=== trap_ctrl ===
`config.mk`:
```
export PLATFORM = sky130hd
export DESIGN_NAME = trap_ctrl
export DESIGN_NICKNAME = d
export VERILOG_FILES = /design/src/rtl/trap_ctrl.sv
export SDC_FILE = /design/constraint.sdc
export NUM_CORES = 1
export LEC_CHECK = 0
export ABC_AREA = 1
export CAP_MARGIN = 20
export CORE_UTILIZATION = 55
export DETAILED_ROUTE_END_ITERATION = 10
export PLACE_DENSITY = 0.84
export SLEW_MARGIN = 40
export SYNTH_ARGS = -nofsm -noshare
export SYNTH_HDL_FRONTEND = slang
export SYNTH_SLANG_ARGS = --single-unit
export TNS_END_PERCENT = 5
```
`constraint.sdc`:
```
create_clock -name clk -period 5.5 [get_ports clk]
set_input_delay 1.1 -clock clk [delete_from_list [all_inputs] [get_ports clk]]
set_output_delay 1.1 -clock clk [all_outputs]
set_load 0.03 [all_outputs]
```
`src/rtl/trap_ctrl.sv`:
```
// Machine-mode trap controller: M-mode CSR file, exception/interrupt arbitration, trap entry and mret.
// Optional VECTORED_MODE_EN makes mtvec[1:0] writable and sends interrupts to base+4*code when MODE=01.
module trap_ctrl #(
  parameter int XLEN = 32,
  parameter int NUM_IRQ = 4,
  parameter logic [XLEN-1:0] MTVEC_RESET = '0
) (
  input  logic               clk,
  input  logic               rst,
  input  logic               csr_valid,
  input  logic [1:0]         csr_op,
  input  logic [11:0]        csr_addr,
  input  logic [XLEN-1:0]    csr_wdata,
  output logic [XLEN-1:0]    csr_rdata,
  output logic               csr_illegal,
  input  logic [NUM_IRQ-1:0] irq,
  input  logic               illegal_inst,
  input  logic               ecall_m,
  input  logic               l_access_fault,
  input  logic               s_access_fault,
  input  logic [XLEN-1:0]    tval_in,
  input  logic               mret,
  input  logic [XLEN-1:0]    epc_cur,
  input  logic [XLEN-1:0]    epc_next,
  output logic               redirect_valid,
  output logic [XLEN-1:0]    redirect_pc,
  output logic               flush,
  output logic               regwrite_cancel
);

  localparam logic [0:0] S_IDLE     = 1'b0;
  localparam logic [0:0] S_REDIRECT = 1'b1;

  localparam logic [11:0] ADDR_MSTATUS  = 12'h300;
  localparam logic [11:0] ADDR_MIE      = 12'h304;
  localparam logic [11:0] ADDR_MTVEC    = 12'h305;
  localparam logic [11:0] ADDR_MSCRATCH = 12'h340;
  localparam logic [11:0] ADDR_MEPC     = 12'h341;
  localparam logic [11:0] ADDR_MCAUSE   = 12'h342;
  localparam logic [11:0] ADDR_MTVAL    = 12'h343;
  localparam logic [11:0] ADDR_MIP      = 12'h344;

  localparam logic [1:0] OP_WRITE = 2'b01;
  localparam logic [1:0] OP_SET   = 2'b10;
  localparam logic [1:0] OP_CLEAR = 2'b11;

  localparam logic [XLEN-1:0] LOW2_CLEAR = ~(XLEN'(3));
`ifdef VECTORED_MODE_EN
  localparam logic [XLEN-1:0] MTVEC_MASK = '1;
`else
  localparam logic [XLEN-1:0] MTVEC_MASK = LOW2_CLEAR;
`endif

  logic [0:0]         state_q;
  logic               mstatus_mie_q;
  logic               mstatus_mpie_q;
  logic [NUM_IRQ-1:0] mie_q;
  logic [NUM_IRQ-1:0] mip_q;
  logic [XLEN-1:0]    mtvec_q;
  logic [XLEN-1:0]    mscratch_q;
  logic [XLEN-1:0]    mepc_q;
  logic [XLEN-1:0]    mcause_q;
  logic [XLEN-1:0]    mtval_q;
  logic [XLEN-1:0]    redirect_pc_q;

  logic               addr_ok;
  logic               idle;
  logic               exc;
  logic               intr;
  logic               take_trap;
  logic               take_mret;
  logic               csr_we;
  logic [NUM_IRQ-1:0] pending;
  logic [4:0]         irq_code;
  logic [4:0]         exc_code;
  logic [XLEN-1:0]    trap_cause;
  logic [XLEN-1:0]    trap_epc;
  logic [XLEN-1:0]    trap_tval;
  logic [XLEN-1:0]    trap_target;
  logic [XLEN-1:0]    mtvec_base;
  logic [XLEN-1:0]    csr_new;

  // CSR read mux; unimplemented bits read as zero.
  always_comb begin
    csr_rdata = '0;
    addr_ok   = 1'b1;
    case (csr_addr)
      ADDR_MSTATUS: begin
        csr_rdata[3] = mstatus_mie_q;
        csr_rdata[7] = mstatus_mpie_q;
      end
      ADDR_MIE:      csr_rdata[16 +: NUM_IRQ] = mie_q;
      ADDR_MTVEC:    csr_rdata = mtvec_q;
      ADDR_MSCRATCH: csr_rdata = mscratch_q;
      ADDR_MEPC:     csr_rdata = mepc_q;
      ADDR_MCAUSE:   csr_rdata = mcause_q;
      ADDR_MTVAL:    csr_rdata = mtval_q;
      ADDR_MIP:      csr_rdata[16 +: NUM_IRQ] = mip_q;
      default:       addr_ok = 1'b0;
    endcase
  end

  assign csr_illegal = csr_valid & ~addr_ok;

  always_comb begin
    case (csr_op)
      OP_WRITE: csr_new = csr_wdata;
      OP_SET:   csr_new = csr_rdata | csr_wdata;
      OP_CLEAR: csr_new = csr_rdata & ~csr_wdata;
      default:  csr_new = csr_rdata;
    endcase
  end

  // Lowest-numbered enabled pending line wins.
  always_comb begin
    pending  = mip_q & mie_q;
    irq_code = 5'd16;
    for (int i = NUM_IRQ - 1; i >= 0; i--) begin
      if (pending[i]) irq_code = 5'(16 + i);
    end
  end

  always_comb begin
    if (illegal_inst)        exc_code = 5'd2;
    else if (ecall_m)        exc_code = 5'd11;
    else if (l_access_fault) exc_code = 5'd5;
    else                     exc_code = 5'd7;
  end

  assign idle      = (state_q == S_IDLE);
  assign exc       = illegal_inst | ecall_m | l_access_fault | s_access_fault;
  assign intr      = mstatus_mie_q & (|pending);
  assign take_trap = idle & (exc | intr);
  assign take_mret = idle & ~(exc | intr) & mret;
  assign csr_we    = idle & ~(exc | intr) & ~mret & csr_valid & (csr_op != 2'b00) & addr_ok;

  assign mtvec_base = {mtvec_q[XLEN-1:2], 2'b00};

  // Exceptions always take precedence over a simultaneous interrupt.
  always_comb begin
    if (exc) begin
      trap_cause = XLEN'(exc_code);
      trap_epc   = epc_cur;
      trap_tval  = (~illegal_inst & ecall_m) ? '0 : tval_in;
    end else begin
      trap_cause = {1'b1, (XLEN-1)'(irq_code)};
      trap_epc   = epc_next;
      trap_tval  = '0;
    end
  end

`ifdef VECTORED_MODE_EN
  assign trap_target = (!exc && mtvec_q[1:0] == 2'b01)
                       ? mtvec_base + (XLEN'(irq_code) << 2)
                       : mtvec_base;
`else
  assign trap_target = mtvec_base;
`endif

  always_ff @(posedge clk) begin
    if (rst) begin
      state_q        <= S_IDLE;
      mstatus_mie_q  <= 1'b0;
      mstatus_mpie_q <= 1'b0;
      mie_q          <= '0;
      mip_q          <= '0;
      mtvec_q        <= MTVEC_RESET & MTVEC_MASK;
      mscratch_q     <= '0;
      mepc_q         <= '0;
      mcause_q       <= '0;
      mtval_q        <= '0;
      redirect_pc_q  <= '0;
    end else begin
      mip_q <= irq;
      case (state_q)
        S_IDLE: begin
          if (take_trap) begin
            mepc_q         <= trap_epc & LOW2_CLEAR;
            mcause_q       <= trap_cause;
            mtval_q        <= trap_tval;
            mstatus_mpie_q <= mstatus_mie_q;
            mstatus_mie_q  <= 1'b0;
            redirect_pc_q  <= trap_target;
            state_q        <= S_REDIRECT;
          end else if (take_mret) begin
            mstatus_mie_q  <= mstatus_mpie_q;
            mstatus_mpie_q <= 1'b1;
            redirect_pc_q  <= mepc_q;
            state_q        <= S_REDIRECT;
          end else if (csr_we) begin
            case (csr_addr)
              ADDR_MSTATUS: begin
                mstatus_mie_q  <= csr_new[3];
                mstatus_mpie_q <= csr_new[7];
              end
              ADDR_MIE:      mie_q      <= csr_new[16 +: NUM_IRQ];
              ADDR_MTVEC:    mtvec_q    <= csr_new & MTVEC_MASK;
              ADDR_MSCRATCH: mscratch_q <= csr_new;
              ADDR_MEPC:     mepc_q     <= csr_new & LOW2_CLEAR;
              ADDR_MCAUSE:   mcause_q   <= csr_new;
              ADDR_MTVAL:    mtval_q    <= csr_new;
              default: ;
            endcase
          end
        end
        default: state_q <= S_IDLE;
      endcase
    end
  end

  assign redirect_valid  = (state_q == S_REDIRECT);
  assign redirect_pc     = redirect_pc_q;
  assign flush           = ~rst & (~idle | take_trap | take_mret);
  assign regwrite_cancel = ~rst & take_trap;

endmodule

```
=== fifo_serial_tx_flat ===
## config.mk

```make
export PLATFORM = sky130hd
export DESIGN_NAME = fifo_serial_tx_flat
export DESIGN_NICKNAME = d
export VERILOG_FILES = /design/src/rtl/fifo_serial_pkg.sv /design/src/rtl/fifo_serial_tx_if.sv /design/src/rtl/fifo_serial_tx_bit_timer.sv /design/src/rtl/fifo_serial_tx.sv /design/src/flat_wrapper.sv
export SDC_FILE = /design/constraint.sdc
export NUM_CORES = 1
export LEC_CHECK = 0
export ABC_AREA = 1
export CAP_MARGIN = 20
export CORE_MARGIN = 2
export CORE_UTILIZATION = 39
export DETAILED_ROUTE_END_ITERATION = 12
export PLACE_DENSITY = 0.72
export RECOVER_POWER = 25
export SYNTH_ARGS = -nofsm -noshare
export SYNTH_HDL_FRONTEND = slang
export SYNTH_SLANG_ARGS = --single-unit
```

## constraint.sdc

```tcl
create_clock -name clk -period 1.78 [get_ports clk]
set_input_delay 0.356 -clock clk [delete_from_list [all_inputs] [get_ports clk]]
set_output_delay 0.356 -clock clk [all_outputs]
set_load 0.02 [all_outputs]
```

## src/rtl/fifo_serial_pkg.sv

```systemverilog
// rtl/fifo_serial_pkg.sv - shared FSM state type and line-level constants for fifo_serial_tx
package fifo_serial_pkg;

  typedef enum logic [2:0] {
    IDLE,
    POP,
    LOAD,
    START,
    DATA,
    PARITY,
    STOP
  } state_t;

  localparam logic IDLE_LEVEL  = 1'b1;
  localparam logic START_LEVEL = 1'b0;
  localparam logic STOP_LEVEL  = 1'b1;

  localparam int FRAME_CNT_W = 16;

endpackage

```

## src/rtl/fifo_serial_tx_if.sv

```systemverilog
// rtl/fifo_serial_tx_if.sv - FIFO read side, tx enable and serial status bundle
interface fifo_serial_tx_if #(
  parameter int WIDTH = 8
);
  import fifo_serial_pkg::*;

  logic                   fifo_empty;
  logic                   fifo_rd_en;
  logic [WIDTH-1:0]       fifo_r_data;
  logic                   tx_en;
  logic                   tx_line;
  logic                   busy;
  logic [FRAME_CNT_W-1:0] frame_cnt;

  // Driver side: owns the FIFO flags/data and the enable
  modport master (
    output fifo_empty, fifo_r_data, tx_en,
    input  fifo_rd_en, tx_line, busy, frame_cnt
  );

  // Transmitter side
  modport slave (
    input  fifo_empty, fifo_r_data, tx_en,
    output fifo_rd_en, tx_line, busy, frame_cnt
  );

endinterface

```

## src/rtl/fifo_serial_tx_bit_timer.sv

```systemverilog
// rtl/fifo_serial_tx_bit_timer.sv - CLKS_PER_BIT cycle counter with end-of-bit pulse
module bit_timer #(
  parameter int CLKS_PER_BIT = 4
) (
  input  logic clk,
  input  logic rst,
  input  logic run,
  output logic bit_done
);
  localparam int CW = $clog2(CLKS_PER_BIT);

  logic [CW-1:0] cnt_q, cnt_d;

  assign bit_done = run && (cnt_q == CW'(CLKS_PER_BIT - 1));

  // Count while a bit is on the line; restart at every bit boundary and when idle
  always_comb begin
    cnt_d = '0;
    if (run && !bit_done) begin
      cnt_d = cnt_q + CW'(1);
    end
  end

  // Counter register
  always_ff @(posedge clk) begin
    if (rst) begin
      cnt_q <= '0;
    end else begin
      cnt_q <= cnt_d;
    end
  end

endmodule

```

## src/rtl/fifo_serial_tx.sv

```systemverilog
// rtl/fifo_serial_tx.sv - FIFO-draining serial transmitter; FIFO_SERIAL_TX_PARITY_EN adds even parity
module fifo_serial_tx
  import fifo_serial_pkg::*;
#(
  parameter int WIDTH        = 8,
  parameter int CLKS_PER_BIT = 4
) (
  input logic             clk,
  input logic             rst,
  fifo_serial_tx_if.slave bus
);
  localparam int BCW = (WIDTH > 1) ? $clog2(WIDTH) : 1;

  state_t                 state_q, state_d;
  logic [WIDTH-1:0]       shift_q, shift_d;
  logic [BCW-1:0]         bit_cnt_q, bit_cnt_d;
  logic                   tx_line_q, tx_line_d;
  logic                   rd_en_q, rd_en_d;
  logic                   busy_q, busy_d;
  logic [FRAME_CNT_W-1:0] frame_cnt_q, frame_cnt_d;
`ifdef FIFO_SERIAL_TX_PARITY_EN
  logic                   parity_q, parity_d;
`endif

  logic timer_run;
  logic bit_done;
  logic can_pop;
  logic last_bit;

  assign timer_run = (state_q == START) || (state_q == DATA) ||
                     (state_q == PARITY) || (state_q == STOP);
  assign can_pop   = bus.tx_en && !bus.fifo_empty;
  assign last_bit  = (bit_cnt_q == BCW'(WIDTH - 1));

  bit_timer #(
    .CLKS_PER_BIT(CLKS_PER_BIT)
  ) u_bit_timer (
    .clk      (clk),
    .rst      (rst),
    .run      (timer_run),
    .bit_done (bit_done)
  );

  // Next state and next registered outputs; tx_line_d is the level of the state being entered
  always_comb begin
    state_d     = state_q;
    shift_d     = shift_q;
    bit_cnt_d   = bit_cnt_q;
    tx_line_d   = tx_line_q;
    rd_en_d     = 1'b0;
    busy_d      = busy_q;
    frame_cnt_d = frame_cnt_q;
`ifdef FIFO_SERIAL_TX_PARITY_EN
    parity_d    = parity_q;
`endif
    case (state_q)
      IDLE: begin
        tx_line_d = IDLE_LEVEL;
        busy_d    = 1'b0;
        if (can_pop) begin
          state_d = POP;
          rd_en_d = 1'b1;
          busy_d  = 1'b1;
        end
      end
      POP: begin
        state_d = LOAD;
      end
      LOAD: begin
        shift_d   = bus.fifo_r_data;
        bit_cnt_d = '0;
`ifdef FIFO_SERIAL_TX_PARITY_EN
        parity_d  = ^bus.fifo_r_data;
`endif
        state_d   = START;
        tx_line_d = START_LEVEL;
      end
      START: begin
        if (bit_done) begin
          state_d   = DATA;
          tx_line_d = shift_q[0];
        end
      end
      DATA: begin
        if (bit_done) begin
          shift_d = shift_q >> 1;
          if (last_bit) begin
`ifdef FIFO_SERIAL_TX_PARITY_EN
            state_d   = PARITY;
            tx_line_d = parity_q;
`else
            state_d   = STOP;
            tx_line_d = STOP_LEVEL;
`endif
          end else begin
            bit_cnt_d = bit_cnt_q + BCW'(1);
            tx_line_d = shift_d[0];
          end
        end
      end
`ifdef FIFO_SERIAL_TX_PARITY_EN
      PARITY: begin
        if (bit_done) begin
          state_d   = STOP;
          tx_line_d = STOP_LEVEL;
        end
      end
`endif
      STOP: begin
        if (bit_done) begin
          frame_cnt_d = frame_cnt_q + FRAME_CNT_W'(1);
          tx_line_d   = IDLE_LEVEL;
          if (can_pop) begin
            state_d = POP;
            rd_en_d = 1'b1;
          end else begin
            state_d = IDLE;
            busy_d  = 1'b0;
          end
        end
      end
      default: begin
        state_d   = IDLE;
        tx_line_d = IDLE_LEVEL;
        busy_d    = 1'b0;
      end
    endcase
  end

  // State and output registers; reset abandons any frame in flight
  always_ff @(posedge clk) begin
    if (rst) begin
      state_q     <= IDLE;
      shift_q     <= '0;
      bit_cnt_q   <= '0;
      tx_line_q   <= IDLE_LEVEL;
      rd_en_q     <= 1'b0;
      busy_q      <= 1'b0;
      frame_cnt_q <= '0;
`ifdef FIFO_SERIAL_TX_PARITY_EN
      parity_q    <= 1'b0;
`endif
    end else begin
      state_q     <= state_d;
      shift_q     <= shift_d;
      bit_cnt_q   <= bit_cnt_d;
      tx_line_q   <= tx_line_d;
      rd_en_q     <= rd_en_d;
      busy_q      <= busy_d;
      frame_cnt_q <= frame_cnt_d;
`ifdef FIFO_SERIAL_TX_PARITY_EN
      parity_q    <= parity_d;
`endif
    end
  end

  assign bus.tx_line    = tx_line_q;
  assign bus.fifo_rd_en = rd_en_q;
  assign bus.busy       = busy_q;
  assign bus.frame_cnt  = frame_cnt_q;

endmodule

```

## src/flat_wrapper.sv

```systemverilog
// flat-port wrapper written by rule: the top's interface ports become plain ports
module fifo_serial_tx_flat import fifo_serial_pkg::*;
#(
  parameter int WIDTH        = 8,
  parameter int CLKS_PER_BIT = 4
)
  (clk, rst, bus_fifo_empty, bus_fifo_r_data, bus_tx_en, bus_fifo_rd_en, bus_tx_line, bus_busy, bus_frame_cnt);
  fifo_serial_tx_if #(.WIDTH(WIDTH)) bus_i ();
  input logic clk;
  input logic rst;
  input wire logic [$bits(bus_i.fifo_empty)-1:0] bus_fifo_empty;
  input wire logic [$bits(bus_i.fifo_r_data)-1:0] bus_fifo_r_data;
  input wire logic [$bits(bus_i.tx_en)-1:0] bus_tx_en;
  output wire logic [$bits(bus_i.fifo_rd_en)-1:0] bus_fifo_rd_en;
  output wire logic [$bits(bus_i.tx_line)-1:0] bus_tx_line;
  output wire logic [$bits(bus_i.busy)-1:0] bus_busy;
  output wire logic [$bits(bus_i.frame_cnt)-1:0] bus_frame_cnt;
  assign bus_i.fifo_empty = bus_fifo_empty;
  assign bus_i.fifo_r_data = bus_fifo_r_data;
  assign bus_i.tx_en = bus_tx_en;
  assign bus_fifo_rd_en = bus_i.fifo_rd_en;
  assign bus_tx_line = bus_i.tx_line;
  assign bus_busy = bus_i.busy;
  assign bus_frame_cnt = bus_i.frame_cnt;
  fifo_serial_tx #(.WIDTH(WIDTH), .CLKS_PER_BIT(CLKS_PER_BIT)) u_core (.clk(clk), .rst(rst), .bus(bus_i));
endmodule
```

=== layer_header_scanner ===
**src/rtl/layer_header_scanner.sv**
```systemverilog
// rtl/layer_header_scanner.sv - per-scanline layer header scan with visible-layer output FIFO
// Optional LAYER_HDR_CLIP_EN: clip pushed width to SCREEN_W and drop layers starting off-screen.
module layer_header_scanner #(
  parameter int NUM_LAYERS = 32,
  parameter int FIFO_DEPTH = 4,
  parameter int SCREEN_W   = 640
) (
  input  logic         clk,
  input  logic         reset,
  input  logic         start,
  input  logic [15:0]  line_y,
  output logic [4:0]   read_layer,
  input  logic [127:0] layer_info,
  output logic         busy,
  output logic         done,
  output logic [5:0]   hit_count,
  output logic         out_valid,
  input  logic         out_ready,
  output logic [4:0]   out_layer,
  output logic [127:0] out_header
);

  localparam int PW = (FIFO_DEPTH > 1) ? $clog2(FIFO_DEPTH) : 1;
  localparam int CW = $clog2(FIFO_DEPTH + 1);
  localparam logic [4:0]    LAST_IDX = 5'(NUM_LAYERS - 1);
  localparam logic [CW-1:0] DEPTH_C  = CW'(FIFO_DEPTH);

  typedef enum logic [2:0] {S_IDLE, S_ADDR, S_CHECK, S_PUSH, S_FIN} state_t;

  state_t         r_state;
  logic [15:0]    r_line;
  logic [4:0]     r_idx;
  logic [5:0]     r_cnt;
  logic [127:0]   r_held;

  logic [132:0]   r_mem [FIFO_DEPTH];
  logic [PW-1:0]  r_wr_ptr;
  logic [PW-1:0]  r_rd_ptr;
  logic [CW-1:0]  r_count;

  logic           w_enable;
  logic [15:0]    w_y_start;
  logic [15:0]    w_height;
  logic [16:0]    w_dy;
  logic           w_in_rows;
  logic           w_visible;
  logic [127:0]   w_hdr;
  logic           w_full;
  logic           w_pop;
  logic           w_push;
  logic [132:0]   w_push_data;
  logic           w_advance;
  logic [5:0]     w_cnt_next;

  assign w_enable  = layer_info[0];
  assign w_y_start = layer_info[47:32];
  assign w_height  = layer_info[79:64];

  // 17-bit compare so a layer running past line 0xFFFF never wraps back to the top
  assign w_dy      = {1'b0, r_line} - {1'b0, w_y_start};
  assign w_in_rows = ({1'b0, r_line} >= {1'b0, w_y_start}) && (w_dy < {1'b0, w_height});

`ifdef LAYER_HDR_CLIP_EN
  logic [15:0] w_x_start;
  logic [15:0] w_width;
  logic [16:0] w_room;
  logic        w_x_ok;
  logic [15:0] w_clip_width;

  assign w_x_start    = layer_info[31:16];
  assign w_width      = layer_info[63:48];
  assign w_x_ok       = {1'b0, w_x_start} < 17'(SCREEN_W);
  assign w_room       = 17'(SCREEN_W) - {1'b0, w_x_start};
  assign w_clip_width = ({1'b0, w_width} > w_room) ? w_room[15:0] : w_width;
  assign w_hdr        = {layer_info[127:64], w_clip_width, layer_info[47:0]};
  assign w_visible    = w_enable && w_in_rows && w_x_ok;
`else
  assign w_hdr        = layer_info;
  assign w_visible    = w_enable && w_in_rows;
`endif

  // Fullness uses the registered count: a same-cycle pop frees a slot only next cycle
  assign w_full    = (r_count == DEPTH_C);
  assign out_valid = (r_count != '0);
  assign w_pop     = out_valid && out_ready;
  assign out_layer  = r_mem[r_rd_ptr][132:128];
  assign out_header = r_mem[r_rd_ptr][127:0];

  always_comb begin
    w_push      = 1'b0;
    w_push_data = {r_idx, w_hdr};
    w_advance   = 1'b0;
    if (r_state == S_CHECK) begin
      w_push    = w_visible && !w_full;
      w_advance = !w_visible || !w_full;
    end else if (r_state == S_PUSH) begin
      w_push      = !w_full;
      w_advance   = !w_full;
      w_push_data = {r_idx, r_held};
    end
  end

  assign w_cnt_next = r_cnt + {5'd0, w_push};

  always_ff @(posedge clk) begin
    if (w_push) r_mem[r_wr_ptr] <= w_push_data;
  end

  always_ff @(posedge clk or posedge reset) begin
    if (reset) begin
      r_wr_ptr <= '0;
      r_rd_ptr <= '0;
      r_count  <= '0;
    end else begin
      if (w_push) r_wr_ptr <= r_wr_ptr + 1'b1;
      if (w_pop)  r_rd_ptr <= r_rd_ptr + 1'b1;
      case ({w_push, w_pop})
        2'b10:   r_count <= r_count + 1'b1;
        2'b01:   r_count <= r_count - 1'b1;
        default: r_count <= r_count;
      endcase
    end
  end

  always_ff @(posedge clk or posedge reset) begin
    if (reset) begin
      r_state    <= S_IDLE;
      r_line     <= '0;
      r_idx      <= '0;
      r_cnt      <= '0;
      r_held     <= '0;
      read_layer <= '0;
      busy       <= 1'b0;
      done       <= 1'b0;
      hit_count  <= '0;
    end else begin
      done <= 1'b0;
      case (r_state)
        S_IDLE: begin
          if (start) begin
            r_line     <= line_y;
            r_idx      <= '0;
            r_cnt      <= '0;
            read_layer <= '0;
            busy       <= 1'b1;
            r_state    <= S_ADDR;
          end
        end
        S_ADDR: r_state <= S_CHECK;
        S_CHECK, S_PUSH: begin
          r_cnt <= w_cnt_next;
          if (w_advance) begin
            if (r_idx == LAST_IDX) begin
              done      <= 1'b1;
              hit_count <= w_cnt_next;
              r_state   <= S_FIN;
            end else begin
              r_idx      <= r_idx + 5'd1;
              read_layer <= r_idx + 5'd1;
              r_state    <= S_ADDR;
            end
          end else if (r_state == S_CHECK) begin
            r_held  <= w_hdr;
            r_state <= S_PUSH;
          end
        end
        S_FIN: begin
          busy    <= 1'b0;
          r_state <= S_IDLE;
        end
        default: r_state <= S_IDLE;
      endcase
    end
  end

endmodule

```
**config.mk**
```make
export PLATFORM = sky130hd
export DESIGN_NAME = layer_header_scanner
export DESIGN_NICKNAME = d
export VERILOG_FILES = /design/src/rtl/layer_header_scanner.sv
export SDC_FILE = /design/constraint.sdc
export NUM_CORES = 1
export LEC_CHECK = 0
export ABC_AREA = 1
export CAP_MARGIN = 10
export CORE_MARGIN = 5
export CORE_UTILIZATION = 53
export CTS_CLUSTER_DIAMETER = 100
export DETAILED_ROUTE_END_ITERATION = 8
export PLACE_DENSITY_LB_ADDON = 0.1
export REMOVE_ABC_BUFFERS = 1
export SLEW_MARGIN = 40
export SYNTH_ARGS = -nofsm -noshare
export SYNTH_HDL_FRONTEND = slang
export SYNTH_SLANG_ARGS = --single-unit
```
**constraint.sdc**
```tcl
create_clock -name clk -period 16.5 [get_ports clk]
set_input_delay 3.3 -clock clk [delete_from_list [all_inputs] [get_ports clk]]
set_output_delay 3.3 -clock clk [all_outputs]
set_load 0.005 [all_outputs]
```
=== mpsub_seq ===
[config.mk]
export PLATFORM = sky130hd
export DESIGN_NAME = mpsub_seq
export DESIGN_NICKNAME = d
export VERILOG_FILES = /design/src/rtl/mpsub_seq.sv
export SDC_FILE = /design/constraint.sdc
export NUM_CORES = 1
export LEC_CHECK = 0
export CAP_MARGIN = 20
export CORE_UTILIZATION = 33
export CTS_CLUSTER_DIAMETER = 60
export DETAILED_ROUTE_END_ITERATION = 7
export GPL_TIMING_DRIVEN = 0
export REMOVE_ABC_BUFFERS = 1
export SLEW_MARGIN = 0
export SYNTH_ARGS = -nofsm -noshare
export SYNTH_HDL_FRONTEND = slang
export SYNTH_SLANG_ARGS = --single-unit
[constraint.sdc]
create_clock -name clk -period 4.65 [get_ports clk]
set_input_delay 0.6975 -clock clk [delete_from_list [all_inputs] [get_ports clk]]
set_output_delay 0.6975 -clock clk [all_outputs]
set_load 0.005 [all_outputs]
[src/rtl/mpsub_seq.sv]
// Multi-word sequential subtractor controller: feeds one WIDTH-bit word per cycle
// to an external subtractor stage, chains the carry and collects difference and flags.
module mpsub_seq #(
  parameter int WIDTH = 32,
  parameter int WORDS = 4
) (
  input  logic                     clk,
  input  logic                     rst_n,
  input  logic                     in_valid,
  output logic                     in_ready,
  input  logic [WIDTH*WORDS-1:0]   in_a,
  input  logic [WIDTH*WORDS-1:0]   in_b,
  input  logic                     in_signed,
  output logic [WIDTH-1:0]         sub_a,
  output logic [WIDTH-1:0]         sub_b,
  output logic                     sub_cin,
  output logic                     sub_signed_en,
  input  logic [WIDTH-1:0]         sub_out,
  input  logic                     sub_cout,
  input  logic                     sub_zero,
  input  logic                     sub_neg,
  input  logic                     sub_ovf,
  output logic                     out_valid,
  input  logic                     out_ready,
  output logic [WIDTH*WORDS-1:0]   out_diff,
  output logic                     out_borrow,
  output logic                     out_zero,
  output logic                     out_neg,
  output logic                     out_ovf
);

  localparam int N  = WIDTH * WORDS;
  localparam int IW = $clog2(WORDS);
  localparam logic [IW-1:0] LAST = IW'(WORDS - 1);

  typedef enum logic [1:0] {IDLE, RUN, DONE} state_t;

  state_t        state, state_nx;
  logic [N-1:0]  a_q, b_q, diff_q;
  logic [IW-1:0] idx;
  logic          signed_q, carry_q, alive_q, fin_q;
  logic          zero_q, borrow_q, neg_q, ovf_q;

  always_comb begin
    state_nx      = state;
    in_ready      = 1'b0;
    out_valid     = 1'b0;
    sub_a         = '0;
    sub_b         = '0;
    sub_cin       = 1'b0;
    sub_signed_en = 1'b0;
    case (state)
      IDLE: begin
        // alive_q keeps in_ready low until the first edge after reset release
        in_ready = alive_q;
        if (in_valid && alive_q) state_nx = RUN;
      end
      RUN: begin
        if (!fin_q) begin
          sub_a         = a_q[int'(idx)*WIDTH +: WIDTH];
          sub_b         = b_q[int'(idx)*WIDTH +: WIDTH];
          sub_cin       = (idx == '0) ? 1'b1 : carry_q;
          sub_signed_en = (idx == LAST) && signed_q;
        end else begin
          state_nx = DONE;
        end
      end
      DONE: begin
        out_valid = 1'b1;
        if (out_ready) state_nx = IDLE;
      end
      default: state_nx = IDLE;
    endcase
  end

  always_ff @(posedge clk or negedge rst_n) begin
    if (!rst_n) begin
      state    <= IDLE;
      alive_q  <= 1'b0;
      a_q      <= '0;
      b_q      <= '0;
      diff_q   <= '0;
      idx      <= '0;
      signed_q <= 1'b0;
      carry_q  <= 1'b0;
      fin_q    <= 1'b0;
      zero_q   <= 1'b0;
      borrow_q <= 1'b0;
      neg_q    <= 1'b0;
      ovf_q    <= 1'b0;
    end else begin
      alive_q <= 1'b1;
      state   <= state_nx;
      case (state)
        IDLE: begin
          if (in_valid && alive_q) begin
            a_q      <= in_a;
            b_q      <= in_b;
            signed_q <= in_signed;
            idx      <= '0;
            carry_q  <= 1'b0;
            zero_q   <= 1'b1;
            fin_q    <= 1'b0;
          end
        end
        RUN: begin
          // the last word sets fin_q; one settle cycle follows before DONE
          if (!fin_q) begin
            diff_q[int'(idx)*WIDTH +: WIDTH] <= sub_out;
            carry_q <= sub_cout;
            zero_q  <= zero_q & sub_zero;
            if (idx == LAST) begin
              borrow_q <= ~sub_cout;
              neg_q    <= sub_neg;
              ovf_q    <= sub_ovf;
              fin_q    <= 1'b1;
            end else begin
              idx <= idx + 1'b1;
            end
          end
        end
        default: ;
      endcase
    end
  end

  assign out_diff   = diff_q;
  assign out_borrow = borrow_q;
  assign out_zero   = zero_q;
  assign out_neg    = neg_q;
  assign out_ovf    = ovf_q;

endmodule

layer_header_scanner, sequential cells coloured by netlist name:
Scale: 1.5 px per um. Other sequential cells in the stronger grey, the rest of the logic in the fainter grey.
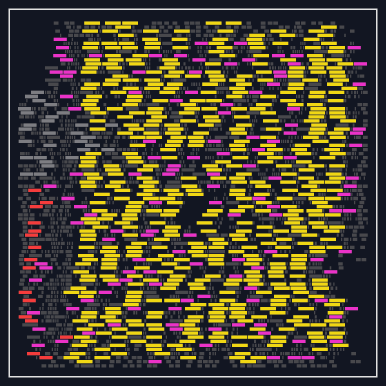
name in the netlist	colour	placed flops
r_line	red	16
r_mem	yellow	532
r_held	magenta	128
not coloured	29

==> reports/summary.log, layer_header_scanner <==
INFO  status         result_of_the_run=completed
INFO  timing         layout_skew=0.0197ns
INFO  timing         setup_viol=0
INFO  timing         fin_crit=8.29ns
INFO  layout         area_growth_syn_to_layout=20.2%
INFO  logic_synthesis synth.top_cell.area_share=55.1%
INFO  logic_synthesis compound_area_share=11.3%
INFO  timing         grt_setup_unrepaired=false
INFO  critical_path  critical_path_class=input port to flop
INFO  logic_synthesis synth_dominant_cell_count=edfxtp_1
INFO  layout         nClkBuffers=101
INFO  floorplanning  ios=295
INFO  critical_path  reg2reg_setup_slack=11.06ns
INFO  clocking       post-cts-setup-buffers=0
INFO  logic_synthesis top_cell_types_by_occurrence_after_synthesis=edfxtp_1, nand2_1, o21ai_0
INFO  layout         seq-cell-share=58.2%
INFO  power          pwr.group.clock=1620uW
INFO  layout         design.seq.count=705
INFO  global_route   gr-max-usage-layer=met2
INFO  power          sequential_cell_power=2450uW
INFO  global_route   global_route.overflow_total=0
INFO  critical_path  critical_path.max_stage_delay=0.56ns
INFO  critical_path  setup.worst_path.end_class=flop
INFO  layout         layout.clock.cell_area_share=6.79%
INFO  clocking       cts.sink_count=705
INFO  logic_synthesis yosys_register_bits=705
INFO  clocking       skew_pair_late_insertion_delay=0.60ns
INFO  layout         largest_registers=r_mem (532), r_held (128), r_line (16)
INFO  logic_synthesis postSynthAreaPerCell=11.4squm
INFO  placement      port_buffers=294
INFO  drt            detail_route.wirelength=73000um
INFO  layout         finalCoreUtilization=64.6%
INFO  timing         slew_at_the_pin_with_the_worst_max_slew_slack=0.852ns
INFO  drt            final_antenna_net_count=0
INFO  drt            met2_length=35500um
INFO  drt            routedLengthMet1=31500um
INFO  global_route   overall_global_routing_usage=24.0%
INFO  layout         mi_logic_area=7590squm
INFO  logic_synthesis synth.yosys.chip_area=29000squm
INFO  placement      post-dp-hpwl=41700um
INFO  power          intPower=4180uW
INFO  global_route   globalRouteMet1Util=33.1%
INFO  global_route   grt_util_met3=4.16%
INFO  layout         layout.filler_cells=4140
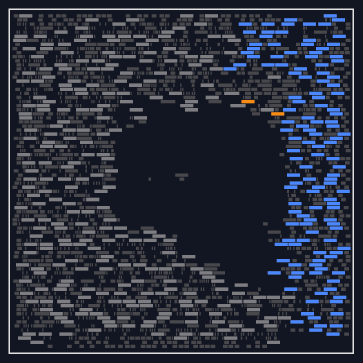
mpsub_seq: sequential cells coloured by netlist name
Scale: 1.5 px per um. Other sequential cells in the stronger grey, the rest of the logic in the fainter grey.
name in the netlist	colour	placed flops
state	orange	2
out_diff	blue	128
not coloured	266

==> reports/summary.log, mpsub_seq <==
INFO  floorplanning  die_width=228um
INFO  critical_path  launching_element_of_the_worst_setup_path=idx[0]
INFO  timing         finalSetupTns=0ns
INFO  layout         top_area_cell_class=flip-flops and latches
INFO  clocking       cts.hold.buffers_added=0
INFO  floorplanning  die_area=52100squm
INFO  placement      gp_congestion=0.793
INFO  floorplanning  core_area=50400squm
INFO  layout         seqCellArea=9920squm
INFO  global_route   grt_util_met3=7.52%
INFO  global_route   global_route.overflow_total=0
INFO  timing         slew_at_the_pin_with_the_worst_max_slew_slack=0.912ns
INFO  layout         num_antenna_cells=3
INFO  critical_path  setup.worst_path.end_class=output port
INFO  critical_path  critical_path_class=flop to output port
INFO  timing         setup_viol=0
INFO  clocking       skew_pair_late_insertion_delay=0.56ns
INFO  critical_path  timing.critical_path.cells=buf_16 > mux4_2 > and2_1 > clkdlybuf4s50_1
INFO  floorplanning  ios=497
INFO  logic_synthesis yosys_register_bits=396
INFO  status         result_of_the_run=completed
INFO  drt            maxUsedRoutingLayer=met5
INFO  critical_path  r2r.worst_path.cells=6
INFO  timing         setup_slack=0.788ns
INFO  layout         final-instance-count-excl-fill=2830
INFO  placement      port_buffers=496
INFO  placement      pre_cts_ws=1.17ns
INFO  clocking       number_of_buffers_between_clock_root_and_the_deepest_sink=3
INFO  layout         num-multi-input-gates=1139
INFO  critical_path  timing.critical_path.to=sub_a[18]
INFO  critical_path  worst-path-buf-inv=2
fifo_serial_tx_flat, cells by drive strength:
Scale: 4 px per um.
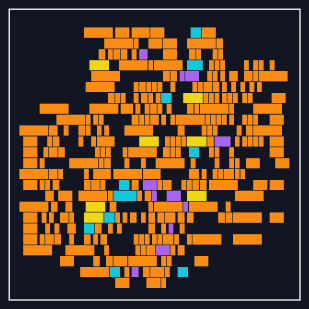
size	colour	cells	most used
x6 and larger	yellow	7	clkbuf_8
x3 and x4	cyan	10	buf_4
x1 and smaller	orange	284	nand2_1
x2	purple	11	inv_2
Layout area overhead: 26.0%
Final Worst Setup Slack: 0.0605 ns
final cell area excluding filler cells: 2290 sq um
number of non-clock buffers in the layout: 39

==> reports/summary.log, fifo_serial_tx_flat <==
INFO  layout         num_antenna_cells=0
INFO  run            max-cap-violations=0
INFO  layout         nNetsFinal=327
INFO  status         result_of_the_run=completed
INFO  layout         largest_reg_flops=16
INFO  critical_path  timing.critical_path.depth=1
INFO  layout         top_area_cell_class=combinational gates
INFO  floorplanning  placement_rows=24
INFO  timing         grt_setup_unrepaired=false
INFO  logic_synthesis synth_top_flop_cell=dfxtp_1
INFO  placement      dp_cells=356
INFO  logic_synthesis count_of_instantiated_cells_in_the_yosys_netlist=272
INFO  global_route   gr-usage-met2=29.1%
INFO  drt            drt_pre_antenna_iters=4
INFO  logic_synthesis postSynth.asyncResetShare=0%
INFO  drt            routedLengthMet1=1940um
INFO  global_route   grt_antenna_before_repair=0
INFO  floorplanning  floorplanUtilization=41.2%
INFO  global_route   wire_length_of_the_first_global_routing_pass=7310um
INFO  layout         top_cells_excl_fill_tap=nand2_1, nor2_1, dfxtp_1
INFO  critical_path  critical_path_peak_fanout=5
INFO  critical_path  cp_data_arrival_time=1.36ns
INFO  clocking       clk_pin_slew=0.08ns
INFO  clocking       ctsResizeCount=0
INFO  clocking       number_of_buffers_between_clock_root_and_the_deepest_sink=2
INFO  layout         mi_logic_area=953squm
INFO  logic_synthesis synth.largest_area_cell=dfxtp_1
INFO  floorplanning  die_area=5230squm
INFO  layout         signal_buffer_area_fraction=15.4%
INFO  hold_path      worstHoldPathCells=1
INFO  placement      port_buffers=30
INFO  floorplanning  ios=31
INFO  logic_synthesis compound_area_share=17.0%
INFO  layout         seqCellArea=701squm
INFO  logic_synthesis yosys_simple_share=32.5%
INFO  timing         finalSetupTns=0ns
INFO  timing         worst_case_hold_slack=0.426ns
INFO  critical_path  regToRegEndpoint=u_core.bus.frame_cnt[7]
trap_ctrl, sequential cells coloured by netlist name:
Scale: 2 px per um. Other sequential cells in the stronger grey, the rest of the logic in the fainter grey.
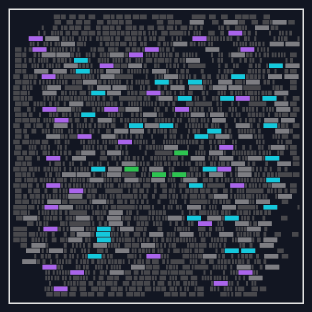
name in the netlist	colour	placed flops
mtval_q	purple	32
mtvec_q	cyan	30
mie_q	green	4
not coloured	131

trap_ctrl, cell placement:
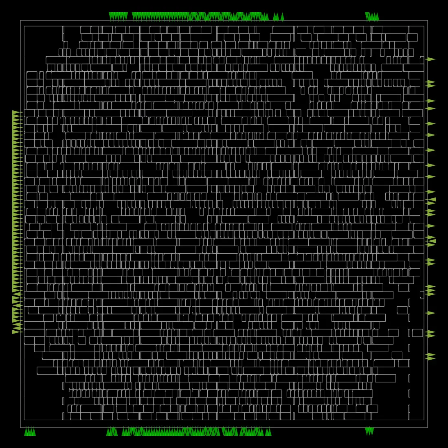
sequential share of cell area: 27.5%
number of filler cells placed in the layout: 1754
total number of tap cells: 270

==> reports/summary.log, trap_ctrl <==
INFO  status         result_of_the_run=completed
INFO  placement      dp_cells=2281
INFO  global_route   global_route.overflow_total=0
INFO  hold_path      worstHoldPathCells=2
INFO  drt            met2_length=18600um
INFO  logic_synthesis synth.mux.area_fraction=0%
INFO  critical_path  critical_path_required=4.40ns
INFO  global_route   wire_length_of_the_first_global_routing_pass=64700um
INFO  power          irDropWorstVdd=0.206mV
INFO  run            max-cap-violations=0
INFO  timing         setup_slack=0.553ns
INFO  power          intPower=2460uW
INFO  floorplanning  placement_rows=52
INFO  logic_synthesis enable_flop_cells=0
INFO  logic_synthesis yosysWarningCount=0
INFO  layout         num-multi-input-gates=1381
INFO  logic_synthesis postSynth.asyncResetShare=0%
INFO  power          power_density=252nW/um^2
INFO  clocking       cts.hold.buffers_added=0
INFO  clocking       number_of_buffers_between_clock_root_and_the_deepest_sink=2
INFO  layout         comb_area_share=43.8%
INFO  drt            drt_pre_antenna_iters=6
INFO  logic_synthesis logic_family=simple AND/OR/NAND/NOR gates
INFO  logic_synthesis synth.largest_area_cell=dfxtp_1
INFO  clocking       clk_pin_slew=0.07ns
INFO  layout         top_area_cell_class=combinational gates

=== smem_arbiter ===
smem_arbiter, cell placement:
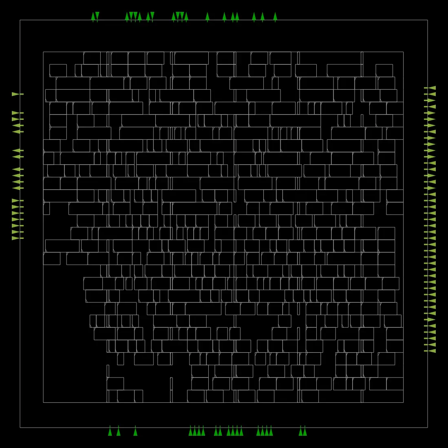

<file path="config.mk">
export PLATFORM = sky130hd
export DESIGN_NAME = smem_arbiter
export DESIGN_NICKNAME = d
export VERILOG_FILES = /design/src/rtl/rc4_pkg.sv /design/src/rtl/rr_picker.sv /design/src/rtl/smem_arbiter.sv
export SDC_FILE = /design/constraint.sdc
export NUM_CORES = 1
export LEC_CHECK = 0
export CORE_MARGIN = 5
export CORE_UTILIZATION = 46
export DETAILED_ROUTE_END_ITERATION = 12
export GPL_TIMING_DRIVEN = 0
export PLACE_DENSITY = 0.86
export SLEW_MARGIN = 5
export SYNTH_ARGS = -nofsm -noshare
export SYNTH_HDL_FRONTEND = slang
export SYNTH_SLANG_ARGS = --single-unit
</file>
<file path="constraint.sdc">
create_clock -name clk -period 3.27 [get_ports clk]
set_input_delay 0.4905 -clock clk [delete_from_list [all_inputs] [get_ports clk]]
set_output_delay 0.4905 -clock clk [all_outputs]
set_load 0.005 [all_outputs]
</file>
<file path="src/rtl/rc4_pkg.sv">
// Shared constants for the shared-memory arbiter: default bus widths and
// the legacy-compatible FSM state encodings.
package rc4_pkg;

  localparam int unsigned DEFAULT_AW = 8;
  localparam int unsigned DEFAULT_DW = 8;

  typedef logic [1:0] state_t;

  localparam state_t ST_IDLE  = 2'd0;
  localparam state_t ST_ISSUE = 2'd1;
  localparam state_t ST_WAIT  = 2'd2;
  localparam state_t ST_DONE  = 2'd3;

endpackage

</file>
<file path="src/rtl/rr_picker.sv">
// Combinational round-robin winner selection: the search starts at the
// client after last_winner and wraps, returning one-hot grant and index.
module rr_picker #(
  parameter int unsigned NREQ = 3,
  parameter int unsigned IW   = $clog2(NREQ)
) (
  input  logic [NREQ-1:0] req,
  input  logic [IW-1:0]   last_winner,
  output logic [NREQ-1:0] grant,
  output logic [IW-1:0]   index
);

  logic          found;
  logic [IW-1:0] cand;

  // First requester found in rotating order from last_winner+1 wins
  always_comb begin
    grant = '0;
    index = '0;
    found = 1'b0;
    cand  = '0;
    for (int unsigned i = 1; i <= NREQ; i++) begin
      cand = IW'((32'(last_winner) + i) % NREQ);
      if (!found && req[cand]) begin
        found       = 1'b1;
        grant[cand] = 1'b1;
        index       = cand;
      end
    end
  end

endmodule

</file>
<file path="src/rtl/smem_arbiter.sv">
// Round-robin arbiter giving NREQ clients access to one single-port RAM
// with a two-cycle read latency. Each access runs IDLE/ISSUE/WAIT/DONE;
// a client holding lock keeps the grant for back-to-back accesses.
module smem_arbiter
  import rc4_pkg::*;
#(
  parameter int unsigned NREQ = 3,
  parameter int unsigned AW   = DEFAULT_AW,
  parameter int unsigned DW   = DEFAULT_DW
) (
  input  logic             clk,
  input  logic             reset,
  input  logic [NREQ-1:0]  req,
  input  logic [NREQ-1:0]  lock,
  input  logic [NREQ-1:0]  wren,
  input  logic [NREQ*AW-1:0] addr,
  input  logic [NREQ*DW-1:0] wdata,
  output logic [NREQ-1:0]  gnt,
  output logic [NREQ-1:0]  ack,
  output logic [DW-1:0]    rdata,
  output logic             busy,
  output logic [AW-1:0]    mem_addr,
  output logic [DW-1:0]    mem_data,
  output logic             mem_wren,
  input  logic [DW-1:0]    mem_q
);

  localparam int unsigned IW = $clog2(NREQ);

  state_t          state;
  logic [IW-1:0]   last_winner;
  logic [IW-1:0]   winner;
  logic            wren_q;

  logic [NREQ-1:0] pick_grant;
  logic [IW-1:0]   pick_index;

  logic [IW-1:0]   sel;
  logic            sel_wren;
  logic [AW-1:0]   sel_addr;
  logic [DW-1:0]   sel_wdata;

  rr_picker #(
    .NREQ (NREQ),
    .IW   (IW)
  ) u_picker (
    .req         (req),
    .last_winner (last_winner),
    .grant       (pick_grant),
    .index       (pick_index)
  );

  // Client whose inputs get latched: the new winner in IDLE, else the current owner
  always_comb begin
    sel       = (state == ST_IDLE) ? pick_index : winner;
    sel_wren  = wren[sel];
    sel_addr  = addr[32'(sel)*AW +: AW];
    sel_wdata = wdata[32'(sel)*DW +: DW];
  end

  // The latched address/data registers double as the RAM drive, so the RAM
  // sees them from ISSUE onward and they hold between accesses.
  always_ff @(posedge clk) begin
    if (reset) begin
      state       <= ST_IDLE;
      gnt         <= '0;
      ack         <= '0;
      rdata       <= '0;
      last_winner <= IW'(NREQ - 1);
      winner      <= '0;
      wren_q      <= 1'b0;
      mem_addr    <= '0;
      mem_data    <= '0;
    end else begin
      ack <= '0;
      case (state)
        ST_IDLE: begin
          if (|req) begin
            gnt         <= pick_grant;
            winner      <= pick_index;
            last_winner <= pick_index;
            wren_q      <= sel_wren;
            mem_addr    <= sel_addr;
            mem_data    <= sel_wdata;
            state       <= ST_ISSUE;
          end
        end
        ST_ISSUE: state <= ST_WAIT;
        ST_WAIT:  state <= ST_DONE;
        ST_DONE: begin
          ack <= gnt;
          if (!wren_q) begin
            rdata <= mem_q;
          end
          if (lock[winner] && req[winner]) begin
            wren_q   <= sel_wren;
            mem_addr <= sel_addr;
            mem_data <= sel_wdata;
            state    <= ST_ISSUE;
          end else begin
            gnt   <= '0;
            state <= ST_IDLE;
          end
        end
        default: state <= ST_IDLE;
      endcase
    end
  end

  assign mem_wren = (state == ST_ISSUE) && wren_q;
  assign busy     = (state != ST_IDLE);

endmodule

</file>
=== fifo_wr_arbiter ===
**src/rtl/fifo_arb_pkg.sv**
```systemverilog
// rtl/fifo_arb_pkg.sv - shared state encodings and width helper for the FIFO write arbiter
package fifo_arb_pkg;

  typedef enum logic {
    ST_IDLE  = 1'b0,
    ST_BURST = 1'b1
  } state_t;

  // Minimum width able to index/count 'value' distinct values, never below 1 bit.
  function automatic int clog2(input int value);
    int w;
    w = 1;
    while ((1 << w) < value) w++;
    return w;
  endfunction

endpackage

```
**src/rtl/rr_pick.sv**
```systemverilog
// rtl/rr_pick.sv - combinational round-robin picker starting at rr_ptr
module rr_pick #(
  parameter int NUM_REQ = 4,
  parameter int PTR_W   = 2
) (
  input  logic [NUM_REQ-1:0] req_valid,
  input  logic [PTR_W-1:0]   rr_ptr,
  output logic [PTR_W-1:0]   pick,
  output logic               any_valid
);

  localparam logic [PTR_W:0] NUM_W = (PTR_W + 1)'(NUM_REQ);

  logic [2*NUM_REQ-1:0] dbl;
  logic [NUM_REQ-1:0]   rot;
  logic [PTR_W-1:0]     offset;
  logic [PTR_W:0]       sum;

  // Rotate so that bit 0 of rot is the requester at rr_ptr.
  assign dbl       = {req_valid, req_valid};
  assign rot       = NUM_REQ'(dbl >> rr_ptr);
  assign any_valid = |req_valid;

  // Scan from farthest to nearest so the nearest valid offset is the last one written.
  always_comb begin
    offset = '0;
    for (int k = NUM_REQ - 1; k >= 0; k--) begin
      if (rot[k]) offset = PTR_W'(k);
    end
  end

  // Undo the rotation, wrapping past NUM_REQ-1 back to 0.
  always_comb begin
    sum  = {1'b0, rr_ptr} + {1'b0, offset};
    pick = (sum >= NUM_W) ? PTR_W'(sum - NUM_W) : sum[PTR_W-1:0];
  end

endmodule

```
**src/rtl/fifo_wr_arbiter.sv**
```systemverilog
// rtl/fifo_wr_arbiter.sv - round-robin burst arbiter for the FIFO write port
module fifo_wr_arbiter
  import fifo_arb_pkg::*;
#(
  parameter int NUM_REQ    = 4,
  parameter int DATA_WIDTH = 4,
  parameter int MAX_BURST  = 4
) (
  input  logic                            wr_clk,
  input  logic                            wrst_n,
  input  logic [NUM_REQ-1:0]              req_valid,
  input  logic [NUM_REQ*DATA_WIDTH-1:0]   req_data,
  input  logic [NUM_REQ-1:0]              req_last,
  output logic [NUM_REQ-1:0]              req_ready,
  input  logic                            fifo_full,
  output logic                            fifo_wr_en,
  output logic [DATA_WIDTH-1:0]           fifo_wr_data,
  output logic [clog2(NUM_REQ)-1:0]       grant_id,
  output logic                            busy
);

  localparam int ID_W  = clog2(NUM_REQ);
  localparam int CNT_W = clog2(MAX_BURST + 1);
  localparam logic [CNT_W-1:0] LAST_BEAT = CNT_W'(MAX_BURST - 1);
  localparam logic [ID_W-1:0]  TOP_ID    = ID_W'(NUM_REQ - 1);

  state_t              state, state_nxt;
  logic [ID_W-1:0]     owner, owner_nxt;
  logic [ID_W-1:0]     rr_ptr, rr_ptr_nxt;
  logic [CNT_W-1:0]    beat_cnt, beat_cnt_nxt;
  logic [ID_W-1:0]     pick;
  logic                any_valid;
  logic                owner_valid;
  logic                owner_last;
  logic                xfer;
  logic                burst_end;
  logic [DATA_WIDTH-1:0] slice [NUM_REQ];
  logic [DATA_WIDTH-1:0] owner_data;

  for (genvar g = 0; g < NUM_REQ; g++) begin : g_slice
    assign slice[g] = req_data[g*DATA_WIDTH +: DATA_WIDTH];
  end

  assign owner_valid = req_valid[owner];
  assign owner_last  = req_last[owner];
  assign owner_data  = slice[owner];
  assign busy        = (state == ST_BURST);
  assign grant_id    = owner;

  rr_pick #(
    .NUM_REQ (NUM_REQ),
    .PTR_W   (ID_W)
  ) u_rr_pick (
    .req_valid (req_valid),
    .rr_ptr    (rr_ptr),
    .pick      (pick),
    .any_valid (any_valid)
  );

  // State, owner, round-robin pointer and beat counter registers.
  always_ff @(posedge wr_clk or negedge wrst_n) begin
    if (!wrst_n) begin
      state    <= ST_IDLE;
      owner    <= '0;
      rr_ptr   <= '0;
      beat_cnt <= '0;
    end else begin
      state    <= state_nxt;
      owner    <= owner_nxt;
      rr_ptr   <= rr_ptr_nxt;
      beat_cnt <= beat_cnt_nxt;
    end
  end

  // Next state plus write/ready decode; a full FIFO freezes everything in BURST.
  always_comb begin
    state_nxt    = state;
    owner_nxt    = owner;
    rr_ptr_nxt   = rr_ptr;
    beat_cnt_nxt = beat_cnt;
    xfer         = 1'b0;
    burst_end    = 1'b0;
    fifo_wr_en   = 1'b0;
    req_ready    = '0;
    fifo_wr_data = '0;
    case (state)
      ST_IDLE: begin
        if (any_valid) begin
          owner_nxt    = pick;
          beat_cnt_nxt = '0;
          state_nxt    = ST_BURST;
        end
      end
      ST_BURST: begin
        fifo_wr_data = owner_data;
        xfer         = owner_valid & ~fifo_full;
        if (xfer) begin
          fifo_wr_en       = 1'b1;
          req_ready[owner] = 1'b1;
          beat_cnt_nxt     = beat_cnt + 1'b1;
        end
        // Abandonment only counts when the FIFO could have taken the beat.
        burst_end = (xfer & (owner_last | (beat_cnt == LAST_BEAT)))
                  | (~owner_valid & ~fifo_full);
        if (burst_end) begin
          state_nxt  = ST_IDLE;
          rr_ptr_nxt = (owner == TOP_ID) ? '0 : owner + 1'b1;
        end
      end
      default: state_nxt = ST_IDLE;
    endcase
  end

endmodule

```
**config.mk**
```make
export PLATFORM = sky130hd
export DESIGN_NAME = fifo_wr_arbiter
export DESIGN_NICKNAME = d
export VERILOG_FILES = /design/src/rtl/fifo_arb_pkg.sv /design/src/rtl/rr_pick.sv /design/src/rtl/fifo_wr_arbiter.sv
export SDC_FILE = /design/constraint.sdc
export NUM_CORES = 1
export LEC_CHECK = 0
export CORE_MARGIN = 1
export CORE_UTILIZATION = 42
export CTS_BUF_LIST = sky130_fd_sc_hd__clkbuf_8
export CTS_CLUSTER_SIZE = 10
export DETAILED_ROUTE_END_ITERATION = 8
export GPL_TIMING_DRIVEN = 0
export PLACE_DENSITY = 0.86
export SYNTH_ARGS = -nofsm -noshare
export SYNTH_HDL_FRONTEND = slang
export SYNTH_SLANG_ARGS = --single-unit
```
**constraint.sdc**
```tcl
create_clock -name wr_clk -period 3 [get_ports wr_clk]
set_clock_uncertainty 0.2 [all_clocks]
set_input_delay 0.6 -clock wr_clk [delete_from_list [all_inputs] [get_ports wr_clk]]
set_output_delay 0.6 -clock wr_clk [all_outputs]
set_load 0.02 [all_outputs]
```
smem_arbiter, metal 3:
Scale: 3 px per um.
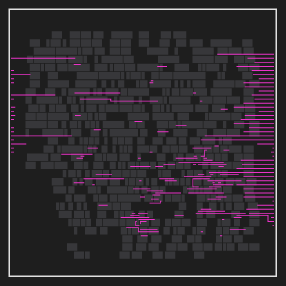
wire length on this layer	832 um
longest straight run	24.2 um
total wirelength of the detailed-routed design: 9670 um
met3 global-route usage: 4.19%
total vias in the final route: 3348

About 'cell placement' of smem_arbiter:
Layout Utilization: 68.2%
number of filler cells placed in the layout: 515

==> reports/summary.log, smem_arbiter <==
INFO  placement      gp_congestion=0.913
INFO  timing         slew_headroom=47.0%
INFO  timing         hold_viol_final=0
INFO  critical_path  launching_element_of_the_worst_setup_path=last_winner[0]
INFO  drt            drc_errors=0
INFO  global_route   first_global_vias=3142
INFO  global_route   grt_antenna_before_repair=0
INFO  logic_synthesis yosys_register_bits=36
INFO  logic_synthesis synth.yosys.chip_area=2840squm
INFO  drt            routedLengthMet1=3980um
INFO  layout         num-nonclk-buffers=133
INFO  clocking       tritoncts=done
INFO  logic_synthesis compound_area_share=35.6%
INFO  critical_path  timing.critical_path.to=mem_addr[3]
INFO  logic_synthesis enable_flop_cells=0
INFO  power          sw_frac_of_total=47.8%
INFO  logic_synthesis post_synth_num_cell_types=46
INFO  clocking       ctsResizeCount=7
INFO  layout         layout.clock.cell_area_share=2.65%
INFO  power          intPower=1890uW
INFO  floorplanning  core_area=5960squm
INFO  logic_synthesis synth.top_cell.area_share=25.4%
INFO  logic_synthesis yosys_simple_share=22.4%
INFO  critical_path  r2r-start=last_winner[0]
INFO  power          power_density=892nW/um^2
INFO  power          p_sw=1730uW
INFO  floorplanning  tapcell.inserted=75
INFO  logic_synthesis synth.cellmix.adderShare=3.53%
INFO  clocking       skew_pair_late_insertion_delay=0.29ns
INFO  layout         mi_logic_area=1950squm
INFO  global_route   grt_max_degree=12
INFO  layout         nNetsFinal=522
INFO  critical_path  crit_slowest_cell=mux2_2
INFO  logic_synthesis synth_dominant_cell_count=dfxtp_1
INFO  floorplanning  dieHeight=88.5um
INFO  critical_path  r2r.worst_path.cells=13
INFO  status         result_of_the_run=completed
INFO  layout         num_antenna_cells=0
fifo_wr_arbiter, metal 3:
Scale: 6 px per um.
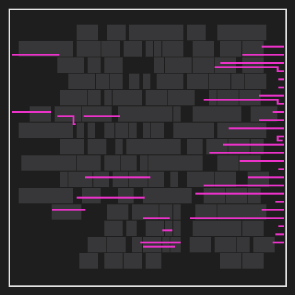
longest straight run	15.4 um
nets with wire on the layer	33
main direction	horizontal

==> reports/summary.log, fifo_wr_arbiter <==
INFO  status         result_of_the_run=completed
INFO  layout         layout.clock.cell_area_share=3.24%
INFO  layout         drive_gt1_share=14.8%
INFO  drt            final_antenna_net_count=0
INFO  clocking       number_of_buffers_between_clock_root_and_the_deepest_sink=2
INFO  global_route   grt_max_degree=11
INFO  hold_path      path_category_of_the_worst_min_delay_check=flop to flop
INFO  logic_synthesis logic_family=simple AND/OR/NAND/NOR gates
INFO  logic_synthesis syn_inst=79
INFO  run            max-cap-violations=0
INFO  global_route   globalRouteMet1Util=21.1%
INFO  clocking       clk_pin_slew=0.04ns
INFO  logic_synthesis mappedNetlistArea=810squm
INFO  floorplanning  dieHeight=45.9um
INFO  clocking       cts_buffer_count=3
INFO  critical_path  launching_element_of_the_worst_setup_path=req_data[3]
INFO  critical_path  critical_path_peak_fanout=1
INFO  layout         layout.filler_cells=143
INFO  placement      post-dp-hpwl=1670um
INFO  logic_synthesis synth_seq_share=24.7%
INFO  critical_path  reg2reg_setup_slack=0.58ns
INFO  logic_synthesis synth.cellmix.adderShare=10.8%

=== regfile_mp ===
regfile_mp, placement by cell class:
Scale: 1.5 px per um.
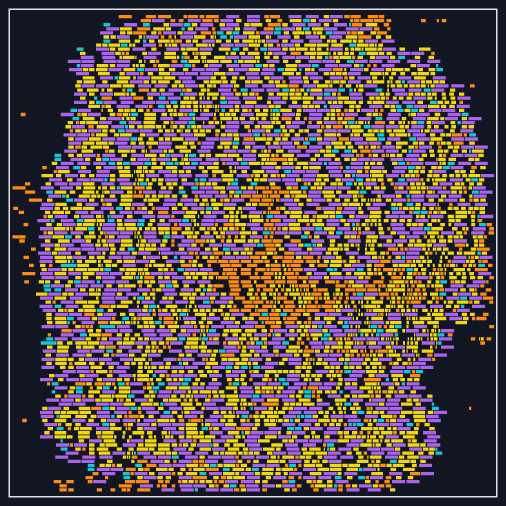

==> src/rtl/rf_pkg.sv <==
// Shared defaults and helpers for the multi-port integer register file.
package rf_pkg;

    localparam int unsigned XLEN_DEF = 32;
    localparam int unsigned NREG_DEF = 32;
    localparam int unsigned ZERO_REG = 0;

    // LSB of read port k's address field inside the packed rs_addr bus.
    function automatic int unsigned rd_addr_of(input int unsigned k, input int unsigned aw);
        return k * aw;
    endfunction

endpackage

==> src/rtl/rf_scoreboard.sv <==
// Per-register pending bits for RAW hazard detection in ID; x0 is never pending.
module rf_scoreboard
    import rf_pkg::*;
#(
    parameter int unsigned NREG   = NREG_DEF,
    parameter int unsigned AW     = $clog2(NREG),
    parameter int unsigned NRD    = 2,
    parameter int unsigned BYPASS = 1
) (
    input  logic              clk,
    input  logic              rst_n,
    input  logic [NRD*AW-1:0] rs_addr,
    output logic [NRD-1:0]    rs_pend,
    input  logic              we,
    input  logic [AW-1:0]     wa,
    input  logic              pend_set,
    input  logic [AW-1:0]     pend_addr,
    input  logic              flush
);

    logic [NREG-1:1] pend_q;
    logic [NREG-1:1] pend_d;
    logic [NREG-1:0] pend_full;

    // Flush beats everything; a new producer's set beats an older producer's writeback.
    always_comb begin
        pend_d = pend_q;
        if (flush) begin
            pend_d = '0;
        end else begin
            for (int unsigned r = 1; r < NREG; r++) begin
                if (pend_set && pend_addr == AW'(r)) begin
                    pend_d[r] = 1'b1;
                end else if (we && wa == AW'(r)) begin
                    pend_d[r] = 1'b0;
                end
            end
        end
    end

    always_ff @(posedge clk or negedge rst_n) begin
        if (!rst_n) begin
            pend_q <= '0;
        end else begin
            pend_q <= pend_d;
        end
    end

    assign pend_full = {pend_q, 1'b0};

    for (genvar k = 0; k < NRD; k++) begin : g_pend
        logic [AW-1:0] a;
        logic          byp_hit;
        logic          in_range;

        assign a        = rs_addr[rd_addr_of(k, AW) +: AW];
        assign byp_hit  = (BYPASS != 0) && we && (wa == a);
        assign in_range = 32'(a) < NREG;
        assign rs_pend[k] = rst_n && in_range && (a != AW'(ZERO_REG)) && !byp_hit
                            && pend_full[a];
    end

endmodule

==> src/rtl/regfile_mp.sv <==
// Parametrised multi-read-port integer register file with hardwired x0, optional
// write-to-read bypass and an integrated pending scoreboard.
module regfile_mp
    import rf_pkg::*;
#(
    parameter int unsigned XLEN   = XLEN_DEF,
    parameter int unsigned NREG   = NREG_DEF,
    parameter int unsigned AW     = $clog2(NREG),
    parameter int unsigned NRD    = 2,
    parameter int unsigned BYPASS = 1
) (
    input  logic                clk,
    input  logic                rst_n,
    input  logic [NRD*AW-1:0]   rs_addr,
    output logic [NRD*XLEN-1:0] rs_data,
    output logic [NRD-1:0]      rs_pend,
    input  logic                we,
    input  logic [AW-1:0]       wa,
    input  logic [XLEN-1:0]     wd,
    input  logic                pend_set,
    input  logic [AW-1:0]       pend_addr,
    input  logic                flush
);

    logic [XLEN-1:0] rf_q [NREG];

    always_ff @(posedge clk or negedge rst_n) begin
        if (!rst_n) begin
            for (int unsigned i = 0; i < NREG; i++) begin
                rf_q[i] <= '0;
            end
        end else if (we && wa != AW'(ZERO_REG)) begin
            rf_q[wa] <= wd;
        end
    end

    for (genvar k = 0; k < NRD; k++) begin : g_rd
        logic [AW-1:0]   a;
        logic            byp_hit;
        logic [XLEN-1:0] rd;

        assign a = rs_addr[rd_addr_of(k, AW) +: AW];
        // Bypass is gated by rst_n so a held reset reads zero even while we is high.
        assign byp_hit = rst_n && (BYPASS != 0) && we && (wa == a) && (a != AW'(ZERO_REG));

        always_comb begin
            rd = '0;
            if (byp_hit) begin
                rd = wd;
            end else if (a != AW'(ZERO_REG) && 32'(a) < NREG) begin
                rd = rf_q[a];
            end
        end

        assign rs_data[k*XLEN +: XLEN] = rd;
    end

    rf_scoreboard #(
        .NREG   (NREG),
        .AW     (AW),
        .NRD    (NRD),
        .BYPASS (BYPASS)
    ) u_scoreboard (
        .clk       (clk),
        .rst_n     (rst_n),
        .rs_addr   (rs_addr),
        .rs_pend   (rs_pend),
        .we        (we),
        .wa        (wa),
        .pend_set  (pend_set),
        .pend_addr (pend_addr),
        .flush     (flush)
    );

endmodule

==> config.mk <==
export PLATFORM = sky130hd
export DESIGN_NAME = regfile_mp
export DESIGN_NICKNAME = d
export VERILOG_FILES = /design/src/rtl/rf_pkg.sv /design/src/rtl/rf_scoreboard.sv /design/src/rtl/regfile_mp.sv
export SDC_FILE = /design/constraint.sdc
export NUM_CORES = 2
export LEC_CHECK = 0
export CORE_UTILIZATION = 55
export CTS_BUF_LIST = sky130_fd_sc_hd__clkbuf_4 sky130_fd_sc_hd__clkbuf_8
export CTS_CLUSTER_SIZE = 25
export DETAILED_ROUTE_END_ITERATION = 16
export PLACE_DENSITY = 0.75
export REMOVE_ABC_BUFFERS = 1
export SLEW_MARGIN = 20
export SYNTH_ARGS = -nofsm -noshare
export SYNTH_HDL_FRONTEND = slang
export SYNTH_SLANG_ARGS = --single-unit
==> constraint.sdc <==
create_clock -name clk -period 2.5 [get_ports clk]
set_input_delay 0.375 -clock clk [delete_from_list [all_inputs] [get_ports clk]]
set_output_delay 0.375 -clock clk [all_outputs]
set_load 0.05 [all_outputs]
=== sort_drain ===
===== config.mk =====
export PLATFORM = sky130hd
export DESIGN_NAME = sort_drain
export DESIGN_NICKNAME = d
export VERILOG_FILES = /design/src/rtl/sort_drain.sv
export SDC_FILE = /design/constraint.sdc
export NUM_CORES = 2
export LEC_CHECK = 0
export CAP_MARGIN = 20
export CORE_AREA = 2 2 373 375
export DETAILED_ROUTE_END_ITERATION = 7
export DIE_AREA = 0 0 375 377
export PLACE_DENSITY = 0.53
export SLEW_MARGIN = 20
export SYNTH_ARGS = -nofsm -noshare
export SYNTH_HDL_FRONTEND = slang
export SYNTH_SLANG_ARGS = --single-unit

===== constraint.sdc =====
create_clock -name clk -period 6.5 [get_ports clk]
set_clock_uncertainty 0.2 [all_clocks]
set_input_delay 1.3 -clock clk [delete_from_list [all_inputs] [get_ports clk]]
set_output_delay 1.3 -clock clk [all_outputs]
set_load 0.03 [all_outputs]

===== src/rtl/sort_drain.sv =====
// sort_drain: snapshots a sorted N-entry bank on start and streams it out in
// rank order over a valid/ready handshake, pulsing done after the last entry.
// Optional key-ordering monitor: define SORT_DRAIN_ORDER_CHECK_EN.
module sort_drain #(
  parameter int unsigned N  = 32,
  parameter int unsigned W  = 29,
  parameter int unsigned RW = 5,
  parameter int unsigned KW = 24
) (
  input  logic              clk,
  input  logic              reset,
  input  logic              start,
  input  logic [N*W-1:0]    s_flat,
  input  logic              out_ready,
  output logic              out_valid,
  output logic [W-1:0]      out_data,
  output logic [RW-1:0]     out_rank,
  output logic              out_last,
  output logic              busy,
  output logic              done,
  output logic              order_err
);

  localparam logic [RW-1:0] LAST_RANK = RW'(N - 1);

  typedef enum logic [1:0] {
    IDLE,
    STREAM,
    DONE
  } state_t;

  state_t                 state, state_d;
  logic [N-1:0][W-1:0]    buffer, buffer_d;
  logic                   valid_d;
  logic [W-1:0]           data_d;
  logic [RW-1:0]          rank_d;
  logic [RW-1:0]          rank_inc;
  logic                   last_d;
  logic                   busy_d;
  logic                   done_d;
  logic                   xfer;

  assign xfer     = (state == STREAM) && out_valid && out_ready;
  assign rank_inc = out_rank + RW'(1);

  // Next-state and next-output decode
  always_comb begin
    state_d  = state;
    buffer_d = buffer;
    valid_d  = out_valid;
    data_d   = out_data;
    rank_d   = out_rank;
    last_d   = out_last;
    busy_d   = busy;
    done_d   = 1'b0;
    unique case (state)
      IDLE: begin
        if (start) begin
          buffer_d = s_flat;
          state_d  = STREAM;
          rank_d   = '0;
          valid_d  = 1'b1;
          data_d   = s_flat[W-1:0];
          last_d   = (LAST_RANK == '0);
          busy_d   = 1'b1;
        end
      end
      STREAM: begin
        if (xfer) begin
          if (out_last) begin
            state_d = DONE;
            valid_d = 1'b0;
            busy_d  = 1'b0;
            last_d  = 1'b0;
            data_d  = '0;
            rank_d  = '0;
            done_d  = 1'b1;
          end else begin
            rank_d = rank_inc;
            data_d = buffer[rank_inc];
            last_d = (rank_inc == LAST_RANK);
          end
        end
      end
      DONE: begin
        state_d = IDLE;
      end
      default: begin
        state_d = IDLE;
      end
    endcase
  end

  // State, snapshot buffer and registered outputs
  always_ff @(posedge clk) begin
    if (reset) begin
      state     <= IDLE;
      buffer    <= '0;
      out_valid <= 1'b0;
      out_data  <= '0;
      out_rank  <= '0;
      out_last  <= 1'b0;
      busy      <= 1'b0;
      done      <= 1'b0;
    end else begin
      state     <= state_d;
      buffer    <= buffer_d;
      out_valid <= valid_d;
      out_data  <= data_d;
      out_rank  <= rank_d;
      out_last  <= last_d;
      busy      <= busy_d;
      done      <= done_d;
    end
  end

`ifdef SORT_DRAIN_ORDER_CHECK_EN
  logic [KW-1:0] prev_key;
  logic          order_err_d;

  // Sticky flag when a transferred key is smaller than its predecessor
  always_comb begin
    order_err_d = order_err;
    if ((state == IDLE) && start) begin
      order_err_d = 1'b0;
    end else if (xfer && (out_rank != '0) && (out_data[KW-1:0] < prev_key)) begin
      order_err_d = 1'b1;
    end
  end

  // Previous-key register and error flag
  always_ff @(posedge clk) begin
    if (reset) begin
      prev_key  <= '0;
      order_err <= 1'b0;
    end else begin
      if (xfer) begin
        prev_key <= out_data[KW-1:0];
      end
      order_err <= order_err_d;
    end
  end
`else
  assign order_err = 1'b0;
`endif

endmodule



## Gallery

Cell placement.
panel A
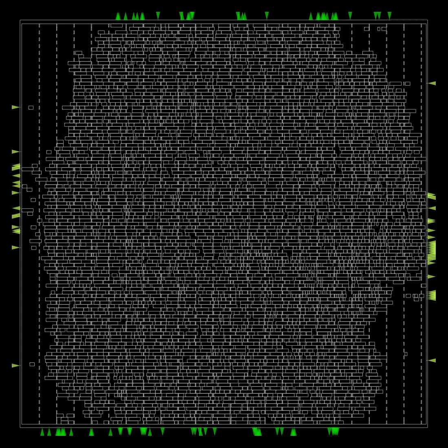
panel B
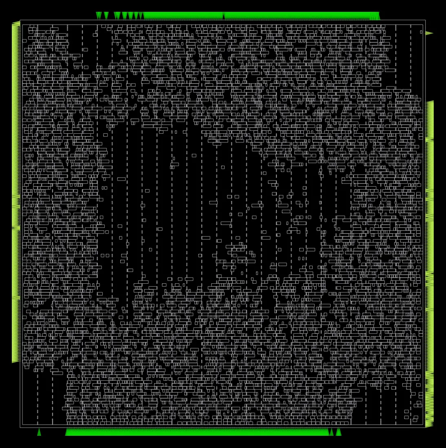
- panel A = regfile_mp
- panel B = sort_drain
- highest utilization: panel A

sort_drain, placement by cell class:
Scale: 1 px per um.
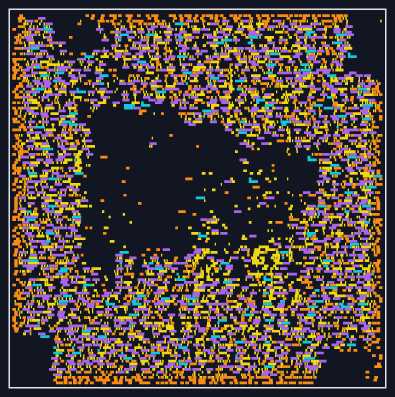
class	colour	cells	share of their area
remaining buffers and delay cells	orange	1047	20%
registers	purple	967	36%
clock drivers and dummy loads	cyan	197	6.8%
remaining logic cells	yellow	3446	37%

==> reports/summary.log, sort_drain <==
INFO  layout         signal_buffer_area_fraction=18.9%
INFO  floorplanning  die_width=375um
INFO  drt            drt_pre_antenna_iters=6
INFO  critical_path  critical_path.max_stage_delay=0.81ns
INFO  layout         finalCoreUtilization=40.5%
INFO  critical_path  critical_path_required=6.95ns
INFO  logic_synthesis postSynth.asyncResetShare=0%
INFO  clocking       clk_pin_slew=0.06ns
INFO  timing         grt_setup_unrepaired=false
INFO  logic_synthesis postSynthAreaPerCell=8.45squm
INFO  logic_synthesis synthTopCellsByArea=dfxtp_1, nand2_1, mux4_2
INFO  logic_synthesis post_synth_num_cell_types=49
INFO  floorplanning  placement_rows=136
INFO  hold_path      worstHoldPathCells=2
INFO  layout         nClkBuffers=164
INFO  layout         area_growth_syn_to_layout=36.1%
INFO  status         result_of_the_run=completed
INFO  critical_path  timing.critical_path.depth=8
INFO  layout         layout_top_cell_excl_fill_tap=nand2_1
INFO  clocking       cts.sink_count=967
INFO  power          total_power=14900uW
INFO  drt            detail_route.vias_per_cell=5.07
INFO  logic_synthesis synth.yosys.chip_area=40800squm
INFO  power          p_sw=3960uW
INFO  critical_path  r2r.worst_path.cells=8
INFO  placement      dp_cells=7254
INFO  hold_path      path_category_of_the_worst_min_delay_check=flop to flop
INFO  drt            drc_errors=0
INFO  critical_path  cp-start-kind=flop
INFO  logic_synthesis synth_dominant_cell_count=nand2_1
INFO  clocking       ctsResizeCount=0
INFO  timing         setup_slack=2.15ns
INFO  timing         slew_at_the_pin_with_the_worst_max_slew_slack=1.20ns
INFO  timing         fin_crit=4.35ns
INFO  critical_path  worst-path-buf-inv=2
INFO  layout         final-instance-count-excl-fill=7486
INFO  timing         hold_viol_final=0
INFO  clocking       skew_pair_late_insertion_delay=0.72ns
regfile_mp, sequential cells coloured by netlist name:
Scale: 1 px per um. Other cells in grey.
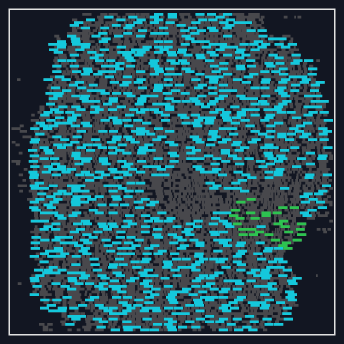
name in the netlist	colour	placed flops
u_scoreboard.pend_q	green	31
rf_q	cyan	1024
Layout Utilization: 68.4%
sequential share of cell area: 37.7%

Notes on 'placement by cell class' of regfile_mp above:
class	colour	cells	share of their area
registers	purple	1055	39%
clock drivers and dummy loads	cyan	316	5.6%
remaining buffers and delay cells	orange	736	12%
remaining logic cells	yellow	2517	43%
core area: 102000 sq um
placement row count: 117
final cell area excluding filler cells: 70000 sq um

==> reports/summary.log, regfile_mp <==
INFO  status         result_of_the_run=finished, violations left
INFO  status         failed_checks=negative setup slack
INFO  timing         setup_slack=-0.785ns
INFO  logic_synthesis synth.top_cell.area_share=46.3%
INFO  layout         top_area_cell_class=combinational gates
INFO  layout         drive_gt1_share=56.6%
INFO  layout         num-nonclk-buffers=736
INFO  power          total_power=52000uW
INFO  global_route   global_route.overflow_total=0
INFO  clocking       post-cts-setup-buffers=90
INFO  clocking       skew_pair_late_insertion_delay=0.85ns
INFO  timing         setup_viol=66
INFO  critical_path  critical_path_class=flop to output port
INFO  critical_path  cp-start-kind=flop
INFO  logic_synthesis synth.largest_area_cell=dfrtp_1
INFO  global_route   gr-usage-met2=55.7%
INFO  logic_synthesis yosysWarningCount=0
INFO  power          clock_power_share=31.7%
INFO  drt            routed-via-count=41400
INFO  logic_synthesis yosys_simple_share=3.17%
INFO  placement      post_dp_cell_area=64300squm
INFO  global_route   gr-max-usage-layer=met2

=== support_buttons_flat ===
support_buttons_flat, cell placement:
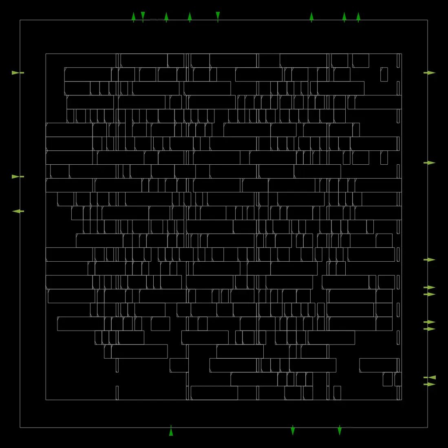

--- src/rtl/support_buttons_pkg.sv ---
// Shared types for the front-panel button conditioner: per-button FSM states and button index map.
package support_pkg;

  typedef enum logic [1:0] {
    BTN_RELEASED,
    BTN_PRESS_PEND,
    BTN_PRESSED,
    BTN_RELEASE_PEND
  } btn_state_e;

  localparam int unsigned BTN_R = 0;
  localparam int unsigned BTN_B = 1;
  localparam int unsigned BTN_C = 2;
  localparam int unsigned BTN_H = 3;

endpackage

--- src/rtl/support_buttons_if.sv ---
// Button bundle between the board pins/consumers and the conditioner; master is the conditioner side.
interface support_buttons_if #(
  parameter int unsigned N = 4
) ();
  logic [N-1:0] button_in;
  logic [N-1:0] button_level;
  logic [N-1:0] button_press;
  logic [N-1:0] button_release;
  logic [N-1:0] button_long;
  logic         tick;

  modport master (
    input  button_in,
    output button_level, button_press, button_release, button_long, tick
  );

  modport slave (
    output button_in,
    input  button_level, button_press, button_release, button_long, tick
  );
endinterface

--- src/rtl/support_buttons_debounce_one.sv ---
// One button: 2-flop synchronizer, debounce FSM on the shared tick, registered level/press/release/long.
// Long-press counting is built only when SUPPORT_BUTTONS_LONGPRESS_EN is defined.
module support_debounce_one
  import support_pkg::*;
#(
  parameter int unsigned STABLE_TICKS = 10
`ifdef SUPPORT_BUTTONS_LONGPRESS_EN
  , parameter int unsigned LONG_TICKS = 1000
`endif
) (
  input  logic sysclk,
  input  logic reset_n,
  input  logic button_raw,
  input  logic tick,
  output logic level_o,
  output logic press_o,
  output logic release_o,
  output logic long_o
);

`ifdef SUPPORT_BUTTONS_LONGPRESS_EN
  localparam int unsigned CW = $clog2(LONG_TICKS + 1);
  localparam logic [CW-1:0] LONG_M1  = CW'(LONG_TICKS - 1);
  localparam logic [CW-1:0] LONG_MAX = CW'(LONG_TICKS);
`else
  localparam int unsigned CW = $clog2(STABLE_TICKS + 1);
`endif
  localparam logic [CW-1:0] STABLE_M1 = CW'(STABLE_TICKS - 1);

  logic          meta_q, meta_d;
  logic          sync_q, sync_d;
  btn_state_e    state_q, state_d;
  logic [CW-1:0] dcnt_q, dcnt_d;
  logic          level_q, level_d;
  logic          press_q, press_d;
  logic          release_q, release_d;
`ifdef SUPPORT_BUTTONS_LONGPRESS_EN
  logic [CW-1:0] lcnt_q, lcnt_d;
  logic          long_q, long_d;
`endif

  always_comb begin
    meta_d    = button_raw;
    sync_d    = meta_q;
    state_d   = state_q;
    dcnt_d    = dcnt_q;
    level_d   = level_q;
    press_d   = 1'b0;
    release_d = 1'b0;
`ifdef SUPPORT_BUTTONS_LONGPRESS_EN
    lcnt_d    = lcnt_q;
    long_d    = 1'b0;
`endif
    // A sync reversal is tested before the tick so it always cancels a pending transition.
    case (state_q)
      BTN_RELEASED: begin
        if (sync_q) begin
          state_d = BTN_PRESS_PEND;
          dcnt_d  = '0;
        end
      end
      BTN_PRESS_PEND: begin
        if (!sync_q) begin
          state_d = BTN_RELEASED;
          dcnt_d  = '0;
        end else if (tick) begin
          if (dcnt_q == STABLE_M1) begin
            state_d = BTN_PRESSED;
            level_d = 1'b1;
            press_d = 1'b1;
            dcnt_d  = '0;
          end else begin
            dcnt_d = dcnt_q + CW'(1);
          end
        end
      end
      BTN_PRESSED: begin
        if (!sync_q) begin
          state_d = BTN_RELEASE_PEND;
`ifdef SUPPORT_BUTTONS_LONGPRESS_EN
        end else if (tick && (lcnt_q != LONG_MAX)) begin
          // Saturating at LONG_TICKS is what limits long to one pulse per accepted press.
          lcnt_d = lcnt_q + CW'(1);
          long_d = (lcnt_q == LONG_M1);
`endif
        end
      end
      BTN_RELEASE_PEND: begin
        if (sync_q) begin
          state_d = BTN_PRESSED;
          dcnt_d  = '0;
        end else if (tick) begin
          if (dcnt_q == STABLE_M1) begin
            state_d   = BTN_RELEASED;
            level_d   = 1'b0;
            release_d = 1'b1;
            dcnt_d    = '0;
`ifdef SUPPORT_BUTTONS_LONGPRESS_EN
            lcnt_d    = '0;
`endif
          end else begin
            dcnt_d = dcnt_q + CW'(1);
          end
        end
      end
      default: state_d = BTN_RELEASED;
    endcase
  end

  always_ff @(posedge sysclk or negedge reset_n) begin
    if (!reset_n) begin
      meta_q    <= 1'b0;
      sync_q    <= 1'b0;
      state_q   <= BTN_RELEASED;
      dcnt_q    <= '0;
      level_q   <= 1'b0;
      press_q   <= 1'b0;
      release_q <= 1'b0;
`ifdef SUPPORT_BUTTONS_LONGPRESS_EN
      lcnt_q    <= '0;
      long_q    <= 1'b0;
`endif
    end else begin
      meta_q    <= meta_d;
      sync_q    <= sync_d;
      state_q   <= state_d;
      dcnt_q    <= dcnt_d;
      level_q   <= level_d;
      press_q   <= press_d;
      release_q <= release_d;
`ifdef SUPPORT_BUTTONS_LONGPRESS_EN
      lcnt_q    <= lcnt_d;
      long_q    <= long_d;
`endif
    end
  end

  assign level_o   = level_q;
  assign press_o   = press_q;
  assign release_o = release_q;
`ifdef SUPPORT_BUTTONS_LONGPRESS_EN
  assign long_o    = long_q;
`else
  assign long_o    = 1'b0;
`endif

endmodule

--- src/rtl/support_buttons.sv ---
// Front-panel button conditioner: shared debounce prescaler plus one debounce FSM per button.
// button_long is built only with SUPPORT_BUTTONS_LONGPRESS_EN defined; otherwise it is tied to 0.
module support_buttons
  import support_pkg::*;
#(
  parameter int unsigned NBUTTONS     = 4,
  parameter int unsigned TICK_DIV     = 4096,
  parameter int unsigned STABLE_TICKS = 10,
  parameter int unsigned LONG_TICKS   = 1000
) (
  input  logic              sysclk,
  input  logic              reset_n,
  support_buttons_if.master btn
);

  localparam int unsigned PW = (TICK_DIV > 1) ? $clog2(TICK_DIV) : 1;
  localparam logic [PW-1:0] PMAX = PW'(TICK_DIV - 1);
  // An illegal parameter set silences the tick, so no button ever changes state.
  localparam bit CFG_OK = (TICK_DIV >= 2) && (STABLE_TICKS >= 1) && (LONG_TICKS > STABLE_TICKS);

  logic [PW-1:0] presc_q, presc_d;
  logic          tick_q, tick_d;

  always_comb begin
    presc_d = (presc_q == PMAX) ? '0 : presc_q + PW'(1);
    tick_d  = CFG_OK && (presc_d == PMAX);
  end

  always_ff @(posedge sysclk or negedge reset_n) begin
    if (!reset_n) begin
      presc_q <= '0;
      tick_q  <= 1'b0;
    end else begin
      presc_q <= presc_d;
      tick_q  <= tick_d;
    end
  end

  logic [NBUTTONS-1:0] level_w, press_w, release_w, long_w;

  for (genvar i = 0; i < NBUTTONS; i++) begin : g_btn
    support_debounce_one #(
      .STABLE_TICKS (STABLE_TICKS)
`ifdef SUPPORT_BUTTONS_LONGPRESS_EN
      , .LONG_TICKS (LONG_TICKS)
`endif
    ) u_db (
      .sysclk     (sysclk),
      .reset_n    (reset_n),
      .button_raw (btn.button_in[i]),
      .tick       (tick_q),
      .level_o    (level_w[i]),
      .press_o    (press_w[i]),
      .release_o  (release_w[i]),
      .long_o     (long_w[i])
    );
  end

  assign btn.button_level   = level_w;
  assign btn.button_press   = press_w;
  assign btn.button_release = release_w;
  assign btn.button_long    = long_w;
  assign btn.tick           = tick_q;

endmodule

--- src/flat_wrapper.sv ---
// flat-port wrapper written by rule: the top's interface ports become plain ports
module support_buttons_flat import support_pkg::*;
#(
  parameter int unsigned NBUTTONS     = 4,
  parameter int unsigned TICK_DIV     = 4096,
  parameter int unsigned STABLE_TICKS = 10,
  parameter int unsigned LONG_TICKS   = 1000
)
  (sysclk, reset_n, btn_button_in, btn_button_level, btn_button_press, btn_button_release, btn_button_long, btn_tick);
  support_buttons_if #(.N(4)) btn_i ();
  input  logic sysclk;
  input  logic reset_n;
  input wire logic [$bits(btn_i.button_in)-1:0] btn_button_in;
  output wire logic [$bits(btn_i.button_level)-1:0] btn_button_level;
  output wire logic [$bits(btn_i.button_press)-1:0] btn_button_press;
  output wire logic [$bits(btn_i.button_release)-1:0] btn_button_release;
  output wire logic [$bits(btn_i.button_long)-1:0] btn_button_long;
  output wire logic [$bits(btn_i.tick)-1:0] btn_tick;
  assign btn_i.button_in = btn_button_in;
  assign btn_button_level = btn_i.button_level;
  assign btn_button_press = btn_i.button_press;
  assign btn_button_release = btn_i.button_release;
  assign btn_button_long = btn_i.button_long;
  assign btn_tick = btn_i.tick;
  support_buttons #(.NBUTTONS(NBUTTONS), .TICK_DIV(TICK_DIV), .STABLE_TICKS(STABLE_TICKS), .LONG_TICKS(LONG_TICKS)) u_core (.sysclk(sysclk), .reset_n(reset_n), .btn(btn_i));
endmodule
--- config.mk ---
export PLATFORM = sky130hd
export DESIGN_NAME = support_buttons_flat
export DESIGN_NICKNAME = d
export VERILOG_FILES = /design/src/rtl/support_buttons_pkg.sv /design/src/rtl/support_buttons_if.sv /design/src/rtl/support_buttons_debounce_one.sv /design/src/rtl/support_buttons.sv /design/src/flat_wrapper.sv
export SDC_FILE = /design/constraint.sdc
export NUM_CORES = 1
export LEC_CHECK = 0
export ABC_AREA = 1
export CORE_MARGIN = 5
export CORE_UTILIZATION = 58
export CTS_CLUSTER_DIAMETER = 60
export DETAILED_ROUTE_END_ITERATION = 8
export PLACE_DENSITY = 0.8
export SETUP_SLACK_MARGIN = 0.05
export SLEW_MARGIN = 40
export SYNTH_ARGS = -nofsm -noshare
export SYNTH_HDL_FRONTEND = slang
export SYNTH_SLANG_ARGS = --single-unit
--- constraint.sdc ---
create_clock -name sysclk -period 1.6 [get_ports sysclk]
set_input_delay 0.48 -clock sysclk [delete_from_list [all_inputs] [get_ports sysclk]]
set_output_delay 0.48 -clock sysclk [all_outputs]
set_load 0.02 [all_outputs]
=== apb_wait_slave ===
File: config.mk
export PLATFORM = sky130hd
export DESIGN_NAME = apb_wait_slave
export DESIGN_NICKNAME = d
export VERILOG_FILES = /design/src/rtl/apb_wait_slave.sv
export SDC_FILE = /design/constraint.sdc
export NUM_CORES = 1
export LEC_CHECK = 0
export ABC_AREA = 1
export CORE_ASPECT_RATIO = 0.75
export CORE_MARGIN = 4
export CORE_UTILIZATION = 42
export CTS_CLUSTER_SIZE = 8
export DETAILED_ROUTE_END_ITERATION = 10
export GPL_TIMING_DRIVEN = 1
export HOLD_SLACK_MARGIN = 0.1
export PLACE_DENSITY_LB_ADDON = 0.15
export SYNTH_ARGS = -nofsm -noshare
export SYNTH_HDL_FRONTEND = slang
export SYNTH_SLANG_ARGS = --single-unit
File: constraint.sdc
create_clock -name clk -period 3.2 [get_ports clk]
set_input_delay 0.32 -clock clk [delete_from_list [all_inputs] [get_ports clk]]
set_output_delay 0.32 -clock clk [all_outputs]
set_load 0.01 [all_outputs]
File: src/rtl/apb_wait_slave.sv
// APB completer with a small 8-bit register file and wait-state insertion:
// a fixed MIN_WAIT count followed by the external s_wait stall.
module apb_wait_slave #(
    parameter int MEM_DEPTH = 12,
    parameter int MIN_WAIT  = 0
) (
    input  logic       clk,
    input  logic       rstn,
    input  logic       psel,
    input  logic       penable,
    input  logic       pwrite,
    input  logic [3:0] paddr,
    input  logic [7:0] pwdata,
    input  logic       s_wait,
    output logic [7:0] prdata,
    output logic       pready,
    output logic       pslverr
);

    localparam logic [1:0] ST_IDLE = 2'd0;
    localparam logic [1:0] ST_WAIT = 2'd1;
    localparam logic [1:0] ST_DONE = 2'd2;

    localparam logic [3:0] MIN_WAIT_C  = 4'(MIN_WAIT);
    localparam logic [4:0] MEM_DEPTH_C = 5'(MEM_DEPTH);

    logic [1:0] state_q,   state_d;
    logic [3:0] cnt_q,     cnt_d;
    logic [3:0] addr_q,    addr_d;
    logic       write_q,   write_d;
    logic [7:0] wdata_q,   wdata_d;
    logic [7:0] prdata_q,  prdata_d;
    logic       pready_q,  pready_d;
    logic       pslverr_q, pslverr_d;
    logic [7:0] mem_q [MEM_DEPTH];
    logic [7:0] mem_d [MEM_DEPTH];

    logic       err_s;
    logic [7:0] rd_data_s;

    // Address decode and read mux over the implemented registers
    always_comb begin
        err_s     = ({1'b0, addr_q} >= MEM_DEPTH_C);
        rd_data_s = 8'h00;
        for (int i = 0; i < MEM_DEPTH; i++) begin
            if (addr_q == i[3:0]) begin
                rd_data_s = mem_q[i];
            end else begin
                rd_data_s = rd_data_s;
            end
        end
    end

    // Transfer FSM: setup latch, wait countdown/stall, single-cycle completion
    always_comb begin
        state_d   = state_q;
        cnt_d     = cnt_q;
        addr_d    = addr_q;
        write_d   = write_q;
        wdata_d   = wdata_q;
        prdata_d  = prdata_q;
        pready_d  = 1'b0;
        pslverr_d = 1'b0;
        mem_d     = mem_q;
        case (state_q)
            ST_IDLE: begin
                if (psel && !penable) begin
                    addr_d  = paddr;
                    write_d = pwrite;
                    wdata_d = pwdata;
                    cnt_d   = MIN_WAIT_C;
                    state_d = ST_WAIT;
                end else begin
                    state_d = ST_IDLE;
                end
            end
            ST_WAIT: begin
                if (!psel) begin
                    state_d = ST_IDLE;
                end else if (penable) begin
                    if (cnt_q != 4'd0) begin
                        cnt_d = cnt_q - 4'd1;
                    end else if (!s_wait) begin
                        pready_d  = 1'b1;
                        pslverr_d = err_s;
                        state_d   = ST_DONE;
                        if (write_q) begin
                            for (int i = 0; i < MEM_DEPTH; i++) begin
                                if (!err_s && addr_q == i[3:0]) begin
                                    mem_d[i] = wdata_q;
                                end else begin
                                    mem_d[i] = mem_q[i];
                                end
                            end
                        end else begin
                            prdata_d = err_s ? 8'h00 : rd_data_s;
                        end
                    end else begin
                        cnt_d = 4'd0;
                    end
                end else begin
                    state_d = ST_WAIT;
                end
            end
            ST_DONE: begin
                // Any setup seen here is dropped; the master idles first.
                state_d = ST_IDLE;
            end
            default: begin
                state_d = ST_IDLE;
            end
        endcase
    end

    // State and register file flops with synchronous active-low reset
    always_ff @(posedge clk) begin
        if (!rstn) begin
            state_q   <= ST_IDLE;
            cnt_q     <= 4'd0;
            addr_q    <= 4'd0;
            write_q   <= 1'b0;
            wdata_q   <= 8'h00;
            prdata_q  <= 8'h00;
            pready_q  <= 1'b0;
            pslverr_q <= 1'b0;
            for (int i = 0; i < MEM_DEPTH; i++) begin
                mem_q[i] <= 8'h00;
            end
        end else begin
            state_q   <= state_d;
            cnt_q     <= cnt_d;
            addr_q    <= addr_d;
            write_q   <= write_d;
            wdata_q   <= wdata_d;
            prdata_q  <= prdata_d;
            pready_q  <= pready_d;
            pslverr_q <= pslverr_d;
            for (int i = 0; i < MEM_DEPTH; i++) begin
                mem_q[i] <= mem_d[i];
            end
        end
    end

    assign prdata  = prdata_q;
    assign pready  = pready_q;
    assign pslverr = pslverr_q;

endmodule
=== tinyalu_responder ===
$ cat config.mk
export PLATFORM = sky130hd
export DESIGN_NAME = tinyalu_responder
export DESIGN_NICKNAME = d
export VERILOG_FILES = /design/src/rtl/tinyalu_responder.sv
export SDC_FILE = /design/constraint.sdc
export NUM_CORES = 1
export LEC_CHECK = 0
export CAP_MARGIN = 0
export CORE_MARGIN = 3
export CORE_UTILIZATION = 25
export CTS_BUF_LIST = sky130_fd_sc_hd__clkbuf_4
export CTS_CLUSTER_DIAMETER = 60
export DETAILED_ROUTE_END_ITERATION = 10
export SLEW_MARGIN = 20
export SYNTH_ARGS = -nofsm -noshare
export SYNTH_HDL_FRONTEND = slang
export SYNTH_SLANG_ARGS = --single-unit
$ cat constraint.sdc
create_clock -name clk -period 4.5 [get_ports clk]
set_clock_uncertainty 0.15 [all_clocks]
set_input_delay 1.125 -clock clk [delete_from_list [all_inputs] [get_ports clk]]
set_output_delay 1.125 -clock clk [all_outputs]
set_load 0.05 [all_outputs]
$ cat src/rtl/tinyalu_responder.sv
// TinyALU responder: accepts a start/op/A/B command and answers with a
// registered result plus a one-cycle done pulse; multiply takes MUL_LATENCY cycles.
//
// state    | meaning
// ---------+---------------------------------------------------------------
// IDLE     | waiting for start; no_op ignored, rst_op clears result
// ALU      | operands captured; add/and/xor/unused complete on next edge
// MUL      | operands captured; counting down to multiply completion
// WAIT_LOW | done pulsed; waiting for start to drop before re-arming
module tinyalu_responder #(
  parameter int MUL_LATENCY = 3
) (
  input  logic        clk,
  input  logic        reset,
  input  logic [7:0]  A,
  input  logic [7:0]  B,
  input  logic [2:0]  op,
  input  logic        start,
  output logic        done,
  output logic [15:0] result
);

  typedef enum logic [1:0] {IDLE, ALU, MUL, WAIT_LOW} state_t;

  localparam logic [3:0] MUL_LOAD = 4'(MUL_LATENCY - 1);

  localparam logic [2:0] OP_NOP = 3'b000;
  localparam logic [2:0] OP_ADD = 3'b001;
  localparam logic [2:0] OP_AND = 3'b010;
  localparam logic [2:0] OP_XOR = 3'b011;
  localparam logic [2:0] OP_MUL = 3'b100;
  localparam logic [2:0] OP_RST = 3'b111;

  state_t      state;
  logic [7:0]  a_q;
  logic [7:0]  b_q;
  logic [2:0]  op_q;
  logic [3:0]  cnt;
  logic [15:0] alu_res;
  logic [15:0] product;
  logic [8:0]  sum;

  assign sum     = {1'b0, a_q} + {1'b0, b_q};
  assign product = 16'(a_q) * 16'(b_q);

  // Unused opcodes fall through to zero so the initiator still sees done.
  always_comb begin
    alu_res = 16'h0000;
    case (op_q)
      OP_ADD:  alu_res = {7'b0, sum};
      OP_AND:  alu_res = {8'h00, a_q & b_q};
      OP_XOR:  alu_res = {8'h00, a_q ^ b_q};
      default: alu_res = 16'h0000;
    endcase
  end

  always_ff @(posedge clk or posedge reset) begin
    if (reset) begin
      state  <= IDLE;
      done   <= 1'b0;
      result <= 16'h0000;
      a_q    <= 8'h00;
      b_q    <= 8'h00;
      op_q   <= 3'b000;
      cnt    <= 4'h0;
    end else begin
      done <= 1'b0;
      case (state)
        IDLE: begin
          if (start) begin
            case (op)
              OP_NOP: ;
              OP_RST: result <= 16'h0000;
              OP_MUL: begin
                a_q   <= A;
                b_q   <= B;
                op_q  <= op;
                cnt   <= MUL_LOAD;
                state <= MUL;
              end
              default: begin
                a_q   <= A;
                b_q   <= B;
                op_q  <= op;
                state <= ALU;
              end
            endcase
          end
        end
        ALU: begin
          result <= alu_res;
          done   <= 1'b1;
          state  <= WAIT_LOW;
        end
        MUL: begin
          if (cnt == 4'h0) begin
            result <= product;
            done   <= 1'b1;
            state  <= WAIT_LOW;
          end else begin
            cnt <= cnt - 4'h1;
          end
        end
        WAIT_LOW: begin
          // A held start must not be re-accepted as a new command.
          if (!start) state <= IDLE;
        end
        default: state <= IDLE;
      endcase
    end
  end

endmodule
=== alarm_bank_flat ===
**src/rtl/alarm_bank_pkg.sv**
```systemverilog
// Shared types, codes and BCD helpers for the alarm bank.
package alarm_bank_pkg;

    localparam int unsigned MAX_CH = 8;
    localparam logic [2:0] RING_ID_SNOOZE = 3'd7;

    typedef enum logic [1:0] {
        FLD_NONE = 2'b00,
        FLD_MIN  = 2'b01,
        FLD_HOUR = 2'b10,
        FLD_ARM  = 2'b11
    } set_field_e;

    typedef enum logic {
        ST_IDLE    = 1'b0,
        ST_RINGING = 1'b1
    } state_e;

    typedef struct packed {
        logic [7:0] hour;
        logic [7:0] minute;
    } hhmm_t;

    function automatic logic [6:0] bcd_to_bin(input logic [7:0] b);
        return 7'(b[7:4]) * 7'd10 + 7'(b[3:0]);
    endfunction

    function automatic logic [7:0] bin_to_bcd(input logic [6:0] v);
        logic [6:0] tens;
        tens = v / 7'd10;
        return {4'(tens), 4'(v - tens * 7'd10)};
    endfunction

endpackage

```
**src/rtl/alarm_bank_if.sv**
```systemverilog
// Control/status bundle between the time base, the alarm bank and its consumers.
interface alarm_bank_if;
    logic       tick_1hz;
    logic [7:0] cur_hour;
    logic [7:0] cur_minute;
    logic [7:0] cur_second;
    logic [2:0] sel_alarm;
    logic [1:0] set_field;
    logic       set_inc;
    logic       stop;
    logic       snooze;
    logic [7:0] disp_hour;
    logic [7:0] disp_minute;
    logic [7:0] armed;
    logic       ring;
    logic [2:0] ring_id;

    modport master (
        output tick_1hz, cur_hour, cur_minute, cur_second,
        output sel_alarm, set_field, set_inc, stop, snooze,
        input  disp_hour, disp_minute, armed, ring, ring_id
    );

    modport slave (
        input  tick_1hz, cur_hour, cur_minute, cur_second,
        input  sel_alarm, set_field, set_inc, stop, snooze,
        output disp_hour, disp_minute, armed, ring, ring_id
    );
endinterface

```
**src/rtl/alarm_bank_bcd_wrap_inc.sv**
```systemverilog
// Combinational two-digit BCD increment that wraps MAX_BCD back to 00.
module alarm_bank_bcd_wrap_inc #(
    parameter logic [7:0] MAX_BCD = 8'h59
) (
    input  logic [7:0] val_i,
    output logic [7:0] val_o
);

    always_comb begin
        if (val_i == MAX_BCD) begin
            val_o = 8'h00;
        end else if (val_i[3:0] == 4'd9) begin
            val_o = {val_i[7:4] + 4'd1, 4'd0};
        end else begin
            val_o = {val_i[7:4], val_i[3:0] + 4'd1};
        end
    end

endmodule

```
**src/rtl/alarm_bank.sv**
```systemverilog
// Multi-channel BCD hh:mm alarm unit with bounded ring, stop and one pending snooze.
module alarm_bank
    import alarm_bank_pkg::*;
#(
    parameter int unsigned NUM_ALARMS   = 4,
    parameter int unsigned RING_SECONDS = 60,
    parameter int unsigned SNOOZE_MIN   = 5
) (
    input  logic        clk,
    input  logic        cr,
    alarm_bank_if.slave bus
);

    localparam logic [7:0] RING_LOAD = 8'(RING_SECONDS);

    logic [7:0] hr_q [MAX_CH];
    logic [7:0] hr_d [MAX_CH];
    logic [7:0] mn_q [MAX_CH];
    logic [7:0] mn_d [MAX_CH];
    logic [MAX_CH-1:0] armed_q, armed_d;

    state_e     state_q;
    logic       ring_q;
    logic [2:0] ring_id_q;
    logic [7:0] cnt_q;
    logic       pend_q;
    hhmm_t      snz_q, trig_q;

    logic       sel_ok;
    logic [7:0] mn_inc, hr_inc;
    logic       top_of_min, chan_hit, snz_hit;
    logic [2:0] chan_id;
    hhmm_t      cur_t, snz_next;
    logic [6:0] mn_sum, mn_new, hr_bin, hr_new;
    logic       carry;

    assign sel_ok = 32'(bus.sel_alarm) < NUM_ALARMS;
    assign cur_t  = {bus.cur_hour, bus.cur_minute};

    alarm_bank_bcd_wrap_inc #(.MAX_BCD(8'h59)) u_min_inc (
        .val_i (mn_q[bus.sel_alarm]),
        .val_o (mn_inc)
    );

    alarm_bank_bcd_wrap_inc #(.MAX_BCD(8'h23)) u_hour_inc (
        .val_i (hr_q[bus.sel_alarm]),
        .val_o (hr_inc)
    );

    // Push-button edit of the selected channel; out-of-range selects are ignored.
    always_comb begin
        hr_d    = hr_q;
        mn_d    = mn_q;
        armed_d = armed_q;
        if (bus.set_inc && sel_ok) begin
            case (set_field_e'(bus.set_field))
                FLD_MIN:  mn_d[bus.sel_alarm] = mn_inc;
                FLD_HOUR: hr_d[bus.sel_alarm] = hr_inc;
                FLD_ARM:  armed_d[bus.sel_alarm] = ~armed_q[bus.sel_alarm];
                default:  ;
            endcase
        end
    end

    always_ff @(posedge clk) begin
        if (cr) begin
            for (int unsigned i = 0; i < MAX_CH; i++) begin
                hr_q[i] <= 8'h00;
                mn_q[i] <= 8'h00;
            end
            armed_q <= '0;
        end else begin
            hr_q    <= hr_d;
            mn_q    <= mn_d;
            armed_q <= armed_d;
        end
    end

    // Lowest-index armed channel matching the running time wins.
    always_comb begin
        top_of_min = bus.tick_1hz && (bus.cur_second == 8'h00);
        chan_hit   = 1'b0;
        chan_id    = 3'd0;
        for (int unsigned i = 0; i < MAX_CH; i++) begin
            if (top_of_min && !chan_hit && (i < NUM_ALARMS) && armed_q[i] &&
                (hr_q[i] == bus.cur_hour) && (mn_q[i] == bus.cur_minute)) begin
                chan_hit = 1'b1;
                chan_id  = 3'(i);
            end
        end
        snz_hit = top_of_min && pend_q && (snz_q == cur_t);
    end

    // Snooze target: trigger time plus SNOOZE_MIN, carrying minutes into a 24 h wrapping hour.
    always_comb begin
        mn_sum   = bcd_to_bin(trig_q.minute) + 7'(SNOOZE_MIN);
        carry    = mn_sum >= 7'd60;
        mn_new   = carry ? mn_sum - 7'd60 : mn_sum;
        hr_bin   = bcd_to_bin(trig_q.hour);
        hr_new   = !carry ? hr_bin : ((hr_bin == 7'd23) ? 7'd0 : hr_bin + 7'd1);
        snz_next = {bin_to_bcd(hr_new), bin_to_bcd(mn_new)};
    end

    always_ff @(posedge clk) begin
        if (cr) begin
            state_q   <= ST_IDLE;
            ring_q    <= 1'b0;
            ring_id_q <= 3'd0;
            cnt_q     <= 8'd0;
            pend_q    <= 1'b0;
            snz_q     <= '0;
            trig_q    <= '0;
        end else begin
            case (state_q)
                ST_IDLE: begin
                    if (bus.stop) pend_q <= 1'b0;
                    if (chan_hit) begin
                        state_q   <= ST_RINGING;
                        ring_q    <= 1'b1;
                        ring_id_q <= chan_id;
                        cnt_q     <= RING_LOAD;
                        trig_q    <= cur_t;
                    end else if (snz_hit && !bus.stop) begin
                        state_q   <= ST_RINGING;
                        ring_q    <= 1'b1;
                        ring_id_q <= RING_ID_SNOOZE;
                        cnt_q     <= RING_LOAD;
                        trig_q    <= cur_t;
                        pend_q    <= 1'b0;
                    end
                end
                ST_RINGING: begin
                    if (bus.stop) begin
                        state_q <= ST_IDLE;
                        ring_q  <= 1'b0;
                        pend_q  <= 1'b0;
                    end else if (bus.snooze) begin
                        state_q <= ST_IDLE;
                        ring_q  <= 1'b0;
                        pend_q  <= 1'b1;
                        snz_q   <= snz_next;
                    end else if (bus.tick_1hz) begin
                        if (cnt_q <= 8'd1) begin
                            state_q <= ST_IDLE;
                            ring_q  <= 1'b0;
                            cnt_q   <= 8'd0;
                        end else begin
                            cnt_q <= cnt_q - 8'd1;
                        end
                    end
                end
                default: state_q <= ST_IDLE;
            endcase
        end
    end

    assign bus.disp_hour   = hr_q[bus.sel_alarm];
    assign bus.disp_minute = mn_q[bus.sel_alarm];
    assign bus.armed       = 8'(armed_q);
    assign bus.ring        = ring_q;
    assign bus.ring_id     = ring_id_q;

endmodule

```
**src/flat_wrapper.sv**
```systemverilog
// flat-port wrapper written by rule: the top's interface ports become plain ports
module alarm_bank_flat import alarm_bank_pkg::*;
#(
    parameter int unsigned NUM_ALARMS   = 4,
    parameter int unsigned RING_SECONDS = 60,
    parameter int unsigned SNOOZE_MIN   = 5
)
  (clk, cr, bus_tick_1hz, bus_cur_hour, bus_cur_minute, bus_cur_second, bus_sel_alarm, bus_set_field, bus_set_inc, bus_stop, bus_snooze, bus_disp_hour, bus_disp_minute, bus_armed, bus_ring, bus_ring_id);
  alarm_bank_if bus_i ();
  input  logic clk;
  input  logic cr;
  input wire logic [$bits(bus_i.tick_1hz)-1:0] bus_tick_1hz;
  input wire logic [$bits(bus_i.cur_hour)-1:0] bus_cur_hour;
  input wire logic [$bits(bus_i.cur_minute)-1:0] bus_cur_minute;
  input wire logic [$bits(bus_i.cur_second)-1:0] bus_cur_second;
  input wire logic [$bits(bus_i.sel_alarm)-1:0] bus_sel_alarm;
  input wire logic [$bits(bus_i.set_field)-1:0] bus_set_field;
  input wire logic [$bits(bus_i.set_inc)-1:0] bus_set_inc;
  input wire logic [$bits(bus_i.stop)-1:0] bus_stop;
  input wire logic [$bits(bus_i.snooze)-1:0] bus_snooze;
  output wire logic [$bits(bus_i.disp_hour)-1:0] bus_disp_hour;
  output wire logic [$bits(bus_i.disp_minute)-1:0] bus_disp_minute;
  output wire logic [$bits(bus_i.armed)-1:0] bus_armed;
  output wire logic [$bits(bus_i.ring)-1:0] bus_ring;
  output wire logic [$bits(bus_i.ring_id)-1:0] bus_ring_id;
  assign bus_i.tick_1hz = bus_tick_1hz;
  assign bus_i.cur_hour = bus_cur_hour;
  assign bus_i.cur_minute = bus_cur_minute;
  assign bus_i.cur_second = bus_cur_second;
  assign bus_i.sel_alarm = bus_sel_alarm;
  assign bus_i.set_field = bus_set_field;
  assign bus_i.set_inc = bus_set_inc;
  assign bus_i.stop = bus_stop;
  assign bus_i.snooze = bus_snooze;
  assign bus_disp_hour = bus_i.disp_hour;
  assign bus_disp_minute = bus_i.disp_minute;
  assign bus_armed = bus_i.armed;
  assign bus_ring = bus_i.ring;
  assign bus_ring_id = bus_i.ring_id;
  alarm_bank #(.NUM_ALARMS(NUM_ALARMS), .RING_SECONDS(RING_SECONDS), .SNOOZE_MIN(SNOOZE_MIN)) u_core (.clk(clk), .cr(cr), .bus(bus_i));
endmodule
```
**config.mk**
```make
export PLATFORM = sky130hd
export DESIGN_NAME = alarm_bank_flat
export DESIGN_NICKNAME = d
export VERILOG_FILES = /design/src/rtl/alarm_bank_pkg.sv /design/src/rtl/alarm_bank_if.sv /design/src/rtl/alarm_bank_bcd_wrap_inc.sv /design/src/rtl/alarm_bank.sv /design/src/flat_wrapper.sv
export SDC_FILE = /design/constraint.sdc
export NUM_CORES = 1
export LEC_CHECK = 0
export ABC_CLOCK_PERIOD_IN_PS = 7890
export CORE_MARGIN = 2
export CORE_UTILIZATION = 60
export DETAILED_ROUTE_END_ITERATION = 6
export PLACE_DENSITY = 0.81
export REMOVE_ABC_BUFFERS = 1
export SLEW_MARGIN = 20
export SYNTH_ARGS = -nofsm -noshare
export SYNTH_HDL_FRONTEND = slang
export SYNTH_SLANG_ARGS = --single-unit
```
**constraint.sdc**
```tcl
create_clock -name clk -period 7.89 [get_ports clk]
set_clock_uncertainty 0.2 [all_clocks]
set_input_delay 1.578 -clock clk [delete_from_list [all_inputs] [get_ports clk]]
set_output_delay 1.578 -clock clk [all_outputs]
set_load 0.02 [all_outputs]
```

==> gallery <==
Cells by drive strength.
image #1
Scale: 3 px per um.
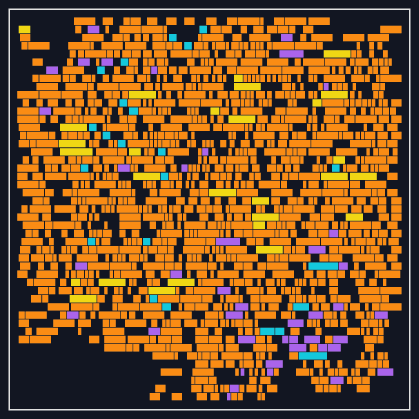
image #2
Scale: 2 px per um.
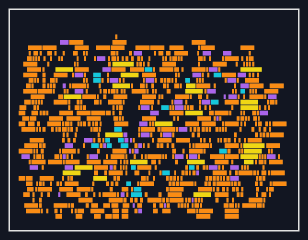
image #3
Scale: 4 px per um.
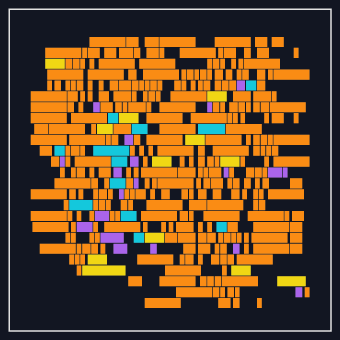
image #4
Scale: 3 px per um.
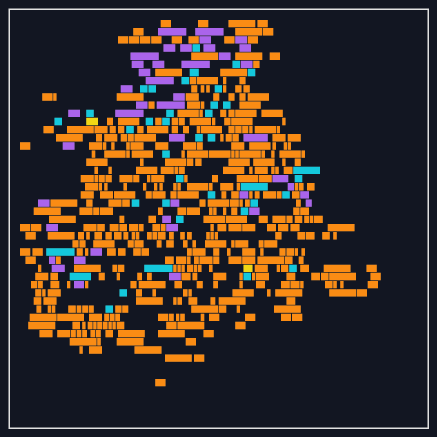
| from | picture |
|---|---|
| support_buttons_flat | image #3 |
| apb_wait_slave | image #2 |
| tinyalu_responder | image #4 |
| alarm_bank_flat | image #1 |
Of these, most cells: image #1
Of these, fewest cells: image #3

Key to image #3:
size	colour	cells	most used
x1 and smaller	orange	303	dfrtp_1
x2	purple	19	inv_2
x6 and larger	yellow	12	clkbuf_8
x3 and x4	cyan	12	buf_4

alarm_bank_flat, cell placement:
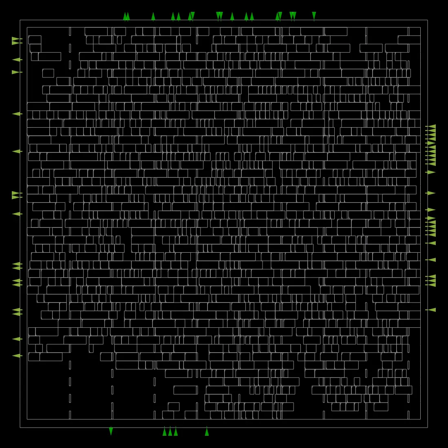
sequential cells: 182
core area: 16400 sq um
sequential share of cell area: 32.1%
placement row count: 47
Layout Utilization: 69.2%

==> reports/summary.log, alarm_bank_flat <==
INFO  global_route   first_global_vias=8344
INFO  logic_synthesis synth_top_flop_cell=dfxtp_1
INFO  logic_synthesis syn_inst=1176
INFO  global_route   gr-max-usage-layer=met2
INFO  layout         num-multi-input-gates=903
INFO  layout         seqCellArea=3640squm
INFO  clocking       cts_buffer_count=17
INFO  critical_path  setup.worst_path.end_class=flop
INFO  logic_synthesis synth.mux.area_fraction=4.78%
INFO  layout         top_cells_excl_fill_tap=dfxtp_1, nand2_1, nor2_1
INFO  drt            drc_errors=0
INFO  placement      gp_congestion=0.985
INFO  layout         mi_logic_area=6000squm
INFO  clocking       ctsResizeCount=0
INFO  layout         drive_gt1_share=7.60%
INFO  logic_synthesis synthTopCellsByArea=dfxtp_1, xnor2_1, nand2_1
INFO  status         result_of_the_run=completed
INFO  layout         area_growth_syn_to_layout=13.8%
INFO  critical_path  critical_path_class=flop to flop
INFO  timing         setup_viol=0
INFO  timing         worst_case_hold_slack=0.254ns
INFO  logic_synthesis synth_dominant_cell_count=dfxtp_1
INFO  layout         top_area_cell_class=combinational gates
INFO  critical_path  critical_path_peak_fanout=7
INFO  layout         nClkBuffers=17
INFO  critical_path  r2r.worst_path.cells=31
INFO  run            max-cap-violations=0
INFO  drt            met2_length=12600um
INFO  global_route   grt_max_degree=114
INFO  logic_synthesis synth.yosys.chip_area=9980squm
INFO  logic_synthesis yosys_register_bits=182
INFO  critical_path  critical_path.max_stage_delay=0.41ns
INFO  floorplanning  floorplanUtilization=60.8%
INFO  layout         signal_buffer_area_fraction=6.40%
INFO  logic_synthesis count_of_instantiated_cells_in_the_yosys_netlist=1176
INFO  global_route   grt_util_met3=6.70%
INFO  timing         finalSetupTns=0ns
INFO  layout         final-instance-count-excl-fill=1443
INFO  critical_path  cp-start-kind=flop
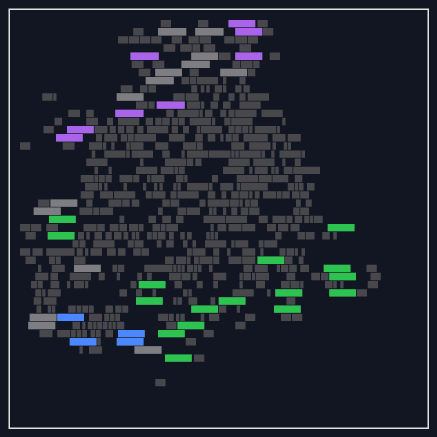
tinyalu_responder: sequential cells coloured by netlist name
Scale: 3 px per um. Other sequential cells in the stronger grey, the rest of the logic in the fainter grey.
name in the netlist	colour	placed flops
b_q	purple	8
result	green	16
cnt	blue	4
not coloured	14
Register Area: 1060 sq um

==> reports/summary.log, tinyalu_responder <==
INFO  status         result_of_the_run=completed
INFO  timing         hold_viol_final=0
INFO  placement      post-dp-hpwl=8890um
INFO  timing         slew_headroom=53.4%
INFO  drt            routed-wl-met3=266um
INFO  logic_synthesis enable_flop_cells=0
INFO  timing         finalClockPeriodUsage=96.2%
INFO  critical_path  worst_path_dominant_cell_family=adder cells
INFO  layout         largest_registers=result (16), a_q (8), b_q (8)
INFO  layout         signal_buffer_area_fraction=11.1%
INFO  run            log.warning_count=31
INFO  layout         registers.top_by_ff_count=result
INFO  critical_path  critical_path.max_stage_delay=0.52ns
INFO  layout         comb_area_share=58.6%
INFO  critical_path  setup.worst_path.end_class=flop
INFO  run            max-cap-violations=0
INFO  clocking       ctsRootBufferMaster=clkbuf_4
INFO  logic_synthesis postSynth.asyncResetShare=100%
INFO  logic_synthesis top_cell_types_by_occurrence_after_synthesis=inv_1, ha_1, and2_1
INFO  drt            final_antenna_net_count=0
INFO  critical_path  crit_slowest_cell=fa_1
INFO  layout         finalCoreUtilization=30.8%
INFO  logic_synthesis logic_family=adder cells
INFO  hold_path      hold_worst_path_end=result[10]
INFO  timing         grt_setup_unrepaired=false
INFO  timing         fin_crit=4.33ns
INFO  placement      gp_congestion=0.881
INFO  logic_synthesis mappedNetlistArea=4430squm
INFO  layout         nNonClkInverters=57
INFO  layout         mi_logic_area=3140squm
INFO  timing         slew_at_the_pin_with_the_worst_max_slew_slack=0.699ns
INFO  global_route   gr-usage-met2=20.1%
INFO  floorplanning  die_width=139um
INFO  drt            routed-via-count=3434
INFO  logic_synthesis compound_area_share=14.8%
INFO  clocking       tritoncts=done
INFO  logic_synthesis synth.cellmix.adderShare=31.1%
INFO  drt            drt_iter0_drc=172
INFO  logic_synthesis count_of_instantiated_cells_in_the_yosys_netlist=455
INFO  critical_path  cp-start-kind=flop
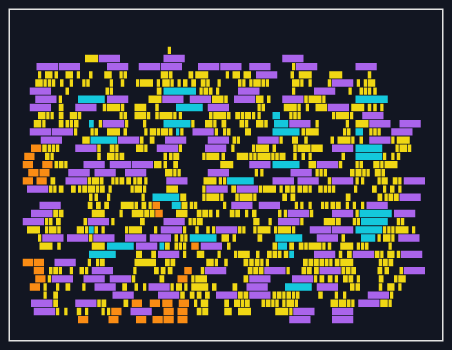
apb_wait_slave: placement by cell class
Scale: 3 px per um.
class	colour	cells	share of their area
remaining buffers and delay cells	orange	31	4.6%
clock drivers and dummy loads	cyan	31	9.2%
registers	purple	125	38%
remaining logic cells	yellow	598	48%
core area: 13300 sq um
Layout Utilization: 50.6%
final cell area excluding filler cells: 6720 sq um

==> reports/summary.log, apb_wait_slave <==
INFO  timing         finalClockPeriodUsage=69.8%
INFO  global_route   first_global_vias=4637
INFO  layout         num-multi-input-gates=469
INFO  layout         num-nonclk-buffers=31
INFO  layout         top_area_cell_class=combinational gates
INFO  global_route   wire_length_of_the_first_global_routing_pass=24800um
INFO  layout         layout.clock.cell_area_share=8.92%
INFO  global_route   gr-usage-met2=30.8%
INFO  clocking       ctsResizeCount=0
INFO  critical_path  critical_path_peak_fanout=19
INFO  logic_synthesis post_synth_num_cell_types=27
INFO  critical_path  worst_path_dominant_cell_family=simple AND/OR/NAND/NOR gates
INFO  critical_path  critical_path_class=flop to flop
INFO  hold_path      path_category_of_the_worst_min_delay_check=flop to flop
INFO  logic_synthesis top_cell_types_by_occurrence_after_synthesis=dfxtp_1, inv_1, nor2_1
INFO  critical_path  crit_slowest_cell=nor2_2
INFO  layout         seq-cell-share=37.2%
INFO  layout         registers.top_by_ff_count=mem_q
INFO  critical_path  critical_path_required=3.54ns
INFO  layout         mi_logic_area=2620squm
INFO  clocking       skew_pair_late_insertion_delay=0.41ns
INFO  timing         worst_case_hold_slack=0.442ns
INFO  floorplanning  die_width=144um
INFO  status         result_of_the_run=completed
INFO  timing         slew_viol_final=0
INFO  critical_path  cp_data_arrival_time=2.57ns
support_buttons_flat, sequential cells coloured by netlist name:
Scale: 4 px per um. Other sequential cells in the stronger grey, the rest of the logic in the fainter grey.
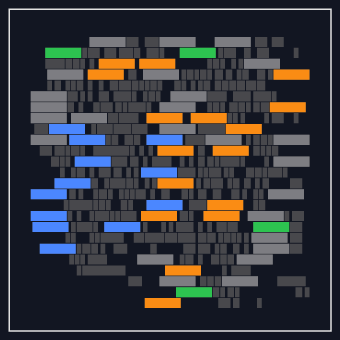
name in the netlist	colour	placed flops
u_core.g_btn.u_db.level_o	green	4
u_core.g_btn.u_db.dcnt_q	orange	16
u_core.presc_q	blue	12

Notes on 'cell placement' of support_buttons_flat above:
number of filler cells placed in the layout: 379
sequential share of cell area: 43.9%
fin cells: 413
sequential cells: 57
placement row count: 25

==> reports/summary.log, support_buttons_flat <==
INFO  floorplanning  ios=23
INFO  critical_path  r2r.worst_path.cells=5
INFO  placement      post_dp_cell_area=3030squm
INFO  timing         setup_slack=0.0983ns
INFO  timing         finalClockPeriodUsage=93.9%
INFO  critical_path  timing.critical_path.depth=1
INFO  critical_path  regToRegEndpoint=u_core.g_btn[2].u_db.level_o
INFO  floorplanning  dieHeight=80.1um
INFO  logic_synthesis top_cell_types_by_occurrence_after_synthesis=dfrtp_1, nand2_1, inv_1
INFO  global_route   wire_length_of_the_first_global_routing_pass=8220um
INFO  logic_synthesis synth.mux.area_fraction=0%
INFO  logic_synthesis postSynthAreaPerCell=8.87squm
INFO  timing         hold_viol_final=0
INFO  critical_path  critical_path_class=flop to output port
INFO  global_route   grt_util_met3=5.72%
INFO  layout         nNonClkInverters=53
INFO  global_route   gr-usage-met2=26.4%
INFO  global_route   global_route.overflow_total=0
INFO  logic_synthesis compound_area_share=9.09%
INFO  run            log.warning_count=31
INFO  timing         finalSetupTns=0ns
INFO  layout         area_growth_syn_to_layout=14.1%
INFO  placement      dp_cells=395
INFO  status         result_of_the_run=completed
INFO  critical_path  critical_path_peak_fanout=3
INFO  layout         drive_gt1_share=12.4%
INFO  layout         mi_logic_area=1140squm
INFO  logic_synthesis synthTopCellsByArea=dfrtp_1, nand2_1, inv_1


==> gallery <==
Placement by cell class.
shot_01.png
Scale: 2 px per um.
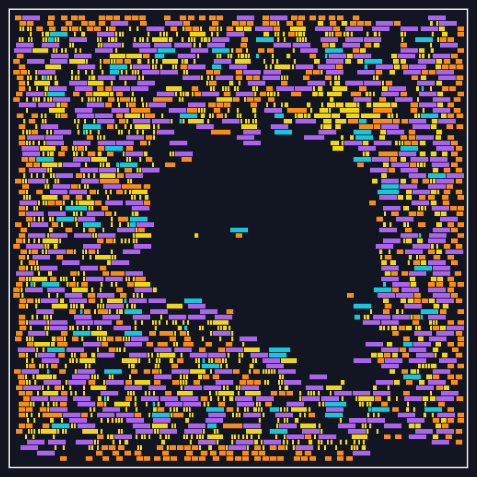
shot_02.png
Scale: 6 px per um.
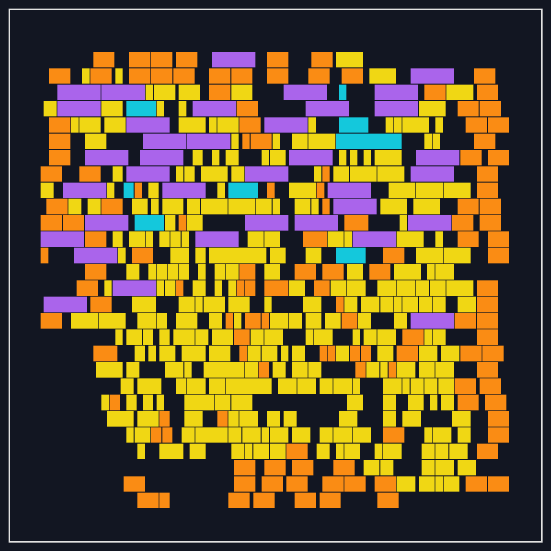
shot_03.png
Scale: 2 px per um.
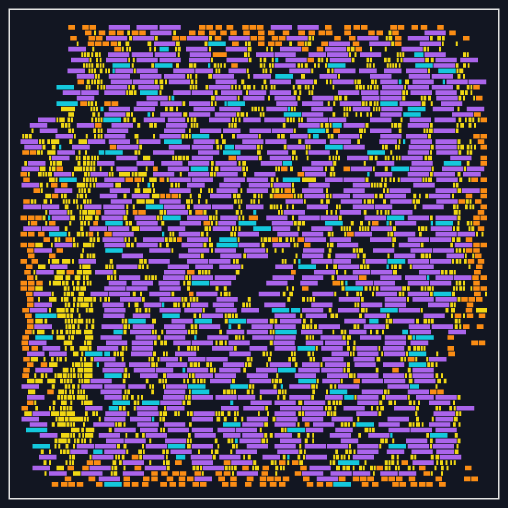
shot_04.png
Scale: 3 px per um.
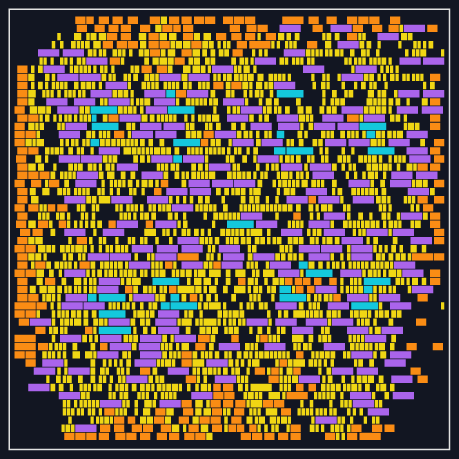
shot_05.png
Scale: 6 px per um.
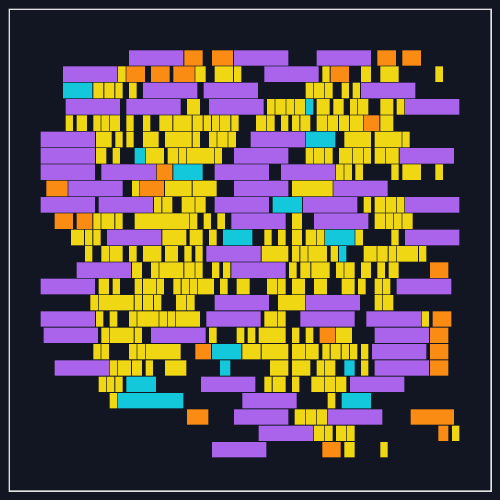
shot_06.png
Scale: 3 px per um.
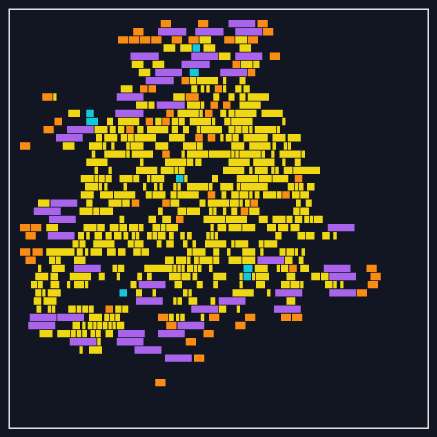
| from | picture |
|---|---|
| smem_arbiter | shot_02.png |
| support_buttons_flat | shot_05.png |
| layer_header_scanner | shot_03.png |
| mpsub_seq | shot_01.png |
| trap_ctrl | shot_04.png |
| tinyalu_responder | shot_06.png |
- most cells: shot_03.png


==> screenshots <==
Cell placement.
picture 1
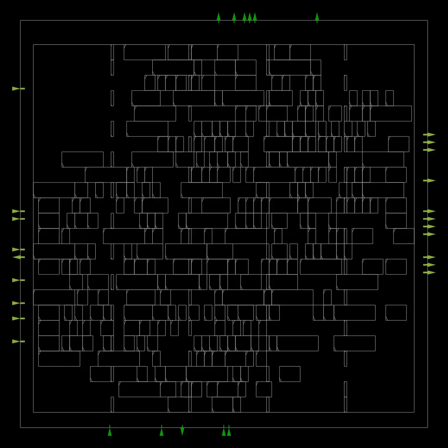
picture 2
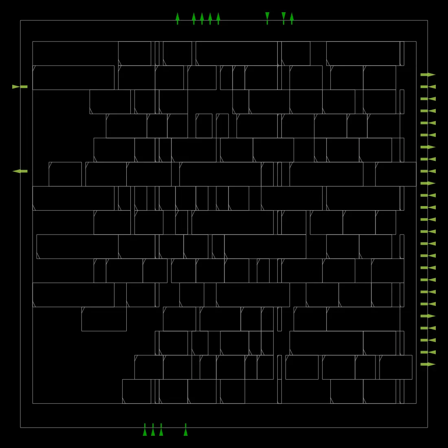
picture 3
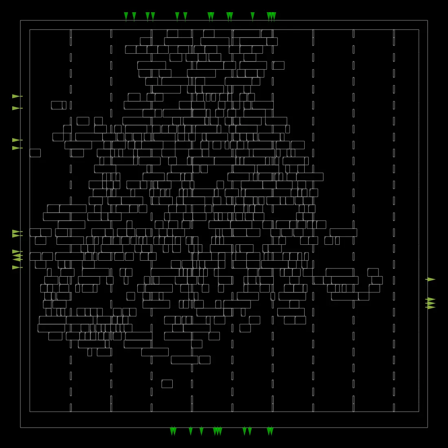
picture 4
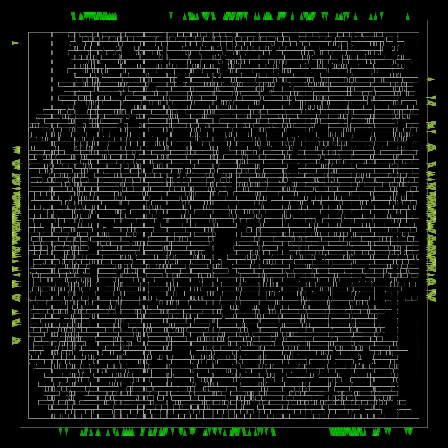
picture 5
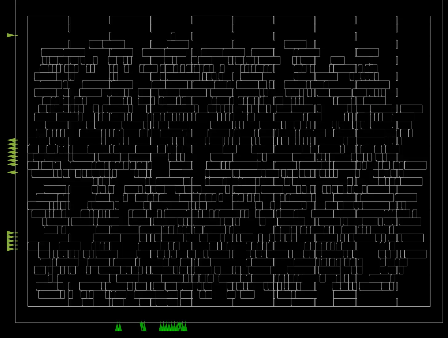
picture 6
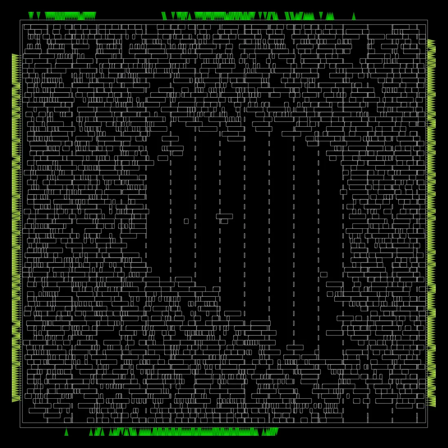
| from | picture |
|---|---|
| mpsub_seq | picture 6 |
| fifo_serial_tx_flat | picture 1 |
| tinyalu_responder | picture 3 |
| layer_header_scanner | picture 4 |
| fifo_wr_arbiter | picture 2 |
| apb_wait_slave | picture 5 |
- most sequential cells: picture 4
- fewest sequential cells: picture 2

Power is estimated from default activity; no workload was simulated.
